# design 1

Design 1, clock network drawn from the DEF:
Bar = 20 um.
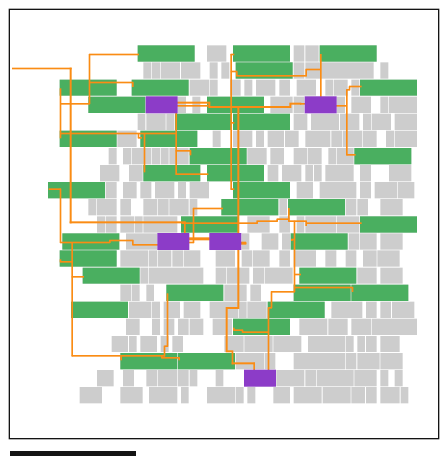

==> src/rtl/phy_reset_transmitter.sv <==
// Hard/cable reset ordered-set transmitter: waits for bus idle, then sends preamble + 4 K-codes.
// Define RESET_TX_BMC_EN for BMC line coding; the default build drives NRZ.
module phy_reset_transmitter #(
  parameter int unsigned BIT_DIV      = 4,
  parameter int unsigned IDLE_TIMEOUT = 1000
) (
  input  logic       CLK,
  input  logic       reset,
  input  logic [7:0] iTRANSMIT,
  input  logic       iTX_START,
  input  logic       iBUS_IDLE,
  output logic       oTX_EN,
  output logic       oTX_BIT,
  output logic       PHY_ACK,
  output logic       oTX_FAIL,
  output logic       oBUSY
);

  typedef enum logic [2:0] {
    StIdle, StWaitIdle, StPreamble, StOrderedSet, StDone, StFail
  } state_e;

  localparam logic [4:0]  KSync1    = 5'b11000;
  localparam logic [4:0]  KSync3    = 5'b00110;
  localparam logic [4:0]  KRst1     = 5'b00111;
  localparam logic [4:0]  KRst2     = 5'b11001;
  // Field 0 sits in the low bits so the word is shifted out LSB first.
  localparam logic [19:0] OsHard    = {KRst2, KRst1, KRst1, KRst1};
  localparam logic [19:0] OsCable   = {KSync3, KRst1, KSync1, KRst1};
  localparam logic [7:0]  BitDivM1  = 8'(BIT_DIV - 1);
  localparam logic [15:0] TimeoutM1 = 16'(IDLE_TIMEOUT - 1);

  state_e      state_q, state_d;
  logic        cmd_hard_q, cmd_hard_d;
  logic [15:0] wait_cnt_q, wait_cnt_d;
  logic [7:0]  bit_cnt_q, bit_cnt_d;
  logic [5:0]  bit_idx_q, bit_idx_d;
  logic [1:0]  field_q, field_d;

  logic        bit_end;
  logic        data_bit;
  logic        tx_en;
  logic        line_bit;
  logic [4:0]  os_pos;
  logic [19:0] os_word;
  logic        unused_transmit;

  assign unused_transmit = ^iTRANSMIT[7:3];
  assign bit_end = (bit_cnt_q == BitDivM1);
  assign os_pos  = 5'({3'b000, field_q} * 5'd5) + 5'(bit_idx_q);
  assign os_word = cmd_hard_q ? OsHard : OsCable;

  always_ff @(posedge CLK or negedge reset) begin
    if (!reset) begin
      state_q    <= StIdle;
      cmd_hard_q <= 1'b0;
      wait_cnt_q <= '0;
      bit_cnt_q  <= '0;
      bit_idx_q  <= '0;
      field_q    <= '0;
    end else begin
      state_q    <= state_d;
      cmd_hard_q <= cmd_hard_d;
      wait_cnt_q <= wait_cnt_d;
      bit_cnt_q  <= bit_cnt_d;
      bit_idx_q  <= bit_idx_d;
      field_q    <= field_d;
    end
  end

  always_comb begin
    state_d    = state_q;
    cmd_hard_d = cmd_hard_q;
    wait_cnt_d = wait_cnt_q;
    bit_cnt_d  = '0;
    bit_idx_d  = bit_idx_q;
    field_d    = field_q;
    data_bit   = 1'b0;
    unique case (state_q)
      StIdle: begin
        wait_cnt_d = '0;
        bit_idx_d  = '0;
        field_d    = '0;
        if (iTX_START && (iTRANSMIT[2:0] == 3'b101 || iTRANSMIT[2:0] == 3'b110)) begin
          cmd_hard_d = (iTRANSMIT[2:0] == 3'b101);
          state_d    = StWaitIdle;
        end
      end
      StWaitIdle: begin
        // Bus idle takes priority over the timeout on the last counted cycle.
        if (iBUS_IDLE) begin
          state_d = StPreamble;
        end else if (wait_cnt_q == TimeoutM1) begin
          state_d = StFail;
        end else begin
          wait_cnt_d = wait_cnt_q + 16'd1;
        end
      end
      StPreamble: begin
        data_bit  = bit_idx_q[0];
        bit_cnt_d = bit_end ? 8'd0 : bit_cnt_q + 8'd1;
        if (bit_end) begin
          if (bit_idx_q == 6'd63) begin
            bit_idx_d = '0;
            state_d   = StOrderedSet;
          end else begin
            bit_idx_d = bit_idx_q + 6'd1;
          end
        end
      end
      StOrderedSet: begin
        data_bit  = os_word[os_pos];
        bit_cnt_d = bit_end ? 8'd0 : bit_cnt_q + 8'd1;
        if (bit_end) begin
          if (bit_idx_q == 6'd4) begin
            bit_idx_d = '0;
            field_d   = field_q + 2'd1;
            if (field_q == 2'd3) begin
              state_d = StDone;
            end
          end else begin
            bit_idx_d = bit_idx_q + 6'd1;
          end
        end
      end
      StDone:  state_d = StIdle;
      StFail:  state_d = StIdle;
      default: state_d = StIdle;
    endcase
  end

  assign tx_en = (state_q == StPreamble) || (state_q == StOrderedSet);

`ifdef RESET_TX_BMC_EN
  localparam logic [7:0] HalfDiv = 8'(BIT_DIV / 2);
  logic line_q, line_d;
  logic toggle;

  // line_q holds the level of the previous cycle; it rests at 0 between frames.
  assign toggle   = (bit_cnt_q == 8'd0) || ((bit_cnt_q == HalfDiv) && data_bit);
  assign line_bit = line_q ^ toggle;
  assign line_d   = tx_en ? line_bit : 1'b0;

  always_ff @(posedge CLK or negedge reset) begin
    if (!reset) begin
      line_q <= 1'b0;
    end else begin
      line_q <= line_d;
    end
  end
`else
  assign line_bit = data_bit;
`endif

  assign oTX_EN   = tx_en;
  assign oTX_BIT  = tx_en & line_bit;
  assign PHY_ACK  = (state_q == StDone);
  assign oTX_FAIL = (state_q == StFail);
  assign oBUSY    = (state_q != StIdle);

endmodule

==> config.mk <==
export PLATFORM = sky130hd
export DESIGN_NAME = phy_reset_transmitter
export DESIGN_NICKNAME = d
export VERILOG_FILES = /design/src/rtl/phy_reset_transmitter.sv
export SDC_FILE = /design/constraint.sdc
export NUM_CORES = 1
export LEC_CHECK = 0
export CORE_MARGIN = 3
export CORE_UTILIZATION = 58
export DETAILED_ROUTE_END_ITERATION = 10
export PLACE_DENSITY = 0.86
export SLEW_MARGIN = 20
export SYNTH_ARGS = -nofsm -noshare
export SYNTH_HDL_FRONTEND = slang
export SYNTH_SLANG_ARGS = --single-unit
==> constraint.sdc <==
create_clock -name CLK -period 4.6 [get_ports CLK]
set_clock_uncertainty 0.2 [all_clocks]
set_input_delay 1.38 -clock CLK [delete_from_list [all_inputs] [get_ports CLK]]
set_output_delay 1.38 -clock CLK [all_outputs]
set_load 0.05 [all_outputs]
# design 2

$ cat config.mk
export PLATFORM = sky130hd
export DESIGN_NAME = door_motor_plant
export DESIGN_NICKNAME = d
export VERILOG_FILES = /design/src/rtl/door_motor_plant.sv
export SDC_FILE = /design/constraint.sdc
export NUM_CORES = 1
export LEC_CHECK = 0
export ABC_AREA = 1
export CORE_MARGIN = 5
export CORE_UTILIZATION = 50
export CTS_BUF_LIST = sky130_fd_sc_hd__clkbuf_8
export CTS_CLUSTER_SIZE = 16
export DETAILED_ROUTE_END_ITERATION = 7
export HOLD_SLACK_MARGIN = 0.15
export MAX_ROUTING_LAYER = met4
export PLACE_DENSITY = 0.74
export SYNTH_ARGS = -nofsm -noshare
export SYNTH_HDL_FRONTEND = slang
export SYNTH_SLANG_ARGS = --single-unit
$ cat constraint.sdc
create_clock -name clk -period 3.55 [get_ports clk]
set_input_delay 0.355 -clock clk [delete_from_list [all_inputs] [get_ports clk]]
set_output_delay 0.355 -clock clk [all_outputs]
set_load 0.02 [all_outputs]
$ cat src/rtl/door_motor_plant.sv
// Garage door mechanism model: integrates motor drive into a position, drives the
// limit switches, and latches drive/stall faults. Define DOOR_MOTOR_PLANT_OBSTRUCT_EN
// to add the obstruct input that blocks closing travel.
module door_motor_plant #(
  parameter int TRAVEL_STEPS = 100,
  parameter int POS_WIDTH    = 8,
  parameter int PRESCALE     = 4,
  parameter int STALL_CYCLES = 16
) (
  input  logic                 clk,
  input  logic                 rst,
  input  logic                 UP_m,
  input  logic                 DN_m,
  input  logic                 fault_clr,
`ifdef DOOR_MOTOR_PLANT_OBSTRUCT_EN
  input  logic                 obstruct,
`endif
  output logic                 UP_max,
  output logic                 DN_max,
  output logic [POS_WIDTH-1:0] position,
  output logic                 moving,
  output logic                 fault
);

  localparam int PW = $clog2(PRESCALE + 1);
  localparam int SW = $clog2(STALL_CYCLES + 1);

  typedef enum logic [1:0] {STOPPED, RISING, FALLING, FAULT} state_t;

  state_t                 state_q, state_d, dir_st;
  logic [POS_WIDTH-1:0]   pos_q, pos_d;
  logic [PW-1:0]          pre_q, pre_d, pre_nx;
  logic [SW-1:0]          stall_q, stall_d;
  logic                   fault_q, fault_d;
  logic                   up_max_q, dn_max_q, moving_q;
  logic                   up_only, dn_only, blocked;

  assign up_only = UP_m & ~DN_m;
  assign dn_only = DN_m & ~UP_m;

  always_comb begin
    blocked = (up_only && pos_q == POS_WIDTH'(TRAVEL_STEPS)) ||
              (dn_only && pos_q == '0);
`ifdef DOOR_MOTOR_PLANT_OBSTRUCT_EN
    // An obstruction only stalls a door that is already closing.
    blocked = blocked || (state_q == FALLING && dn_only && obstruct);
`endif
  end

  always_comb begin
    state_d = state_q;
    pos_d   = pos_q;
    pre_d   = pre_q;
    stall_d = '0;
    fault_d = fault_q;
    dir_st  = up_only ? RISING : FALLING;
    pre_nx  = '0;
    if (state_q == FAULT) begin
      pre_d = '0;
      if (fault_clr && !UP_m && !DN_m) begin
        state_d = STOPPED;
        fault_d = 1'b0;
      end
    end else if (UP_m && DN_m) begin
      state_d = FAULT;
      pre_d   = '0;
      fault_d = 1'b1;
    end else if (!UP_m && !DN_m) begin
      state_d = STOPPED;
      pre_d   = '0;
    end else begin
      state_d = dir_st;
      if (blocked) begin
        pre_d   = '0;
        stall_d = stall_q + 1'b1;
        if (stall_d == SW'(STALL_CYCLES)) begin
          state_d = FAULT;
          stall_d = '0;
          fault_d = 1'b1;
        end
      end else begin
        // Entering a direction (start or reversal) discards any partial step.
        pre_nx = (state_q == dir_st) ? pre_q + 1'b1 : PW'(1);
        if (pre_nx == PW'(PRESCALE)) begin
          pre_d = '0;
          pos_d = up_only ? pos_q + 1'b1 : pos_q - 1'b1;
        end else begin
          pre_d = pre_nx;
        end
      end
    end
  end

  always_ff @(posedge clk) begin
    if (rst) begin
      state_q  <= STOPPED;
      pos_q    <= '0;
      pre_q    <= '0;
      stall_q  <= '0;
      fault_q  <= 1'b0;
      up_max_q <= 1'b0;
      dn_max_q <= 1'b1;
      moving_q <= 1'b0;
    end else begin
      state_q  <= state_d;
      pos_q    <= pos_d;
      pre_q    <= pre_d;
      stall_q  <= stall_d;
      fault_q  <= fault_d;
      up_max_q <= (pos_d == POS_WIDTH'(TRAVEL_STEPS));
      dn_max_q <= (pos_d == '0);
      moving_q <= (state_d == RISING) || (state_d == FALLING);
    end
  end

  assign UP_max   = up_max_q;
  assign DN_max   = dn_max_q;
  assign position = pos_q;
  assign moving   = moving_q;
  assign fault    = fault_q;

endmodule
# design 3

--- config.mk ---
export PLATFORM = sky130hd
export DESIGN_NAME = spi_flash_arbiter
export DESIGN_NICKNAME = d
export VERILOG_FILES = /design/src/rtl/spi_flash_arbiter.sv
export SDC_FILE = /design/constraint.sdc
export NUM_CORES = 1
export LEC_CHECK = 0
export CORE_MARGIN = 4
export CORE_UTILIZATION = 40
export DETAILED_ROUTE_END_ITERATION = 7
export SYNTH_ARGS = -nofsm -noshare
export SYNTH_HDL_FRONTEND = slang
export SYNTH_SLANG_ARGS = --single-unit
--- constraint.sdc ---
create_clock -name sysclk -period 1.6 [get_ports sysclk]
set_clock_uncertainty 0.1 [all_clocks]
set_input_delay 0.32 -clock sysclk [delete_from_list [all_inputs] [get_ports sysclk]]
set_output_delay 0.32 -clock sysclk [all_outputs]
set_load 0.1 [all_outputs]
--- src/rtl/spi_flash_arbiter.sv ---
// spi_flash_arbiter: shares one SPI config flash between the DSP and CPU SPI masters.
//
// Ports:
//   sysclk, reset_INV              UFM oscillator clock, async active-low reset
//   dsp_clk/mosi/cs_INV, dsp_miso  DSP SPI master (raw, async to sysclk)
//   cpu_clk/mosi/cs_INV, cpu_miso  CPU SPI master (raw, async to sysclk)
//   flash_clk/mosi/cs_INV          to the flash; flash_miso from the flash
//   dsp_grant, cpu_grant           registered ownership for software polling
//   timeout                        one-cycle pulse on forced release
//
// Optional feature: define SPI_FLASH_ARB_TIMEOUT_EN to force release of an owner
// after TIMEOUT_CYCLES sysclk cycles; otherwise timeout is tied low.
module spi_flash_arbiter #(
    parameter int GAP_CYCLES     = 4,
    parameter int TIMEOUT_CYCLES = 65535
) (
    input  logic sysclk,
    input  logic reset_INV,
    input  logic dsp_clk,
    input  logic dsp_mosi,
    input  logic dsp_cs_INV,
    output logic dsp_miso,
    input  logic cpu_clk,
    input  logic cpu_mosi,
    input  logic cpu_cs_INV,
    output logic cpu_miso,
    output logic flash_clk,
    output logic flash_mosi,
    output logic flash_cs_INV,
    input  logic flash_miso,
    output logic dsp_grant,
    output logic cpu_grant,
    output logic timeout
);

    typedef enum logic [1:0] {IDLE, GRANT_DSP, GRANT_CPU, GAP} state_t;

    localparam logic OWN_DSP = 1'b0;
    localparam logic OWN_CPU = 1'b1;
    localparam logic [7:0] GAP_LOAD = 8'(GAP_CYCLES - 1);

    if (GAP_CYCLES < 1 || GAP_CYCLES > 255 || TIMEOUT_CYCLES < 1 || TIMEOUT_CYCLES > 65535) begin : g_bad_param
        $error("spi_flash_arbiter: GAP_CYCLES or TIMEOUT_CYCLES out of range");
    end

    state_t     state_q, state_d;
    logic [1:0] dsp_sync_q, cpu_sync_q;
    logic       dsp_stale_q, dsp_stale_d;
    logic       cpu_stale_q, cpu_stale_d;
    logic       last_owner_q, last_owner_d;
    logic [7:0] gap_cnt_q, gap_cnt_d;
    logic       dsp_grant_q, cpu_grant_q;
    logic       dsp_req, cpu_req;
    logic       dsp_fall, cpu_fall;
    logic       own_dsp, own_cpu;

`ifdef SPI_FLASH_ARB_TIMEOUT_EN
    localparam logic [15:0] TMO_LAST = 16'(TIMEOUT_CYCLES - 1);
    logic [15:0] tmo_cnt_q, tmo_cnt_d;
    logic        timeout_q, timeout_d;
    assign timeout = timeout_q;
`else
    assign timeout = 1'b0;
`endif

    // Index 1 is the synchronized CS; a fall is seen one edge early (stage 0 low,
    // stage 1 still high) so the stale bit lands on the same edge the request would.
    assign dsp_fall = dsp_sync_q[1] & ~dsp_sync_q[0];
    assign cpu_fall = cpu_sync_q[1] & ~cpu_sync_q[0];
    assign dsp_req  = ~dsp_sync_q[1] & ~dsp_stale_q;
    assign cpu_req  = ~cpu_sync_q[1] & ~cpu_stale_q;

    always_comb begin
        state_d      = state_q;
        gap_cnt_d    = gap_cnt_q;
        last_owner_d = last_owner_q;
        dsp_stale_d  = (dsp_fall & (state_q == GRANT_CPU || state_q == GAP)) | (dsp_stale_q & ~dsp_sync_q[1]);
        cpu_stale_d  = (cpu_fall & (state_q == GRANT_DSP || state_q == GAP)) | (cpu_stale_q & ~cpu_sync_q[1]);
`ifdef SPI_FLASH_ARB_TIMEOUT_EN
        timeout_d    = 1'b0;
        tmo_cnt_d    = (state_q == GRANT_DSP || state_q == GRANT_CPU) ? tmo_cnt_q + 16'd1 : 16'd0;
`endif
        case (state_q)
            IDLE: begin
                if (dsp_req && (!cpu_req || last_owner_q == OWN_CPU)) state_d = GRANT_DSP;
                else if (cpu_req) state_d = GRANT_CPU;
            end
            GRANT_DSP: begin
                if (dsp_sync_q[1]) begin
                    state_d      = GAP;
                    gap_cnt_d    = GAP_LOAD;
                    last_owner_d = OWN_DSP;
                end
`ifdef SPI_FLASH_ARB_TIMEOUT_EN
                else if (tmo_cnt_q == TMO_LAST) begin
                    state_d      = GAP;
                    gap_cnt_d    = GAP_LOAD;
                    last_owner_d = OWN_DSP;
                    dsp_stale_d  = 1'b1;
                    timeout_d    = 1'b1;
                end
`endif
            end
            GRANT_CPU: begin
                if (cpu_sync_q[1]) begin
                    state_d      = GAP;
                    gap_cnt_d    = GAP_LOAD;
                    last_owner_d = OWN_CPU;
                end
`ifdef SPI_FLASH_ARB_TIMEOUT_EN
                else if (tmo_cnt_q == TMO_LAST) begin
                    state_d      = GAP;
                    gap_cnt_d    = GAP_LOAD;
                    last_owner_d = OWN_CPU;
                    cpu_stale_d  = 1'b1;
                    timeout_d    = 1'b1;
                end
`endif
            end
            GAP: begin
                gap_cnt_d = gap_cnt_q - 8'd1;
                if (gap_cnt_q == 8'd0) begin
                    state_d   = IDLE;
                    gap_cnt_d = 8'd0;
                end
            end
        endcase
    end

    always_ff @(posedge sysclk or negedge reset_INV) begin
        if (!reset_INV) begin
            state_q      <= IDLE;
            dsp_sync_q   <= 2'b11;
            cpu_sync_q   <= 2'b11;
            dsp_stale_q  <= 1'b0;
            cpu_stale_q  <= 1'b0;
            last_owner_q <= OWN_CPU;
            gap_cnt_q    <= 8'd0;
            dsp_grant_q  <= 1'b0;
            cpu_grant_q  <= 1'b0;
`ifdef SPI_FLASH_ARB_TIMEOUT_EN
            tmo_cnt_q    <= 16'd0;
            timeout_q    <= 1'b0;
`endif
        end else begin
            state_q      <= state_d;
            dsp_sync_q   <= {dsp_sync_q[0], dsp_cs_INV};
            cpu_sync_q   <= {cpu_sync_q[0], cpu_cs_INV};
            dsp_stale_q  <= dsp_stale_d;
            cpu_stale_q  <= cpu_stale_d;
            last_owner_q <= last_owner_d;
            gap_cnt_q    <= gap_cnt_d;
            dsp_grant_q  <= (state_d == GRANT_DSP);
            cpu_grant_q  <= (state_d == GRANT_CPU);
`ifdef SPI_FLASH_ARB_TIMEOUT_EN
            tmo_cnt_q    <= tmo_cnt_d;
            timeout_q    <= timeout_d;
`endif
        end
    end

    // The registered state is the owner select; SPI data goes straight through the mux,
    // so an owner's raw CS deselects the flash without waiting for sysclk.
    assign own_dsp      = (state_q == GRANT_DSP);
    assign own_cpu      = (state_q == GRANT_CPU);
    assign flash_clk    = own_dsp ? dsp_clk    : own_cpu ? cpu_clk    : 1'b0;
    assign flash_mosi   = own_dsp ? dsp_mosi   : own_cpu ? cpu_mosi   : 1'b0;
    assign flash_cs_INV = own_dsp ? dsp_cs_INV : own_cpu ? cpu_cs_INV : 1'b1;
    assign dsp_miso     = own_dsp & flash_miso;
    assign cpu_miso     = own_cpu & flash_miso;
    assign dsp_grant    = dsp_grant_q;
    assign cpu_grant    = cpu_grant_q;

endmodule

# design 4

==> src/rtl/fifo_pkg.sv <==
// ============================================================================
//  Module      : fifo_pkg
//  Description : Shared types and helpers for the FIFO read-side stream logic.
//  Revision    : 1.0 - initial release
// ============================================================================
`default_nettype none

package fifo_pkg;

    typedef enum logic [1:0] {
        RD_IDLE   = 2'd0,
        RD_RUN    = 2'd1,
        RD_FINISH = 2'd2
    } rd_state_t;

    // Beat index needs at least one bit even when a burst is a single beat.
    function automatic int beat_idx_width(input int burst_len);
        return (burst_len > 1) ? $clog2(burst_len) : 1;
    endfunction

endpackage

`default_nettype wire

==> src/rtl/stream_skid_buf.sv <==
// ============================================================================
//  Module      : stream_skid_buf
//  Description : Two-entry FIFO-ordered buffer; head entry drives the output.
//  Revision    : 1.0 - initial release
// ============================================================================
`default_nettype none

module stream_skid_buf #(
    parameter int WIDTH = 9
) (
    input  logic             clk,
    input  logic             rst,
    input  logic             i_push,
    input  logic [WIDTH-1:0] i_push_data,
    input  logic             i_pop,
    output logic [WIDTH-1:0] o_head,
    output logic [1:0]       o_count
);

    logic [WIDTH-1:0] r_head;
    logic [WIDTH-1:0] r_tail;
    logic [1:0]       r_count;
    logic             w_pop;
    logic             w_push;

    assign w_pop  = i_pop && (r_count != 2'd0);
    assign w_push = i_push && ((r_count != 2'd2) || w_pop);

    always_ff @(posedge clk) begin
        if (rst) begin
            r_head  <= '0;
            r_tail  <= '0;
            r_count <= 2'd0;
        end else begin
            case ({w_push, w_pop})
                2'b10: begin
                    if (r_count == 2'd0) r_head <= i_push_data;
                    else                 r_tail <= i_push_data;
                    r_count <= r_count + 2'd1;
                end
                2'b01: begin
                    r_head  <= r_tail;
                    r_count <= r_count - 2'd1;
                end
                2'b11: begin
                    // Occupancy holds; new word lands behind whatever remains.
                    if (r_count == 2'd1) begin
                        r_head <= i_push_data;
                    end else begin
                        r_head <= r_tail;
                        r_tail <= i_push_data;
                    end
                end
                default: ;
            endcase
        end
    end

    assign o_head  = r_head;
    assign o_count = r_count;

endmodule

`default_nettype wire

==> src/rtl/fifo_stream_reader.sv <==
// ============================================================================
//  Module      : fifo_stream_reader
//  Description : Pops an FWFT FIFO into a valid/ready stream framed in bursts.
//  Revision    : 1.0 - initial release
// ============================================================================
`default_nettype none

module fifo_stream_reader
    import fifo_pkg::*;
#(
    parameter int WIDTH     = 8,
    parameter int BURST_LEN = 4,
    parameter int CNT_W     = 16
) (
    input  logic             read_clk,
    input  logic             rst_in,
    input  logic             enable_in,
    input  logic             empty_in,
    input  logic [WIDTH-1:0] data_read_in,
    output logic             read_out,
    output logic             m_valid_out,
    output logic [WIDTH-1:0] m_data_out,
    output logic             m_last_out,
    input  logic             m_ready_in,
    output logic             busy_out,
    output logic [CNT_W-1:0] beat_cnt_out
);

    localparam int                 c_IDX_W    = beat_idx_width(BURST_LEN);
    localparam logic [c_IDX_W-1:0] c_LAST_IDX = c_IDX_W'(BURST_LEN - 1);

    rd_state_t          r_state;
    logic [c_IDX_W-1:0] r_idx;
    logic [CNT_W-1:0]   r_beat_cnt;
    logic [1:0]         w_count;
    logic [WIDTH:0]     w_head;
    logic               w_stop_now;
    logic               w_idx_last;
    logic               w_accept;

    assign w_idx_last = (r_idx == c_LAST_IDX);
    // Dropping enable exactly on a burst boundary must not start a new burst.
    assign w_stop_now = (r_state == RD_RUN) && !enable_in && (r_idx == '0);
    assign read_out   = (r_state != RD_IDLE) && !empty_in && (w_count != 2'd2)
                        && !rst_in && !w_stop_now;
    assign w_accept   = m_valid_out && m_ready_in;

    always_ff @(posedge read_clk) begin
        if (rst_in) begin
            r_state    <= RD_IDLE;
            r_idx      <= '0;
            r_beat_cnt <= '0;
        end else begin
            if (read_out) r_idx <= w_idx_last ? '0 : r_idx + c_IDX_W'(1);
            if (w_accept) r_beat_cnt <= r_beat_cnt + CNT_W'(1);
            case (r_state)
                RD_IDLE: begin
                    if (enable_in) r_state <= RD_RUN;
                end
                RD_RUN: begin
                    if (!enable_in) begin
                        if (r_idx == '0 || (read_out && w_idx_last)) r_state <= RD_IDLE;
                        else                                         r_state <= RD_FINISH;
                    end
                end
                RD_FINISH: begin
                    if (read_out && w_idx_last) r_state <= RD_IDLE;
                end
                default: r_state <= RD_IDLE;
            endcase
        end
    end

    stream_skid_buf #(
        .WIDTH (WIDTH + 1)
    ) u_skid (
        .clk         (read_clk),
        .rst         (rst_in),
        .i_push      (read_out),
        .i_push_data ({w_idx_last, data_read_in}),
        .i_pop       (m_ready_in),
        .o_head      (w_head),
        .o_count     (w_count)
    );

    assign m_valid_out  = (w_count != 2'd0);
    assign m_last_out   = w_head[WIDTH];
    assign m_data_out   = w_head[WIDTH-1:0];
    assign busy_out     = (r_state != RD_IDLE) || (w_count != 2'd0);
    assign beat_cnt_out = r_beat_cnt;

endmodule

`default_nettype wire

==> config.mk <==
export PLATFORM = sky130hd
export DESIGN_NAME = fifo_stream_reader
export DESIGN_NICKNAME = d
export VERILOG_FILES = /design/src/rtl/fifo_pkg.sv /design/src/rtl/stream_skid_buf.sv /design/src/rtl/fifo_stream_reader.sv
export SDC_FILE = /design/constraint.sdc
export NUM_CORES = 1
export LEC_CHECK = 0
export CORE_ASPECT_RATIO = 1.2
export CORE_MARGIN = 4
export CORE_UTILIZATION = 50
export CTS_CLUSTER_DIAMETER = 30
export DETAILED_ROUTE_END_ITERATION = 8
export MAX_ROUTING_LAYER = met4
export PLACE_DENSITY = 0.77
export SYNTH_ARGS = -nofsm -noshare
export SYNTH_HDL_FRONTEND = slang
export SYNTH_SLANG_ARGS = --single-unit
==> constraint.sdc <==
create_clock -name read_clk -period 2.53 [get_ports read_clk]
set_clock_uncertainty 0.15 [all_clocks]
set_input_delay 0.253 -clock read_clk [delete_from_list [all_inputs] [get_ports read_clk]]
set_output_delay 0.253 -clock read_clk [all_outputs]
set_load 0.1 [all_outputs]
# design 5

==> src/rtl/fetch_unit.sv <==
// Program-counter and instruction-register datapath for the SISC processor.
// Executes the control FSM's PC/IR commands and fetches instructions over a req/ack handshake.
module fetch_unit #(
    parameter int ADDR_W  = 16,
    parameter int INSTR_W = 32
) (
    input  logic               clk,
    input  logic               rst,
    input  logic               pc_rst,
    input  logic               pc_write,
    input  logic               pc_sel,
    input  logic               br_sel,
    input  logic               ir_load,
    output logic               imem_req,
    output logic [ADDR_W-1:0]  imem_addr,
    input  logic               imem_ack,
    input  logic [INSTR_W-1:0] imem_rdata,
    output logic [ADDR_W-1:0]  pc,
    output logic [INSTR_W-1:0] ir,
    output logic [3:0]         opcode,
    output logic [3:0]         mm,
    output logic               busy,
    output logic               ir_valid
);

    typedef enum logic {
        IDLE = 1'b0,
        REQ  = 1'b1
    } state_e;

    state_e               state_q, state_d;
    logic [ADDR_W-1:0]    pc_q, pc_d;
    logic [ADDR_W-1:0]    fetch_addr_q, fetch_addr_d;
    logic [INSTR_W-1:0]   ir_q, ir_d;
    logic                 ir_valid_q, ir_valid_d;
    logic [ADDR_W-1:0]    imm;
    logic [ADDR_W-1:0]    target;

    // The immediate comes from the IR as it stands before the edge, so a
    // branch issued alongside an IR load still uses the old instruction.
    assign imm    = ir_q[ADDR_W-1:0];
    assign target = br_sel ? imm : pc_q + imm;

    always_comb begin
        pc_d = pc_q;
        if (pc_rst) begin
            pc_d = '0;
        end else if (pc_write) begin
            pc_d = pc_sel ? target : pc_q + ADDR_W'(1);
        end
    end

    always_comb begin
        state_d      = state_q;
        fetch_addr_d = fetch_addr_q;
        ir_d         = ir_q;
        ir_valid_d   = ir_valid_q;
        unique case (state_q)
            IDLE: begin
                if (ir_load) begin
                    fetch_addr_d = pc_q;
                    state_d      = REQ;
                end
            end
            REQ: begin
                if (imem_ack) begin
                    ir_d       = imem_rdata;
                    ir_valid_d = 1'b1;
                    state_d    = IDLE;
                end
            end
            default: state_d = IDLE;
        endcase
    end

    always_ff @(posedge clk or posedge rst) begin
        if (rst) begin
            state_q      <= IDLE;
            pc_q         <= '0;
            fetch_addr_q <= '0;
            ir_q         <= '0;
            ir_valid_q   <= 1'b0;
        end else begin
            state_q      <= state_d;
            pc_q         <= pc_d;
            fetch_addr_q <= fetch_addr_d;
            ir_q         <= ir_d;
            ir_valid_q   <= ir_valid_d;
        end
    end

    assign busy      = (state_q == REQ);
    assign imem_req  = busy;
    assign imem_addr = fetch_addr_q;
    assign pc        = pc_q;
    assign ir        = ir_q;
    assign opcode    = ir_q[31:28];
    assign mm        = ir_q[27:24];
    assign ir_valid  = ir_valid_q;

endmodule
==> config.mk <==
export PLATFORM = sky130hd
export DESIGN_NAME = fetch_unit
export DESIGN_NICKNAME = d
export VERILOG_FILES = /design/src/rtl/fetch_unit.sv
export SDC_FILE = /design/constraint.sdc
export NUM_CORES = 1
export LEC_CHECK = 0
export CORE_ASPECT_RATIO = 0.7
export CORE_UTILIZATION = 35
export DETAILED_ROUTE_END_ITERATION = 7
export GPL_TIMING_DRIVEN = 0
export SKIP_CTS_REPAIR_TIMING = 1
export SLEW_MARGIN = 20
export SYNTH_ARGS = -nofsm -noshare
export SYNTH_HDL_FRONTEND = slang
export SYNTH_SLANG_ARGS = --single-unit
==> constraint.sdc <==
create_clock -name clk -period 3.2 [get_ports clk]
set_clock_uncertainty 0.05 [all_clocks]
set_input_delay 0.48 -clock clk [delete_from_list [all_inputs] [get_ports clk]]
set_output_delay 0.48 -clock clk [all_outputs]
set_load 0.005 [all_outputs]

==> layout pictures side by side <==
Logic cells by family.
(a)
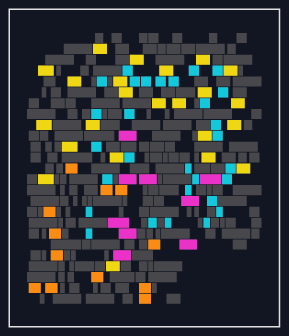
(b)
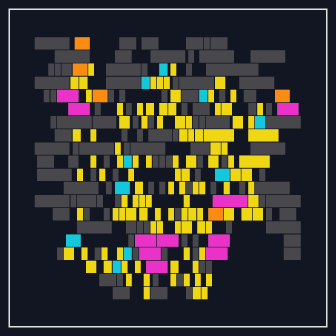
(c)
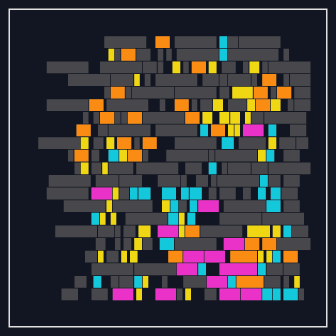
(d)
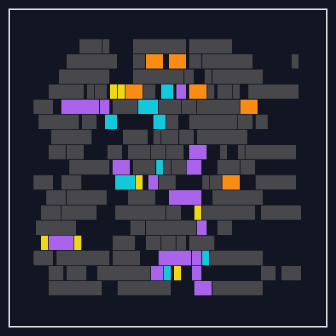
(e)
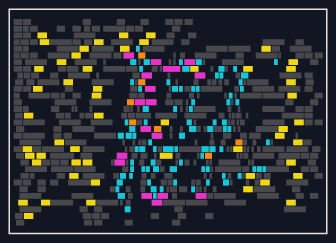
(a) comes from design 4.
(c) comes from design 1.
(b) comes from design 2.
(e) comes from design 5.
(d) comes from design 3.

Design 5, placed cells, one color a class:
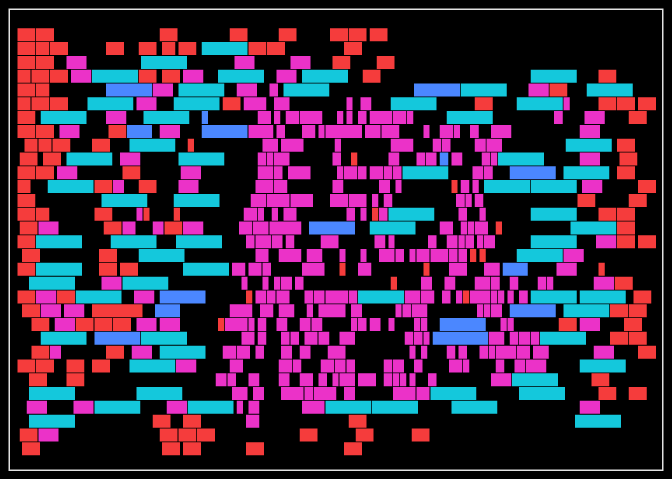
class	color	cells
clock drivers and dummy loads	blue	15
remaining logic cells	magenta	296
remaining buffers and delay cells	red	140
registers	cyan	66

==> flow_summary.json, design 5 <==
{
  "comb-power_mw": 1.11,
  "ys_sh_adder_pct": 5.61,
  "top_area_cell": "dfrtp_1",
  "top_cells_by_count": "dfrtp_1 (66), mux2_2 (48), nand2_1 (29), o21ai_0 (28), nor2_1 (22)",
  "netlist.area_leader.share_pct": 42.1,
  "layout_top_cell": "clkdlybuf4s50_1",
  "power_frac_comb_pct": 33.9,
  "status": "completed",
  "ys.warnings.count": 0,
  "flops": 66,
  "num_io_pins": 115,
  "grt_usage_pct": 20.6,
  "drt-initial-drc-count": 258,
  "htree_levels": 3,
  "nonClkBufAreaFrac_pct": 23.2,
  "inverters": 9,
  "postLayoutCellArea_um2": 5580,
  "via_per_inst": 5.28,
  "drive_gt1_share_pct": 15.9,
  "insertion_delay_ns": 0.34,
  "internal-power_mw": 2.31,
  "grt_pass1_vias": 3396,
  "reg2reg_from": "pc[10]",
  "overflow": 0,
  "dp_slack_ns": 0.514,
  "layout.area.comb_um2": 2110,
  "maxPowerGroup": "sequential cells",
  "seq_power_mw": 1.15,
  "rows": 31,
  "period_needed_ns": 2.75
}
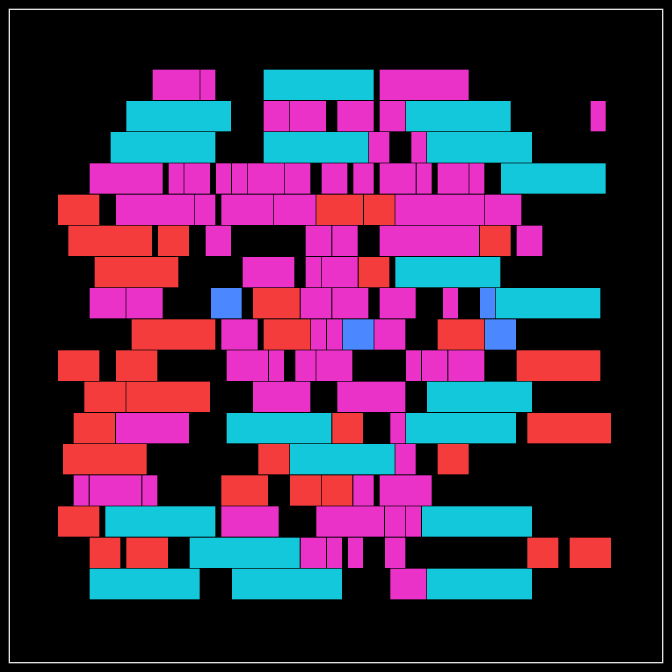
Design 3: placed cells, one color a class
class	color	cells
remaining logic cells	magenta	73
remaining buffers and delay cells	red	31
clock drivers and dummy loads	blue	4
registers	cyan	19
finished layout cell area: 1500 um^2
Seq area share: 32.4%

==> flow_summary.json, design 3 <==
{
  "rr_endpoint": "gap_cnt_q[6]",
  "syn_area_um2": 955,
  "ys_sh_adder_pct": 2.62,
  "synth_cell_types": 37,
  "flops": 19,
  "htree_levels": 1,
  "critPathCapture": "cpu_miso",
  "status": "finished, violations left",
  "mux_share_pct": 0,
  "drv_cap": 0,
  "violations": "negative setup slack",
  "postCtsSetupRepairBufs": 2,
  "seq_area_um2": 484,
  "clkSinkCount": 19,
  "report.final.slew_viol_count": 0,
  "setup_viol": 6,
  "wirelength_mm": 2.34,
  "power.switching_mw": 1.59,
  "antenna_found_initial": 0,
  "worst_slack_ns": -0.188,
  "syn_avg_cell_area_um2": 10.0,
  "cp_cell_sequence": "buf_6 -> nor2b_4 -> and2_4 -> buf_12",
  "rsz0062_at_grt": "true"
}
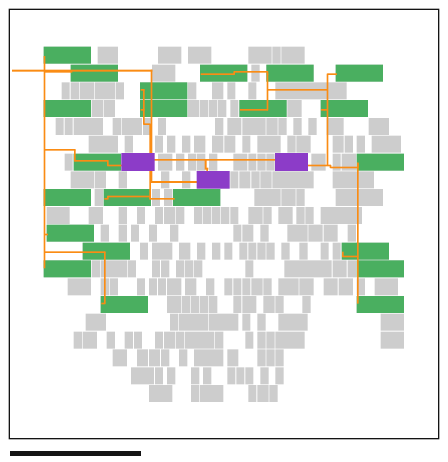
Design 2: clock network drawn from the DEF
Bar = 20 um.
[clock-net drivers] purple | count: 3
[clock wires] orange | length: 258 um
[flip-flops] green | count: 22
routed clock nets	4
Clock group: 229 uW
Insertion Delay late pin: 0.26 ns

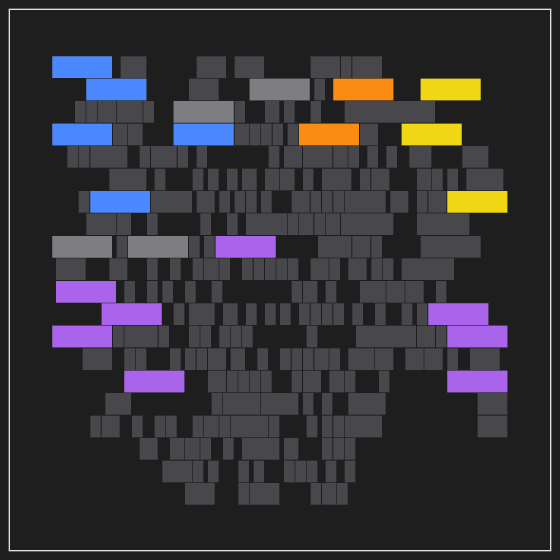
Design 2: sequential cells grouped by signal name
Other sequential cells in the stronger gray, the rest of the logic in the fainter gray.
name in the netlist	color	placed flops
`pre_q`	yellow	3
`stall_q`	blue	5
`state_q`	orange	2
`position`	purple	8
Seq power: 255 uW
Register Area: 440 um^2
Seq area share: 24.6%
utilization after layout: 59.5%

==> flow_summary.json, design 2 <==
{
  "status": "completed",
  "ff2ff_setup_slack_ns": 1.63,
  "drc_errors": 0,
  "yosys_most_used_dff": "dfxtp_1",
  "yosys_area_um2": 1530,
  "critPathLaunch": "DN_m",
  "antenna_cells": 0,
  "worstPathRequired_ns": 3.71,
  "comb-power_uw": 62.6,
  "antenna_left": 0,
  "grt.busiest_layer": "met2",
  "grt_usage_pct": 16.2,
  "met1_usage_pct": 21.2,
  "cts_root_buf": "clkbuf_8",
  "p_leak_nw": 0.968,
  "rows": 20,
  "ys.warnings.count": 0,
  "reg2reg_from": "position[0]",
  "area_growth_pct": 16.6,
  "nNonClkBuffers": 16,
  "crit_family": "simple AND/OR/NAND/NOR gates",
  "async_reset_ff_share_pct": 0,
  "die_h_um": 65.4,
  "worst-path-stages": 16,
  "warning_count": 27,
  "via_per_inst": 4.80,
  "fp_util_pct": 51.1,
  "dp_slack_ns": 0.966,
  "netlist.area_leader.share_pct": 28.7,
  "dp.cells": 278,
  "hold_class": "flop to flop",
  "syn_nets": 246,
  "final-clk-cell-share_pct": 3.99,
  "largest_reg_flops": 8,
  "nonClkBufAreaFrac_pct": 8.96,
  "tritoncts": "built",
  "hold_depth": 2,
  "syn_avg_cell_area_um2": 6.64,
  "xor_area_share_pct": 2.85,
  "top_area_cell": "dfxtp_1",
  "ys_sh_aoi_pct": 4.08,
  "path_max_fanout": 8,
  "crit_path_end_kind": "flop",
  "layout_top_cell": "nand2_1",
  "synth_dominant_cell_count": "nand2_1",
  "finalHoldViolations": 0
}
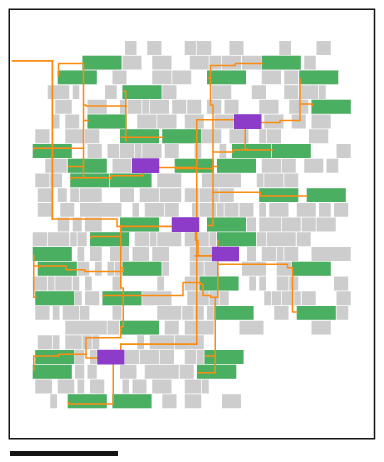
Design 4: clock network drawn from the DEF
Bar = 20 um.
[flip-flops] green | count: 40
[clock wires] orange | length: 525 um
[clock-net drivers] purple | count: 5
flops lie	spread over the die
routed clock nets	6

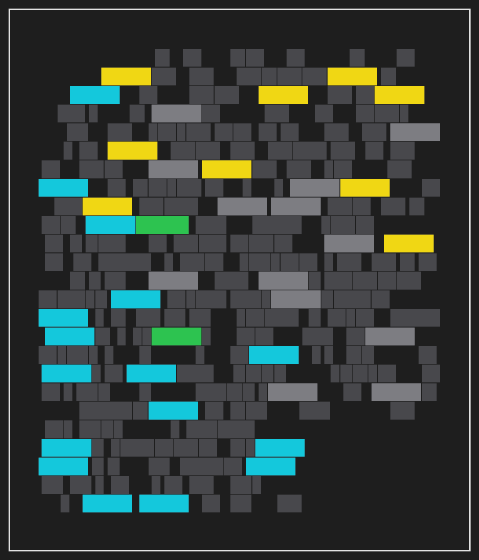
Design 4: sequential cells grouped by signal name
Other sequential cells in the stronger gray, the rest of the logic in the fainter gray.
name in the netlist	color	placed flops
`u_skid.o_count`	green	2
`beat_cnt_out`	cyan	16
`u_skid.o_head`	yellow	9
not colored	13
Seq area share: 30.5%
Seq power: 703 uW
Register Area: 802 um^2
utilization after layout: 65.8%

==> flow_summary.json, design 4 <==
{
  "postCtsSetupRepairBufs": 0,
  "clkSinkCount": 40,
  "postSynthSeqShare_pct": 38.0,
  "htree_levels": 2,
  "yosysCellCount": 223,
  "powerClk_uw": 403,
  "hold_depth": 2,
  "syn_area_um2": 2110,
  "setup_viol": 0,
  "coreArea_um2": 4000,
  "grt_usage_pct": 18.5,
  "r2r_cells": 9,
  "die_x_um": 67.2,
  "synth_cell_types": 40,
  "xor_area_share_pct": 4.99,
  "finalHoldViolations": 0,
  "comb_share_pct": 46.0,
  "hold_class": "flop to flop",
  "dr.max_layer_used": "met4",
  "ff2ff_setup_slack_ns": 0.26,
  "wl_met3_um": 187,
  "crit_type": "flop to flop",
  "power_frac_seq_pct": 38.3,
  "flops": 40,
  "post_cts_resized": 0,
  "sw_frac_of_total_pct": 41.4,
  "met2WireLength_mm": 2.18,
  "final-clk-cell-share_pct": 2.95,
  "async_reset_ff_share_pct": 0,
  "port_buffers": 40,
  "report.final.slew_viol_count": 0,
  "dp_hpwl_mm": 3.16,
  "layout_top_cell": "dfxtp_1",
  "power_frac_comb_pct": 39.8,
  "status": "completed",
  "hold_start": "u_skid.o_head[7]",
  "cp_cell_sequence": "inv_2 -> ha_2 -> or3_4 -> nor2_1 -> ha_1 -> nor2b_2 -> o211a_1 -> o21bai_1 -> mux2i_1",
  "use_met2_pct": 30.0,
  "met1_usage_pct": 21.4,
  "fmax_mhz": 441,
  "wl_met1_mm": 1.92,
  "rr_endpoint": "u_skid.o_head[4]",
  "yosys_area_um2": 2110,
  "nonClkBufAreaFrac_pct": 16.6,
  "edf_count": 0,
  "worstPathRequired_ns": 2.60,
  "nets": 290,
  "crit_family": "simple AND/OR/NAND/NOR gates",
  "dp.cells": 315,
  "insertion_delay_ns": 0.29,
  "top_area_cell": "dfxtp_1",
  "vias": 1699,
  "rows": 25,
  "internal-power_mw": 1.08,
  "cts_buffers": 5,
  "cts_buffer_depth": 2,
  "drive_gt1_share_pct": 22.4,
  "drv_cap": 0,
  "path_max_fanout": 9,
  "drtPass1Iterations": 4,
  "nNonClkBuffers": 51,
  "mux_share_pct": 11.2,
  "stdcell_count": 322,
  "wirelength_mm": 4.37,
  "grt.busiest_layer": "met2"
}
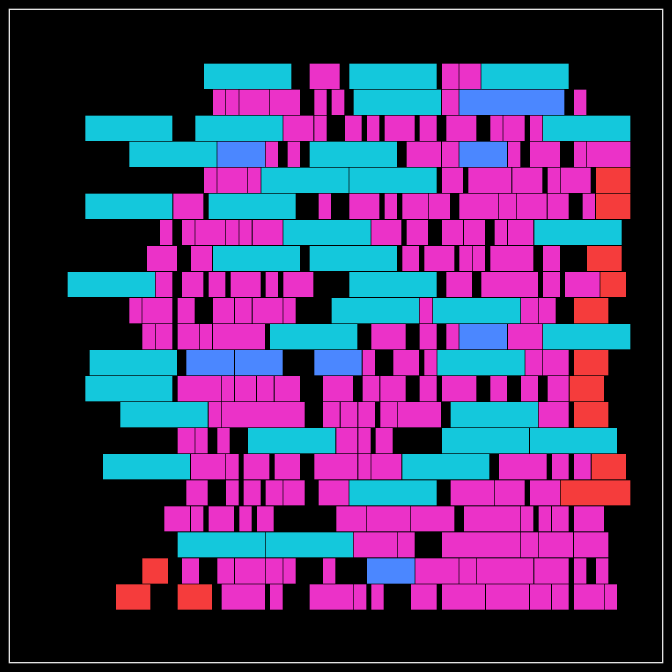
Design 1: placed cells, one color a class
class	color	cells
registers	cyan	36
remaining logic cells	magenta	191
clock drivers and dummy loads	blue	8
remaining buffers and delay cells	red	13
finished layout cell area: 2530 um^2
Core Rows: 21
utilization after layout: 71.9%
core box area: 3520 um^2

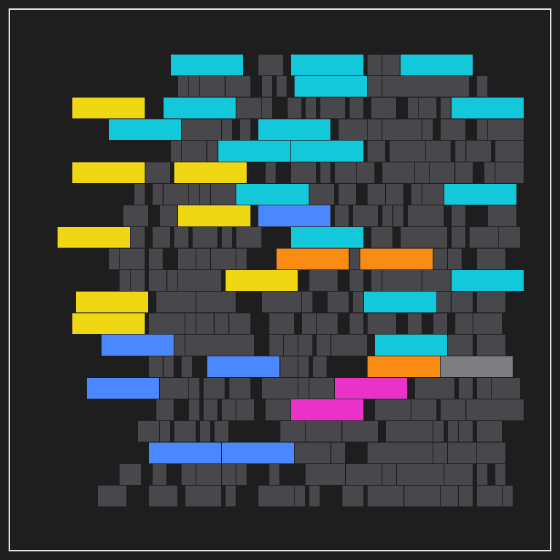
Design 1: sequential cells grouped by signal name
Other sequential cells in the stronger gray, the rest of the logic in the fainter gray.
name in the netlist	color	placed flops
`state_q`	orange	3
`bit_cnt_q`	yellow	8
`bit_idx_q`	blue	6
`field_q`	magenta	2
`wait_cnt_q`	cyan	16
not colored	1
Seq area share: 35.6%
Seq power: 457 uW
Register Area: 901 um^2

## Picture notes: 'clock network drawn from the DEF' of design 1
[flip-flops] green | count: 36
[clock-net drivers] purple | count: 5
[clock wires] orange | length: 475 um
routed clock nets	6

==> flow_summary.json, design 1 <==
{
  "tns_ns": 0,
  "holdWs_ns": 0.298,
  "peakVddDrop_v": 0.000295,
  "async_reset_ff_share_pct": 100,
  "area_growth_pct": 13.1,
  "drv_cap": 0,
  "worstPathRequired_ns": 3.02,
  "fp_util_pct": 63.6,
  "power_frac_seq_pct": 33.3,
  "synth-simple-area-share_pct": 25.7,
  "ys_sh_adder_pct": 8.16,
  "status": "completed",
  "report.final.slew_viol_count": 0,
  "die_area_um2": 4640,
  "maxPowerGroup": "combinational logic",
  "cp_cell_sequence": "ha_1 -> ha_1 -> fa_2 -> xor2_2 -> a21oi_1 -> a311oi_1 -> nor4bb_1 -> nor3_2 -> buf_12",
  "drc_errors": 0,
  "worst_slack_ns": 0.180,
  "drive_gt1_share_pct": 11.7,
  "logic_gates": 183,
  "ys.warnings.count": 0,
  "synth_dominant_cell_count": "dfrtp_1"
}

# design 6

Design 6, placed cells, one color a class:
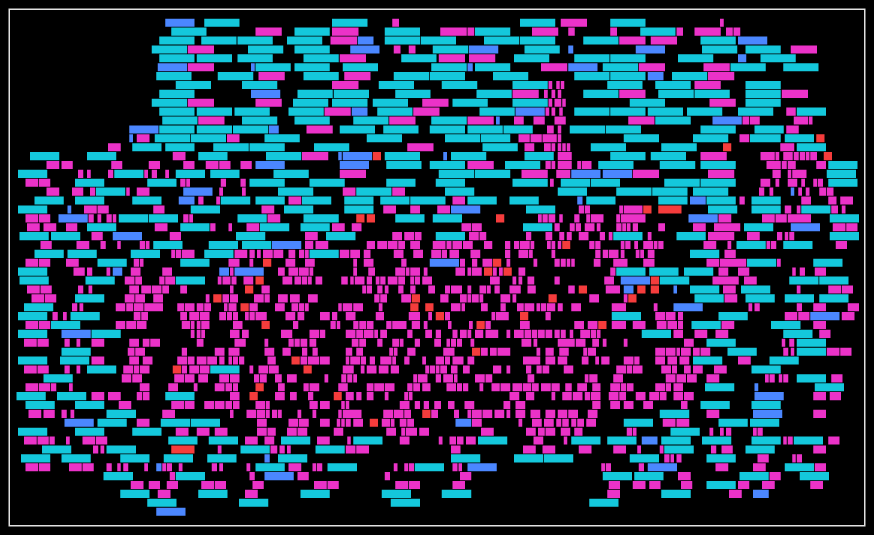

File: config.mk
export PLATFORM = sky130hd
export DESIGN_NAME = usb_hid_kbd_events
export DESIGN_NICKNAME = d
export VERILOG_FILES = /design/src/rtl/usb_hid_pkg.sv /design/src/rtl/event_fifo.sv /design/src/rtl/usb_hid_kbd_events.sv
export SDC_FILE = /design/constraint.sdc
export NUM_CORES = 1
export LEC_CHECK = 0
export CORE_ASPECT_RATIO = 0.6
export CORE_UTILIZATION = 45
export DETAILED_ROUTE_END_ITERATION = 8
export DONT_BUFFER_PORTS = 1
export GPL_ROUTABILITY_DRIVEN = 0
export PLACE_DENSITY_LB_ADDON = 0.1
export SYNTH_ARGS = -nofsm -noshare
export SYNTH_HDL_FRONTEND = slang
export SYNTH_SLANG_ARGS = --single-unit
File: constraint.sdc
create_clock -name clk -period 4.95 [get_ports clk]
set_input_delay 0.99 -clock clk [delete_from_list [all_inputs] [get_ports clk]]
set_output_delay 0.99 -clock clk [all_outputs]
set_load 0.01 [all_outputs]
File: src/rtl/usb_hid_pkg.sv
// Shared types and constants for the USB HID keyboard event block.
// Contents: report byte positions, special keycodes, the event record
// pushed into the event FIFO, the scan FSM states, and a keycode helper.
package usb_hid_pkg;

  localparam int         MOD_BYTE         = 0;
  localparam int         KEY_BASE         = 2;
  localparam logic [7:0] KEY_ROLLOVER     = 8'h01;
  localparam logic [7:0] MOD_USAGE_BASE   = 8'hE0;
  // Codes 00..03 are "no key", rollover and error codes, never real keys
  localparam logic [7:0] KEY_LAST_SPECIAL = 8'h03;

  typedef struct packed {
    logic       press;
    logic [7:0] usage;
  } kbd_event_t;

  typedef enum logic [2:0] {
    IDLE    = 3'd0,
    CAPTURE = 3'd1,
    MOD     = 3'd2,
    BREAK   = 3'd3,
    MAKE    = 3'd4,
    COMMIT  = 3'd5
  } kbd_state_e;

  // True for keycodes that represent a real key and may produce an event
  function automatic logic key_emittable(input logic [7:0] key);
    return key > KEY_LAST_SPECIAL;
  endfunction

endpackage

File: src/rtl/event_fifo.sv
// Synchronous first-word-fall-through FIFO with occupancy count.
// Ports: clk, reset_ni (async, active-low), push_i/data_i (write side),
// pop_i (read side, ignored when empty), data_o (head entry, zero when
// empty), valid_o (not empty), count_o (entries held), drop_o (a push was
// refused because the FIFO was full and nothing was popped that cycle).
module event_fifo #(
  parameter int DEPTH = 16,
  parameter int WIDTH = 9
) (
  input  logic                     clk,
  input  logic                     reset_ni,
  input  logic                     push_i,
  input  logic [WIDTH-1:0]         data_i,
  input  logic                     pop_i,
  output logic [WIDTH-1:0]         data_o,
  output logic                     valid_o,
  output logic [$clog2(DEPTH):0]   count_o,
  output logic                     drop_o
);
  localparam int PW = $clog2(DEPTH);
  localparam int CW = PW + 1;
  localparam logic [CW-1:0] FULL_COUNT = CW'(DEPTH);

  logic [WIDTH-1:0] mem_q [DEPTH];
  logic [PW-1:0]    wr_ptr_q, wr_ptr_d;
  logic [PW-1:0]    rd_ptr_q, rd_ptr_d;
  logic [CW-1:0]    count_q, count_d;
  logic             do_push_s, do_pop_s;

  // Push/pop qualification; a pop frees the slot a same-cycle push needs
  always_comb begin
    do_pop_s  = pop_i && (count_q != {CW{1'b0}});
    do_push_s = push_i && ((count_q != FULL_COUNT) || do_pop_s);
    drop_o    = push_i && !do_push_s;
    wr_ptr_d  = do_push_s ? wr_ptr_q + 1'b1 : wr_ptr_q;
    rd_ptr_d  = do_pop_s  ? rd_ptr_q + 1'b1 : rd_ptr_q;
    case ({do_push_s, do_pop_s})
      2'b10:   count_d = count_q + 1'b1;
      2'b01:   count_d = count_q - 1'b1;
      default: count_d = count_q;
    endcase
  end

  // Pointer and count state
  always_ff @(posedge clk or negedge reset_ni) begin
    if (!reset_ni) begin
      wr_ptr_q <= {PW{1'b0}};
      rd_ptr_q <= {PW{1'b0}};
      count_q  <= {CW{1'b0}};
    end else begin
      wr_ptr_q <= wr_ptr_d;
      rd_ptr_q <= rd_ptr_d;
      count_q  <= count_d;
    end
  end

  // Storage array; contents are only observed while count is non-zero
  always_ff @(posedge clk) begin
    if (do_push_s) begin
      mem_q[wr_ptr_q] <= data_i;
    end
  end

  assign valid_o = (count_q != {CW{1'b0}});
  assign data_o  = valid_o ? mem_q[rd_ptr_q] : {WIDTH{1'b0}};
  assign count_o = count_q;

endmodule

File: src/rtl/usb_hid_kbd_events.sv
// Turns boot-protocol HID keyboard reports into key make/break events.
// Each accepted report is diffed against the previous one by a scan that
// visits the 8 modifier bits, then the previous key slots (releases), then
// the new key slots (presses), one index per cycle, pushing events into a
// FWFT FIFO that the SoC drains.
// Ports: clk, reset_ni (async, active-low), usb_report_i/usb_report_valid_i
// (report and 1-cycle strobe), event_o/event_valid_o/event_ready_i (event
// stream, {press, usage}), fifo_count_o (entries held), overflow_o (sticky
// drop flag) and overflow_clr_i (clears it; a same-cycle drop wins).
module usb_hid_kbd_events
  import usb_hid_pkg::*;
#(
  parameter int REPORT_NB_BYTES = 8,
  parameter int KEY_SLOTS       = REPORT_NB_BYTES - 2,
  parameter int FIFO_DEPTH      = 16
) (
  input  logic                          clk,
  input  logic                          reset_ni,
  input  logic [8*REPORT_NB_BYTES-1:0]  usb_report_i,
  input  logic                          usb_report_valid_i,
  output logic [8:0]                    event_o,
  output logic                          event_valid_o,
  input  logic                          event_ready_i,
  output logic [$clog2(FIFO_DEPTH):0]   fifo_count_o,
  output logic                          overflow_o,
  input  logic                          overflow_clr_i
);
  localparam int IDX_W = (KEY_SLOTS > 8) ? $clog2(KEY_SLOTS) : 3;

  kbd_state_e                 state_q, state_d;
  logic [IDX_W-1:0]           idx_q, idx_d;
  logic [7:0]                 cur_mod_q, cur_mod_d, prev_mod_q, prev_mod_d;
  logic [KEY_SLOTS-1:0][7:0]  cur_keys_q, cur_keys_d, prev_keys_q, prev_keys_d;
  logic [7:0]                 pend_mod_q, pend_mod_d;
  logic [KEY_SLOTS-1:0][7:0]  pend_keys_q, pend_keys_d;
  logic                       pend_valid_q, pend_valid_d;
  logic                       push_q, push_d;
  kbd_event_t                 push_data_q, push_data_d;
  logic                       overflow_q, overflow_d;

  logic [7:0]                 rpt_mod_s;
  logic [KEY_SLOTS-1:0][7:0]  rpt_keys_s;
  logic [7:0]                 nxt_mod_s;
  logic [KEY_SLOTS-1:0][7:0]  nxt_keys_s;
  kbd_state_e                 nxt_state_s;
  logic [7:0]                 brk_key_s, mk_key_s;
  logic                       brk_in_cur_s, brk_dup_s, mk_in_prev_s, mk_dup_s;
  logic                       rollover_s, fifo_drop_s;
  logic [2:0]                 mod_idx_s;
  logic                       unused_rsvd_s;

  // The reserved byte carries nothing for us
  assign unused_rsvd_s = ^usb_report_i[8*KEY_BASE-1:8*(MOD_BYTE+1)];
  assign mod_idx_s     = idx_q[2:0];

  // Split the incoming report and pick what the next scan should work on:
  // a report arriving right now is newer than anything parked in pending
  always_comb begin
    rpt_mod_s = usb_report_i[8*MOD_BYTE +: 8];
    for (int k = 0; k < KEY_SLOTS; k++) begin
      rpt_keys_s[k] = usb_report_i[8*(KEY_BASE+k) +: 8];
    end
    nxt_mod_s   = usb_report_valid_i ? rpt_mod_s  : pend_mod_q;
    nxt_keys_s  = usb_report_valid_i ? rpt_keys_s : pend_keys_q;
    nxt_state_s = (usb_report_valid_i || pend_valid_q) ? CAPTURE : IDLE;
  end

  // Slot comparators for the key slot currently indexed by the scan
  always_comb begin
    brk_key_s    = 8'h00;
    mk_key_s     = 8'h00;
    brk_in_cur_s = 1'b0;
    brk_dup_s    = 1'b0;
    mk_in_prev_s = 1'b0;
    mk_dup_s     = 1'b0;
    rollover_s   = 1'b1;
    for (int k = 0; k < KEY_SLOTS; k++) begin
      brk_key_s  = (idx_q == IDX_W'(k)) ? prev_keys_q[k] : brk_key_s;
      mk_key_s   = (idx_q == IDX_W'(k)) ? cur_keys_q[k]  : mk_key_s;
      rollover_s = rollover_s & (cur_keys_q[k] == KEY_ROLLOVER);
    end
    for (int k = 0; k < KEY_SLOTS; k++) begin
      brk_in_cur_s = brk_in_cur_s | (cur_keys_q[k] == brk_key_s);
      mk_in_prev_s = mk_in_prev_s | (prev_keys_q[k] == mk_key_s);
      // Only earlier slots count as duplicates, so the first copy still fires
      brk_dup_s = brk_dup_s | ((IDX_W'(k) < idx_q) && (prev_keys_q[k] == brk_key_s));
      mk_dup_s  = mk_dup_s  | ((IDX_W'(k) < idx_q) && (cur_keys_q[k]  == mk_key_s));
    end
  end

  // Scan FSM next-state, event generation and pending-report handling
  always_comb begin
    state_d       = state_q;
    idx_d         = idx_q;
    cur_mod_d     = cur_mod_q;
    cur_keys_d    = cur_keys_q;
    prev_mod_d    = prev_mod_q;
    prev_keys_d   = prev_keys_q;
    push_d        = 1'b0;
    push_data_d   = '0;
    // A strobe while busy parks the report; a later one overwrites it
    pend_mod_d    = (usb_report_valid_i && (state_q != IDLE)) ? rpt_mod_s  : pend_mod_q;
    pend_keys_d   = (usb_report_valid_i && (state_q != IDLE)) ? rpt_keys_s : pend_keys_q;
    pend_valid_d  = (usb_report_valid_i && (state_q != IDLE)) ? 1'b1       : pend_valid_q;
    overflow_d    = fifo_drop_s ? 1'b1 : (overflow_clr_i ? 1'b0 : overflow_q);
    case (state_q)
      IDLE: begin
        if (usb_report_valid_i) begin
          cur_mod_d  = rpt_mod_s;
          cur_keys_d = rpt_keys_s;
          state_d    = CAPTURE;
        end else begin
          state_d    = IDLE;
        end
      end
      CAPTURE: begin
        // A rollover report is dropped without touching prev
        if (rollover_s) begin
          cur_mod_d    = nxt_mod_s;
          cur_keys_d   = nxt_keys_s;
          pend_valid_d = 1'b0;
          state_d      = nxt_state_s;
        end else begin
          idx_d        = {IDX_W{1'b0}};
          state_d      = MOD;
        end
      end
      MOD: begin
        push_d            = prev_mod_q[mod_idx_s] != cur_mod_q[mod_idx_s];
        push_data_d.press = cur_mod_q[mod_idx_s];
        push_data_d.usage = MOD_USAGE_BASE + {5'b00000, mod_idx_s};
        if (mod_idx_s == 3'd7) begin
          idx_d   = {IDX_W{1'b0}};
          state_d = BREAK;
        end else begin
          idx_d   = idx_q + 1'b1;
        end
      end
      BREAK: begin
        push_d            = key_emittable(brk_key_s) && !brk_in_cur_s && !brk_dup_s;
        push_data_d.press = 1'b0;
        push_data_d.usage = brk_key_s;
        if (idx_q == IDX_W'(KEY_SLOTS-1)) begin
          idx_d   = {IDX_W{1'b0}};
          state_d = MAKE;
        end else begin
          idx_d   = idx_q + 1'b1;
        end
      end
      MAKE: begin
        push_d            = key_emittable(mk_key_s) && !mk_in_prev_s && !mk_dup_s;
        push_data_d.press = 1'b1;
        push_data_d.usage = mk_key_s;
        if (idx_q == IDX_W'(KEY_SLOTS-1)) begin
          idx_d   = {IDX_W{1'b0}};
          state_d = COMMIT;
        end else begin
          idx_d   = idx_q + 1'b1;
        end
      end
      COMMIT: begin
        prev_mod_d   = cur_mod_q;
        prev_keys_d  = cur_keys_q;
        cur_mod_d    = nxt_mod_s;
        cur_keys_d   = nxt_keys_s;
        pend_valid_d = 1'b0;
        state_d      = nxt_state_s;
      end
      default: begin
        state_d = IDLE;
      end
    endcase
  end

  // All scan state, the registered push request and the sticky overflow
  always_ff @(posedge clk or negedge reset_ni) begin
    if (!reset_ni) begin
      state_q      <= IDLE;
      idx_q        <= {IDX_W{1'b0}};
      cur_mod_q    <= 8'h00;
      cur_keys_q   <= '0;
      prev_mod_q   <= 8'h00;
      prev_keys_q  <= '0;
      pend_mod_q   <= 8'h00;
      pend_keys_q  <= '0;
      pend_valid_q <= 1'b0;
      push_q       <= 1'b0;
      push_data_q  <= '0;
      overflow_q   <= 1'b0;
    end else begin
      state_q      <= state_d;
      idx_q        <= idx_d;
      cur_mod_q    <= cur_mod_d;
      cur_keys_q   <= cur_keys_d;
      prev_mod_q   <= prev_mod_d;
      prev_keys_q  <= prev_keys_d;
      pend_mod_q   <= pend_mod_d;
      pend_keys_q  <= pend_keys_d;
      pend_valid_q <= pend_valid_d;
      push_q       <= push_d;
      push_data_q  <= push_data_d;
      overflow_q   <= overflow_d;
    end
  end

  event_fifo #(
    .DEPTH (FIFO_DEPTH),
    .WIDTH (9)
  ) u_fifo (
    .clk      (clk),
    .reset_ni (reset_ni),
    .push_i   (push_q),
    .data_i   (push_data_q),
    .pop_i    (event_ready_i),
    .data_o   (event_o),
    .valid_o  (event_valid_o),
    .count_o  (fifo_count_o),
    .drop_o   (fifo_drop_s)
  );

  assign overflow_o = overflow_q;

endmodule
# design 7

===== src/rtl/pc_sequencer_if.sv =====
// pc_sequencer_if: control, target and status bundle for the program-counter stage.
//   Control in : PCWrite, PCWriteCond, Zero, Stall, PCSource[1:0]
//   Targets in : JumpTarget, BranchOffset, AccIn (WIDTH bits each)
//   Status out : PC, OldPC, PCPlusInc (WIDTH bits), PCTopBits[1:0], Redirect, FetchValid
// The master modport belongs to control and datapath. The slave modport belongs to pc_sequencer.
interface pc_sequencer_if #(
   parameter int WIDTH = 16
);
   logic             PCWrite;
   logic             PCWriteCond;
   logic             Zero;
   logic             Stall;
   logic [1:0]       PCSource;
   logic [WIDTH-1:0] JumpTarget;
   logic [WIDTH-1:0] BranchOffset;
   logic [WIDTH-1:0] AccIn;
   logic [WIDTH-1:0] PC;
   logic [WIDTH-1:0] OldPC;
   logic [1:0]       PCTopBits;
   logic [WIDTH-1:0] PCPlusInc;
   logic             Redirect;
   logic             FetchValid;

   modport master (
      output PCWrite, PCWriteCond, Zero, Stall, PCSource, JumpTarget, BranchOffset, AccIn,
      input  PC, OldPC, PCTopBits, PCPlusInc, Redirect, FetchValid
   );

   modport slave (
      input  PCWrite, PCWriteCond, Zero, Stall, PCSource, JumpTarget, BranchOffset, AccIn,
      output PC, OldPC, PCTopBits, PCPlusInc, Redirect, FetchValid
   );
endinterface


===== src/rtl/pc_sequencer.sv =====
// pc_sequencer: program-counter stage of the 16-bit accumulator processor.
// The stage holds PC and OldPC. It picks the next PC from one of four sources:
// PC+INC, the jump target, OldPC+branch offset, or the accumulator.
// A small FSM marks the fetch as invalid after reset and for one cycle after
// each non-sequential update.
// Ports:
//   CLK   - system clock; all state changes on the rising edge
//   Reset - synchronous active-low reset
//   bus   - pc_sequencer_if.slave carrying the control inputs, the targets and the PC status
module pc_sequencer #(
   parameter int               WIDTH        = 16,
   parameter logic [WIDTH-1:0] RESET_VECTOR = '0,
   parameter int               INC          = 2
) (
   input logic           CLK,
   input logic           Reset,
   pc_sequencer_if.slave bus
);
   localparam logic [WIDTH-1:0] INC_W = WIDTH'(INC);

   typedef enum logic [1:0] {
      BOOT  = 2'd0,
      RUN   = 2'd1,
      FLUSH = 2'd2
   } state_t;

   state_t           state_q, state_d;
   logic [WIDTH-1:0] pc_q, old_q, next_pc;
   logic             redirect_q;
   logic             we, redir_we, fetch_valid;

   // Stall overrides both write requests. The cond path needs Zero.
   assign we       = ~bus.Stall & (bus.PCWrite | (bus.PCWriteCond & bus.Zero));
   assign redir_we = we & (bus.PCSource != 2'b00);

   // All of the sums wrap modulo 2^WIDTH. Nothing flags an overflow.
   always_comb begin
      next_pc = pc_q + INC_W;
      case (bus.PCSource)
         2'b01:   next_pc = bus.JumpTarget;
         2'b10:   next_pc = old_q + bus.BranchOffset;
         2'b11:   next_pc = bus.AccIn;
         default: next_pc = pc_q + INC_W;
      endcase
   end

   always_ff @(posedge CLK) begin
      if (!Reset) begin
         pc_q       <= RESET_VECTOR;
         old_q      <= RESET_VECTOR;
         redirect_q <= 1'b0;
         state_q    <= BOOT;
      end else begin
         redirect_q <= redir_we;
         state_q    <= state_d;
         if (we) begin
            pc_q  <= next_pc;
            old_q <= pc_q;
         end
      end
   end

   // A stall freezes the state, so FetchValid keeps its value.
   // On any unstalled edge, a committed redirect from any state (BOOT, RUN
   // or FLUSH) moves to FLUSH. Any other unstalled edge moves to RUN.
   always_comb begin
      state_d     = state_q;
      fetch_valid = 1'b0;
      case (state_q)
         BOOT: begin
            fetch_valid = 1'b0;
            if (!bus.Stall) state_d = redir_we ? FLUSH : RUN;
         end
         RUN: begin
            fetch_valid = 1'b1;
            if (redir_we) state_d = FLUSH;
         end
         FLUSH: begin
            fetch_valid = 1'b0;
            if (!bus.Stall) state_d = redir_we ? FLUSH : RUN;
         end
         default: begin
            fetch_valid = 1'b0;
            state_d     = BOOT;
         end
      endcase
   end

   assign bus.PC         = pc_q;
   assign bus.OldPC      = old_q;
   assign bus.PCTopBits  = pc_q[WIDTH-1:WIDTH-2];
   assign bus.PCPlusInc  = pc_q + INC_W;
   assign bus.Redirect   = redirect_q;
   assign bus.FetchValid = fetch_valid;
endmodule


===== src/flat_wrapper.sv =====
// flat-port wrapper written by rule: the top's interface ports become plain ports
module pc_sequencer_flat 
#(
   parameter int               WIDTH        = 16,
   parameter logic [WIDTH-1:0] RESET_VECTOR = '0,
   parameter int               INC          = 2
)
  (CLK, Reset, bus_PCWrite, bus_PCWriteCond, bus_Zero, bus_Stall, bus_PCSource, bus_JumpTarget, bus_BranchOffset, bus_AccIn, bus_PC, bus_OldPC, bus_PCTopBits, bus_PCPlusInc, bus_Redirect, bus_FetchValid);
  pc_sequencer_if #(.WIDTH(WIDTH)) bus_i ();
  input logic CLK;
  input logic Reset;
  input wire logic [$bits(bus_i.PCWrite)-1:0] bus_PCWrite;
  input wire logic [$bits(bus_i.PCWriteCond)-1:0] bus_PCWriteCond;
  input wire logic [$bits(bus_i.Zero)-1:0] bus_Zero;
  input wire logic [$bits(bus_i.Stall)-1:0] bus_Stall;
  input wire logic [$bits(bus_i.PCSource)-1:0] bus_PCSource;
  input wire logic [$bits(bus_i.JumpTarget)-1:0] bus_JumpTarget;
  input wire logic [$bits(bus_i.BranchOffset)-1:0] bus_BranchOffset;
  input wire logic [$bits(bus_i.AccIn)-1:0] bus_AccIn;
  output wire logic [$bits(bus_i.PC)-1:0] bus_PC;
  output wire logic [$bits(bus_i.OldPC)-1:0] bus_OldPC;
  output wire logic [$bits(bus_i.PCTopBits)-1:0] bus_PCTopBits;
  output wire logic [$bits(bus_i.PCPlusInc)-1:0] bus_PCPlusInc;
  output wire logic [$bits(bus_i.Redirect)-1:0] bus_Redirect;
  output wire logic [$bits(bus_i.FetchValid)-1:0] bus_FetchValid;
  assign bus_i.PCWrite = bus_PCWrite;
  assign bus_i.PCWriteCond = bus_PCWriteCond;
  assign bus_i.Zero = bus_Zero;
  assign bus_i.Stall = bus_Stall;
  assign bus_i.PCSource = bus_PCSource;
  assign bus_i.JumpTarget = bus_JumpTarget;
  assign bus_i.BranchOffset = bus_BranchOffset;
  assign bus_i.AccIn = bus_AccIn;
  assign bus_PC = bus_i.PC;
  assign bus_OldPC = bus_i.OldPC;
  assign bus_PCTopBits = bus_i.PCTopBits;
  assign bus_PCPlusInc = bus_i.PCPlusInc;
  assign bus_Redirect = bus_i.Redirect;
  assign bus_FetchValid = bus_i.FetchValid;
  pc_sequencer #(.WIDTH(WIDTH), .RESET_VECTOR(RESET_VECTOR), .INC(INC)) u_core (.CLK(CLK), .Reset(Reset), .bus(bus_i));
endmodule

===== config.mk =====
export PLATFORM = sky130hd
export DESIGN_NAME = pc_sequencer_flat
export DESIGN_NICKNAME = d
export VERILOG_FILES = /design/src/rtl/pc_sequencer_if.sv /design/src/rtl/pc_sequencer.sv /design/src/flat_wrapper.sv
export SDC_FILE = /design/constraint.sdc
export NUM_CORES = 1
export LEC_CHECK = 0
export ABC_AREA = 1
export CAP_MARGIN = 20
export CORE_UTILIZATION = 26
export CTS_CLUSTER_DIAMETER = 120
export DETAILED_ROUTE_END_ITERATION = 10
export GPL_TIMING_DRIVEN = 0
export HOLD_SLACK_MARGIN = 0.1
export PLACE_DENSITY = 0.49
export SLEW_MARGIN = 25
export SYNTH_ARGS = -nofsm -noshare
export SYNTH_HDL_FRONTEND = slang
export SYNTH_SLANG_ARGS = --single-unit
export TNS_END_PERCENT = 20

===== constraint.sdc =====
create_clock -name CLK -period 3.79 [get_ports CLK]
set_clock_uncertainty 0.2 [all_clocks]
set_input_delay 0.758 -clock CLK [delete_from_list [all_inputs] [get_ports CLK]]
set_output_delay 0.758 -clock CLK [all_outputs]
set_load 0.005 [all_outputs]

# design 8

<file path="config.mk">
export PLATFORM = sky130hd
export DESIGN_NAME = rr_arb2
export DESIGN_NICKNAME = d
export VERILOG_FILES = /design/src/rtl/arb_pkg.sv /design/src/rtl/sat_cnt.sv /design/src/rtl/rr_arb2.sv
export SDC_FILE = /design/constraint.sdc
export NUM_CORES = 1
export LEC_CHECK = 0
export ABC_AREA = 1
export CAP_MARGIN = 20
export CORE_ASPECT_RATIO = 1.1
export CORE_UTILIZATION = 45
export DETAILED_ROUTE_END_ITERATION = 7
export PLACE_DENSITY = 0.79
export SLEW_MARGIN = 20
export SYNTH_ARGS = -nofsm -noshare
export SYNTH_HDL_FRONTEND = slang
export SYNTH_SLANG_ARGS = --single-unit
</file>
<file path="constraint.sdc">
create_clock -name clk -period 1.6 [get_ports clk]
set_input_delay 0.32 -clock clk [delete_from_list [all_inputs] [get_ports clk]]
set_output_delay 0.32 -clock clk [all_outputs]
set_load 0.01 [all_outputs]
</file>
<file path="src/rtl/arb_pkg.sv">
// Shared constants for the two-input arbiter and its downstream 2:1 mux.
// SRC_A/SRC_B fix the select encoding both blocks agree on.
package arb_pkg;

  localparam logic SRC_A = 1'b0;
  localparam logic SRC_B = 1'b1;

  localparam int DEFAULT_WIDTH = 8;
  localparam int DEFAULT_CNT_W = 8;

endpackage

</file>
<file path="src/rtl/sat_cnt.sv">
// Saturating up-counter: counts inc pulses and sticks at all-ones.
module sat_cnt #(
  parameter int CNT_W = 8
) (
  input  logic             clk,
  input  logic             rst,
  input  logic             inc,
  output logic [CNT_W-1:0] cnt
);

  always_ff @(posedge clk) begin
    if (rst) begin
      cnt <= '0;
    end else if (inc && (cnt != {CNT_W{1'b1}})) begin
      cnt <= cnt + CNT_W'(1);
    end
  end

endmodule

</file>
<file path="src/rtl/rr_arb2.sv">
// Two-input round-robin arbiter feeding a single output register.
// out_valid and last_grant together form the EMPTY/FULL control state.
module rr_arb2
  import arb_pkg::*;
#(
  parameter int WIDTH = DEFAULT_WIDTH,
  parameter int CNT_W = DEFAULT_CNT_W
) (
  input  logic             clk,
  input  logic             rst,
  input  logic             a_valid,
  input  logic [WIDTH-1:0] a_data,
  output logic             a_ready,
  input  logic             b_valid,
  input  logic [WIDTH-1:0] b_data,
  output logic             b_ready,
  output logic             out_valid,
  output logic [WIDTH-1:0] out_data,
  input  logic             out_ready,
  output logic             sel,
  output logic [CNT_W-1:0] cnt_a,
  output logic [CNT_W-1:0] cnt_b
);

  logic last_grant;
  logic load;
  logic grant_valid;
  logic grant_id;

  assign load = !out_valid || out_ready;

  // State register: output word, its source, and the round-robin pointer.
  always_ff @(posedge clk) begin
    if (rst) begin
      out_valid  <= 1'b0;
      out_data   <= '0;
      sel        <= SRC_A;
      last_grant <= SRC_B;
    end else if (grant_valid) begin
      out_valid  <= 1'b1;
      out_data   <= (grant_id == SRC_B) ? b_data : a_data;
      sel        <= grant_id;
      last_grant <= grant_id;
    end else if (load) begin
      out_valid  <= 1'b0;
    end
  end

  // Next-state: on a tie the source not served last time wins.
  always_comb begin
    grant_valid = 1'b0;
    grant_id    = SRC_A;
    if (load) begin
      if (a_valid && b_valid) begin
        grant_valid = 1'b1;
        grant_id    = ~last_grant;
      end else if (a_valid) begin
        grant_valid = 1'b1;
        grant_id    = SRC_A;
      end else if (b_valid) begin
        grant_valid = 1'b1;
        grant_id    = SRC_B;
      end
    end
  end

  // Outputs: readies are masked during reset so no transfer is reported.
  always_comb begin
    a_ready = 1'b0;
    b_ready = 1'b0;
    if (!rst && grant_valid) begin
      a_ready = (grant_id == SRC_A);
      b_ready = (grant_id == SRC_B);
    end
  end

  sat_cnt #(.CNT_W(CNT_W)) u_cnt_a (
    .clk (clk),
    .rst (rst),
    .inc (a_ready),
    .cnt (cnt_a)
  );

  sat_cnt #(.CNT_W(CNT_W)) u_cnt_b (
    .clk (clk),
    .rst (rst),
    .inc (b_ready),
    .cnt (cnt_b)
  );

endmodule
</file>
# design 9

File: src/rtl/axicb_rd_ostdg_ctrl.sv
// Read admission controller: limits outstanding reads to MAX_OSTDG, all to one slave route.
// Optional watchdog enabled by defining AXICB_RD_OSTDG_TIMEOUT_EN.
module axicb_rd_ostdg_ctrl #(
    parameter int SLV_NB         = 4,
    parameter int MAX_OSTDG      = 8,
    parameter int TIMEOUT_CYCLES = 1024
) (
    input  logic              aclk,
    input  logic              aresetn,
    input  logic              srst,
    input  logic              i_arvalid,
    output logic              i_arready,
    input  logic [SLV_NB-1:0] i_artarget,
    output logic              o_arvalid,
    input  logic              o_arready,
    input  logic              r_valid,
    input  logic              r_ready,
    input  logic              r_last,
    output logic [7:0]        o_ostdg_cnt,
    output logic [SLV_NB-1:0] o_cur_target,
    output logic              o_busy,
    output logic              o_underflow,
    output logic              o_timeout
);

    localparam logic [1:0] S_IDLE   = 2'd0;
    localparam logic [1:0] S_ACTIVE = 2'd1;
    localparam logic [1:0] S_FULL   = 2'd2;
    localparam logic [7:0] MAX_CNT  = 8'(MAX_OSTDG);

    logic [1:0]        state, state_nxt;
    logic [7:0]        cnt, cnt_nxt;
    logic [SLV_NB-1:0] cur_target;
    logic              underflow;
    logic              accept_ok, accept, retire;

    // srst forces the reset-time pass-through even before the registers clear
    assign accept_ok = srst || ((state != S_FULL) &&
                                ((state == S_IDLE) || (i_artarget == cur_target)));
    assign o_arvalid = i_arvalid & accept_ok;
    assign i_arready = o_arready & accept_ok;
    assign accept    = i_arvalid & o_arready & accept_ok;
    assign retire    = r_valid & r_ready & r_last;

    always_comb begin
        cnt_nxt = cnt;
        if (state == S_IDLE)
            cnt_nxt = accept ? 8'd1 : 8'd0;
        else if (accept && !retire)
            cnt_nxt = cnt + 8'd1;
        else if (retire && !accept)
            cnt_nxt = cnt - 8'd1;
    end

    always_comb begin
        state_nxt = S_ACTIVE;
        if (cnt_nxt == 8'd0)
            state_nxt = S_IDLE;
        else if (cnt_nxt == MAX_CNT)
            state_nxt = S_FULL;
    end

    always_ff @(posedge aclk or negedge aresetn) begin
        if (!aresetn) begin
            state      <= S_IDLE;
            cnt        <= 8'd0;
            cur_target <= '0;
            underflow  <= 1'b0;
        end else if (srst) begin
            state      <= S_IDLE;
            cnt        <= 8'd0;
            cur_target <= '0;
            underflow  <= 1'b0;
        end else begin
            state <= state_nxt;
            cnt   <= cnt_nxt;
            if (accept && state == S_IDLE)
                cur_target <= i_artarget;
            // a last beat with nothing tracked belongs to a read we never saw
            if (retire && state == S_IDLE)
                underflow <= 1'b1;
        end
    end

    assign o_ostdg_cnt  = cnt;
    assign o_cur_target = cur_target;
    assign o_busy       = (state != S_IDLE);
    assign o_underflow  = underflow;

`ifdef AXICB_RD_OSTDG_TIMEOUT_EN
    localparam int            WDW    = $clog2(TIMEOUT_CYCLES + 1);
    localparam logic [WDW-1:0] WD_MAX = WDW'(TIMEOUT_CYCLES);

    logic [WDW-1:0] wd, wd_inc;
    logic           timeout;

    assign wd_inc = wd + 1'b1;

    // any R beat counts as forward progress, not just the last one
    always_ff @(posedge aclk or negedge aresetn) begin
        if (!aresetn) begin
            wd      <= '0;
            timeout <= 1'b0;
        end else if (srst) begin
            wd      <= '0;
            timeout <= 1'b0;
        end else if (state == S_IDLE || (r_valid && r_ready)) begin
            wd <= '0;
        end else if (wd != WD_MAX) begin
            wd <= wd_inc;
            if (wd_inc == WD_MAX)
                timeout <= 1'b1;
        end
    end

    assign o_timeout = timeout;
`else
    assign o_timeout = 1'b0;
`endif

endmodule

File: config.mk
export PLATFORM = sky130hd
export DESIGN_NAME = axicb_rd_ostdg_ctrl
export DESIGN_NICKNAME = d
export VERILOG_FILES = /design/src/rtl/axicb_rd_ostdg_ctrl.sv
export SDC_FILE = /design/constraint.sdc
export NUM_CORES = 1
export LEC_CHECK = 0
export CAP_MARGIN = 30
export CELL_PAD_IN_SITES_DETAIL_PLACEMENT = 0
export CELL_PAD_IN_SITES_GLOBAL_PLACEMENT = 1
export CORE_MARGIN = 5
export CORE_UTILIZATION = 38
export DETAILED_ROUTE_END_ITERATION = 10
export GPL_TIMING_DRIVEN = 0
export MAX_ROUTING_LAYER = met4
export PLACE_DENSITY = 0.92
export SLEW_MARGIN = 20
export SYNTH_ARGS = -nofsm -noshare
export SYNTH_HDL_FRONTEND = slang
export SYNTH_SLANG_ARGS = --single-unit
File: constraint.sdc
create_clock -name aclk -period 2.78 [get_ports aclk]
set_input_delay 0.417 -clock aclk [delete_from_list [all_inputs] [get_ports aclk]]
set_output_delay 0.417 -clock aclk [all_outputs]
set_load 0.005 [all_outputs]
Design 9, logic cells by family:
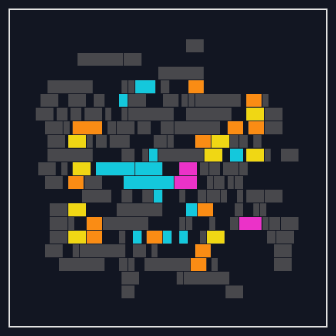
family	color	cells
mux cells	yellow	9
aoi and oai cells	cyan	12
fa/ha/maj cells	magenta	3
xor and xnor cells	orange	13

==> flow_summary.json, design 9 <==
{
  "status": "completed",
  "report.final.slew_viol_count": 0,
  "xor_area_share_pct": 11.4,
  "critPathBufInv": 3,
  "synth_flop_count": 15,
  "hold_depth": 2,
  "synth_cell_types": 36,
  "yosys_most_used_dff": "dfrtp_1",
  "powerDensity_nw_per_um2": 350,
  "nonClkBufAreaFrac_pct": 21.8,
  "syn_nets": 128,
  "finalHoldViolations": 0,
  "comb_share_pct": 45.8,
  "fp_util_pct": 39.2,
  "worst-path-stages": 6,
  "tns_ns": 0,
  "layout_top_cell": "clkdlybuf4s50_1",
  "comb-power_uw": 129,
  "drtPass1Iterations": 4,
  "top_area_cell": "dfrtp_1",
  "internal-power_uw": 345,
  "ys.warnings.count": 0,
  "wl_met3_um": 167,
  "fmax_mhz": 394,
  "stdcell_count": 176,
  "postCtsSetupRepairBufs": 0,
  "die_x_um": 62.9,
  "ys_sh_aoi_pct": 12.0,
  "finalPower_uw": 489,
  "die_h_um": 62.9,
  "drv_cap": 0,
  "worst_clock_skew_ns": 0.0109,
  "yosysCellCount": 114,
  "die_area_um2": 3950,
  "async_reset_ff_share_pct": 100,
  "drc_errors": 0,
  "cp_cell_sequence": "clkdlybuf4s50_1 -> clkbuf_1 -> nor2_1 -> nand2_1 -> and2_1 -> clkdlybuf4s50_1",
  "port_buffers": 27,
  "drive_gt1_share_pct": 10.3,
  "grt_pass1_vias": 927,
  "cts_root_buf": "clkbuf_4",
  "peakVddDrop_v": 0.000251,
  "crit_type": "input port to primary output",
  "antenna_left": 0,
  "seq_share_pct": 26.8,
  "powerClk_uw": 126,
  "area_growth_pct": 31.7,
  "synth-simple-area-share_pct": 24.7,
  "power_frac_comb_pct": 26.4,
  "logic_gates": 89,
  "hold_class": "flop to flop",
  "place_area_um2": 1370,
  "tritoncts": "built",
  "warning_count": 27,
  "flops": 15,
  "logic_family": "simple AND/OR/NAND/NOR gates",
  "overflow": 0,
  "postLayoutCellArea_um2": 1400
}
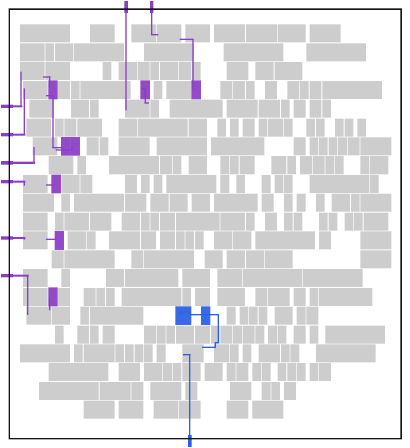
Design 8: I/O nets highlighted
port	color	direction	edge	end cells	buffers	wire
`a_data`	purple	input	6 west, 2 north	8	8	80.3 um
`out_ready`	blue	input	south	2	1	25.9 um

==> flow_summary.json, design 8 <==
{
  "nFillCells": 250,
  "tritoncts": "built",
  "vias": 1571,
  "die_x_um": 56.4,
  "via_per_inst": 4.97,
  "hold_start": "rst",
  "stdcell_count": 316,
  "crit_path_end_kind": "primary output",
  "seq_area_um2": 592,
  "seq_share_pct": 26.5,
  "worst-path-stages": 1,
  "path_clk_slew_ns": 0.14,
  "wl_met3_um": 186,
  "fp_util_pct": 47.7,
  "die_h_um": 61.9,
  "cts_root_buf": "clkbuf_4",
  "arrival_ns": 1.24,
  "yosys_most_used_dff": "dfxtp_1",
  "status": "completed",
  "powerClk_uw": 295,
  "dp.cells": 308,
  "report.final.slew_viol_count": 0,
  "dp_hpwl_mm": 2.42,
  "use_met2_pct": 34.1,
  "globalplace.congestion": 0.777,
  "worst_slack_ns": 0.0404,
  "nonClkBufAreaFrac_pct": 28.4,
  "yosys_area_um2": 1470,
  "rows": 21,
  "antenna_left": 0,
  "synth_dominant_cell_count": "nand2_1",
  "async_reset_ff_share_pct": 0,
  "period_needed_ns": 1.56
}
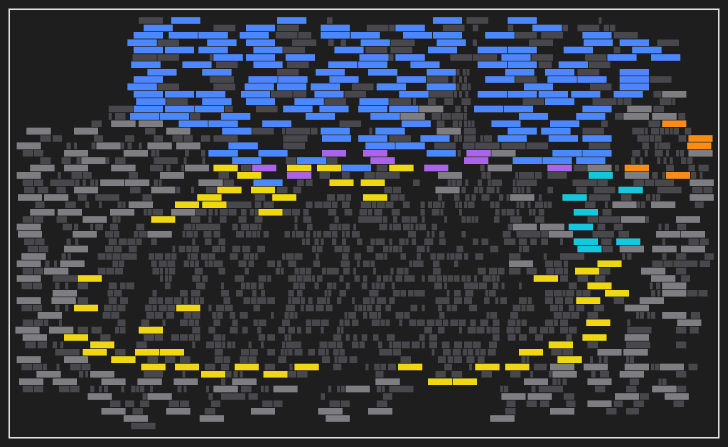
Design 6: sequential cells grouped by signal name
Other sequential cells in the stronger gray, the rest of the logic in the fainter gray.
name in the netlist	color	placed flops
`u_fifo.mem_q`	blue	144
`prev_mod_q`	cyan	8
`prev_keys_q`	yellow	48
`u_fifo.count_o`	orange	5
`push_data_q`	purple	9
utilization after layout: 50.1%
Seq power: 5.56 mW

Notes on 'placed cells, one color a class' of design 6 above:
class	color	cells
registers	cyan	343
clock drivers and dummy loads	blue	63
remaining logic cells	magenta	1063
remaining buffers and delay cells	red	42

==> flow_summary.json, design 6 <==
{
  "comb-power_mw": 7.43,
  "inverters": 36,
  "num_io_pins": 85,
  "postLayoutCellArea_um2": 19700,
  "cp_cell_sequence": "inv_1 -> ha_1 -> buf_4 -> nand2_1 -> o21ai_0 -> nor3_2 -> nand2_1 -> o21ai_0 -> or4_1 -> nor4_1 -> buf_4 -> a311oi_1 -> nand4_1 -> o21ai_1",
  "yosys_most_used_dff": "dfrtp_1",
  "violations": "design-rule violations",
  "via_per_inst": 6.14,
  "layout.area.comb_um2": 8180,
  "internal-power_mw": 8.62,
  "n_tap_cell": 522,
  "power.switching_mw": 6.93,
  "dp.cells": 1970,
  "path_clk_slew_ns": 0.06,
  "synth-simple-area-share_pct": 10.0,
  "synth_cell_types": 80,
  "yosys_area_um2": 18200,
  "drc_errors": 6,
  "postSynthSeqShare_pct": 51.2,
  "grt_usage_pct": 25.9,
  "comb_share_pct": 41.5,
  "post_cts_resized": 0,
  "nNonClkBuffers": 42,
  "crit_family": "simple AND/OR/NAND/NOR gates",
  "met2WireLength_mm": 19.6,
  "grt.busiest_layer": "met1",
  "r2r_cells": 14,
  "nFillCells": 3504,
  "coreArea_um2": 39400,
  "drt-initial-drc-count": 1713,
  "crit_type": "flop to flop",
  "drtPass1Iterations": 8,
  "tritoncts": "built",
  "syn_inst": 1537,
  "final-clk-cell-share_pct": 5.64,
  "sw_frac_of_total_pct": 44.6,
  "status": "finished, violations left",
  "wirelength_mm": 52.5,
  "synth_flop_count": 343,
  "finalHoldViolations": 0,
  "ys.warnings.count": 0,
  "port_buffers": 0,
  "postCtsSetupRepairBufs": 0,
  "critPathLaunch": "idx_q[0]",
  "crit_path_start_kind": "flop",
  "reg2reg_from": "idx_q[0]",
  "period_used_pct": 89.2,
  "drv_cap": 0,
  "drive_gt1_share_pct": 18.6,
  "wl_met3_mm": 6.63,
  "flops": 343,
  "place_area_um2": 18600,
  "worst_slack_ns": 0.533,
  "cts_root_buf": "clkbuf_16",
  "grt_pass1_wl_mm": 78.4,
  "tightestPinTransition_ns": 1.20,
  "ys_sh_aoi_pct": 9.28,
  "rr_endpoint": "push_q",
  "syn_avg_cell_area_um2": 11.8,
  "die_h_um": 158,
  "clkSinkCount": 343,
  "xor_area_share_pct": 8.10,
  "grt_max_degree": 200,
  "holdWs_ns": 0.162,
  "vias": 12500,
  "nets": 1568,
  "critPathCapture": "push_q",
  "cpPeakStageDelay_ns": 0.65,
  "powerClk_mw": 2.57,
  "worst_clock_skew_ns": 0.0263
}
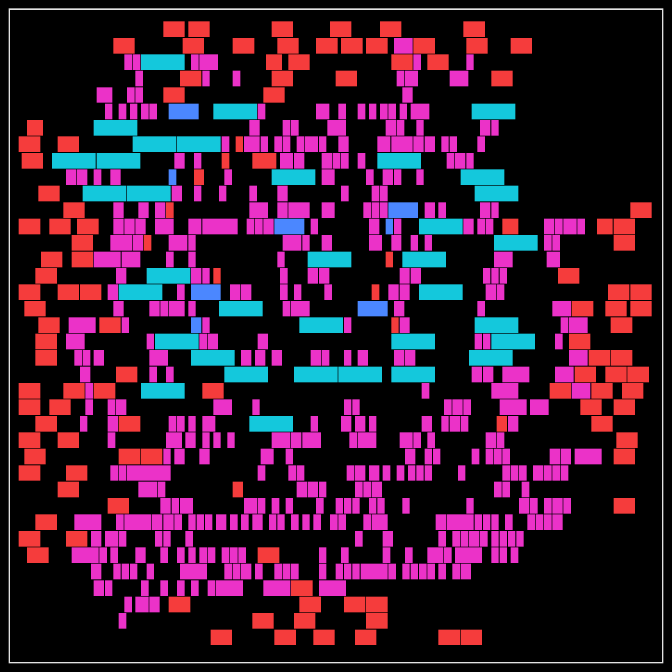
Design 7: placed cells, one color a class
class	color	cells
registers	cyan	35
remaining logic cells	magenta	432
clock drivers and dummy loads	blue	8
remaining buffers and delay cells	red	123
utilization after layout: 39.0%
core box area: 10900 um^2
Core Rows: 38
Seq area share: 16.5%

==> flow_summary.json, design 7 <==
{
  "synth_cell_types": 35,
  "htree_levels": 2,
  "status": "completed",
  "ys.warnings.count": 0,
  "reg2reg_from": "u_core.bus.OldPC[0]",
  "insertion_delay_ns": 0.29,
  "top_area_cell": "dfxtp_1",
  "min_to": "u_core.bus.OldPC[0]",
  "nets": 670,
  "clkbuf_count": 7,
  "die_area_um2": 11600,
  "wirelength_mm": 10.9,
  "arrival_ns": 2.19,
  "met1_usage_pct": 25.7,
  "seq_power_uw": 430,
  "fmax_mhz": 317,
  "sw_frac_of_total_pct": 34.8,
  "finalPower_mw": 1.13,
  "tritoncts": "built",
  "dp.cells": 730,
  "lay_top_cells": "nand2_1 (149), clkdlybuf4s50_1 (107), inv_1 (71)",
  "ctsHoldBuffers": 0,
  "inverters": 74,
  "comb_share_pct": 43.6,
  "mux_share_pct": 0,
  "area_growth_pct": 45.5,
  "yosysCellCount": 483,
  "power.switching_uw": 392,
  "setup_viol": 0,
  "dp_slack_ns": 0.680,
  "worstPathRequired_ns": 2.83,
  "ys_sh_aoi_pct": 16.5,
  "yosys_most_used_dff": "dfxtp_1",
  "hold_class": "flop to flop",
  "num_io_pins": 108,
  "top_cells_by_count": "nand2_1 (149), inv_1 (71), nor2_1 (37), a21oi_1 (36), dfxtp_1 (35)",
  "crit_path_start_kind": "flop",
  "powerClk_uw": 269
}


==> layout pictures side by side <==
Clock network drawn from the DEF.
image #1
Bar = 100 um.
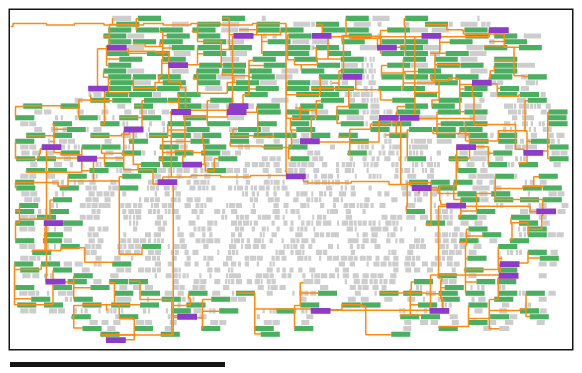
image #2
Bar = 20 um.
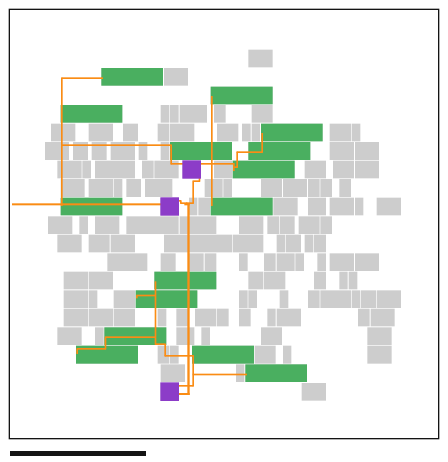
image #3
Bar = 20 um.
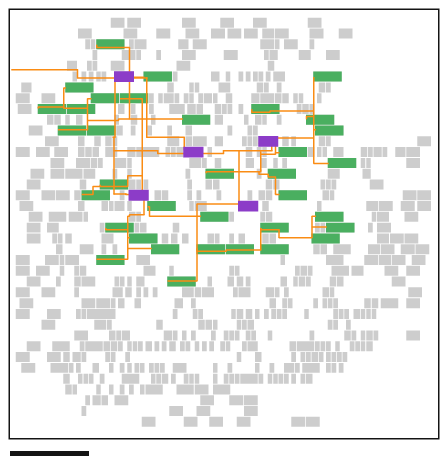
image #4
Bar = 20 um.
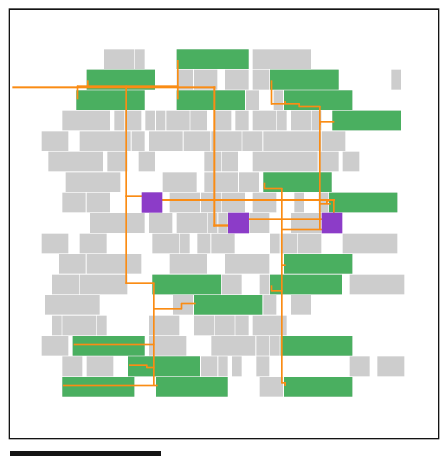
image #5
Bar = 50 um.
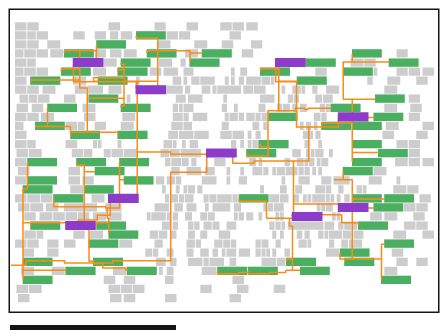
image #6
Bar = 20 um.
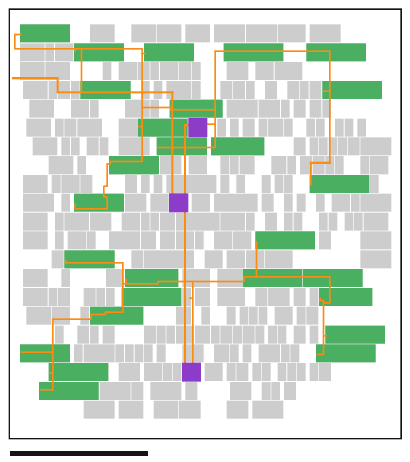
Image #5 is design 5.
Image #6 is design 8.
Image #4 is design 3.
Image #2 is design 9.
Image #1 is design 6.
Image #3 is design 7.
The one with the largest die is image #1.
The one with the most sequential cells is image #1.

Key to image #4:
[clock wires] orange | length: 261 um
[clock-net drivers] purple | count: 3
[flip-flops] green | count: 19
routed clock nets	4


==> notes/layouts.md <==
Pictures saved along the way, in no particular order.

Logic cells by family.
shot_01.png
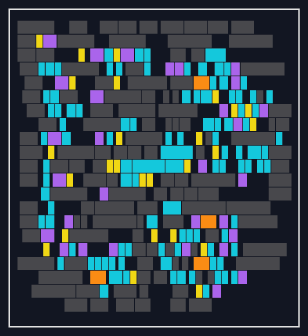
shot_02.png
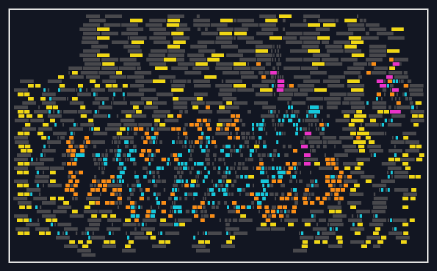
shot_03.png
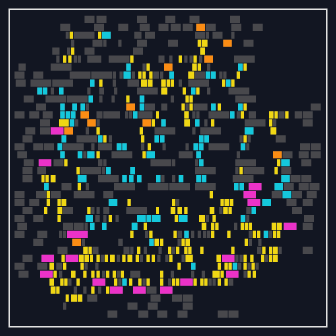
Design 8 is shot_01.png.
Design 7 is shot_03.png.
Design 6 is shot_02.png.

Key to shot_02.png:
family	color	cells
fa/ha/maj cells	magenta	14
aoi and oai cells	cyan	233
xor and xnor cells	orange	168
mux cells	yellow	221

No activity file was given, so power comes from the tool's default toggle rates.
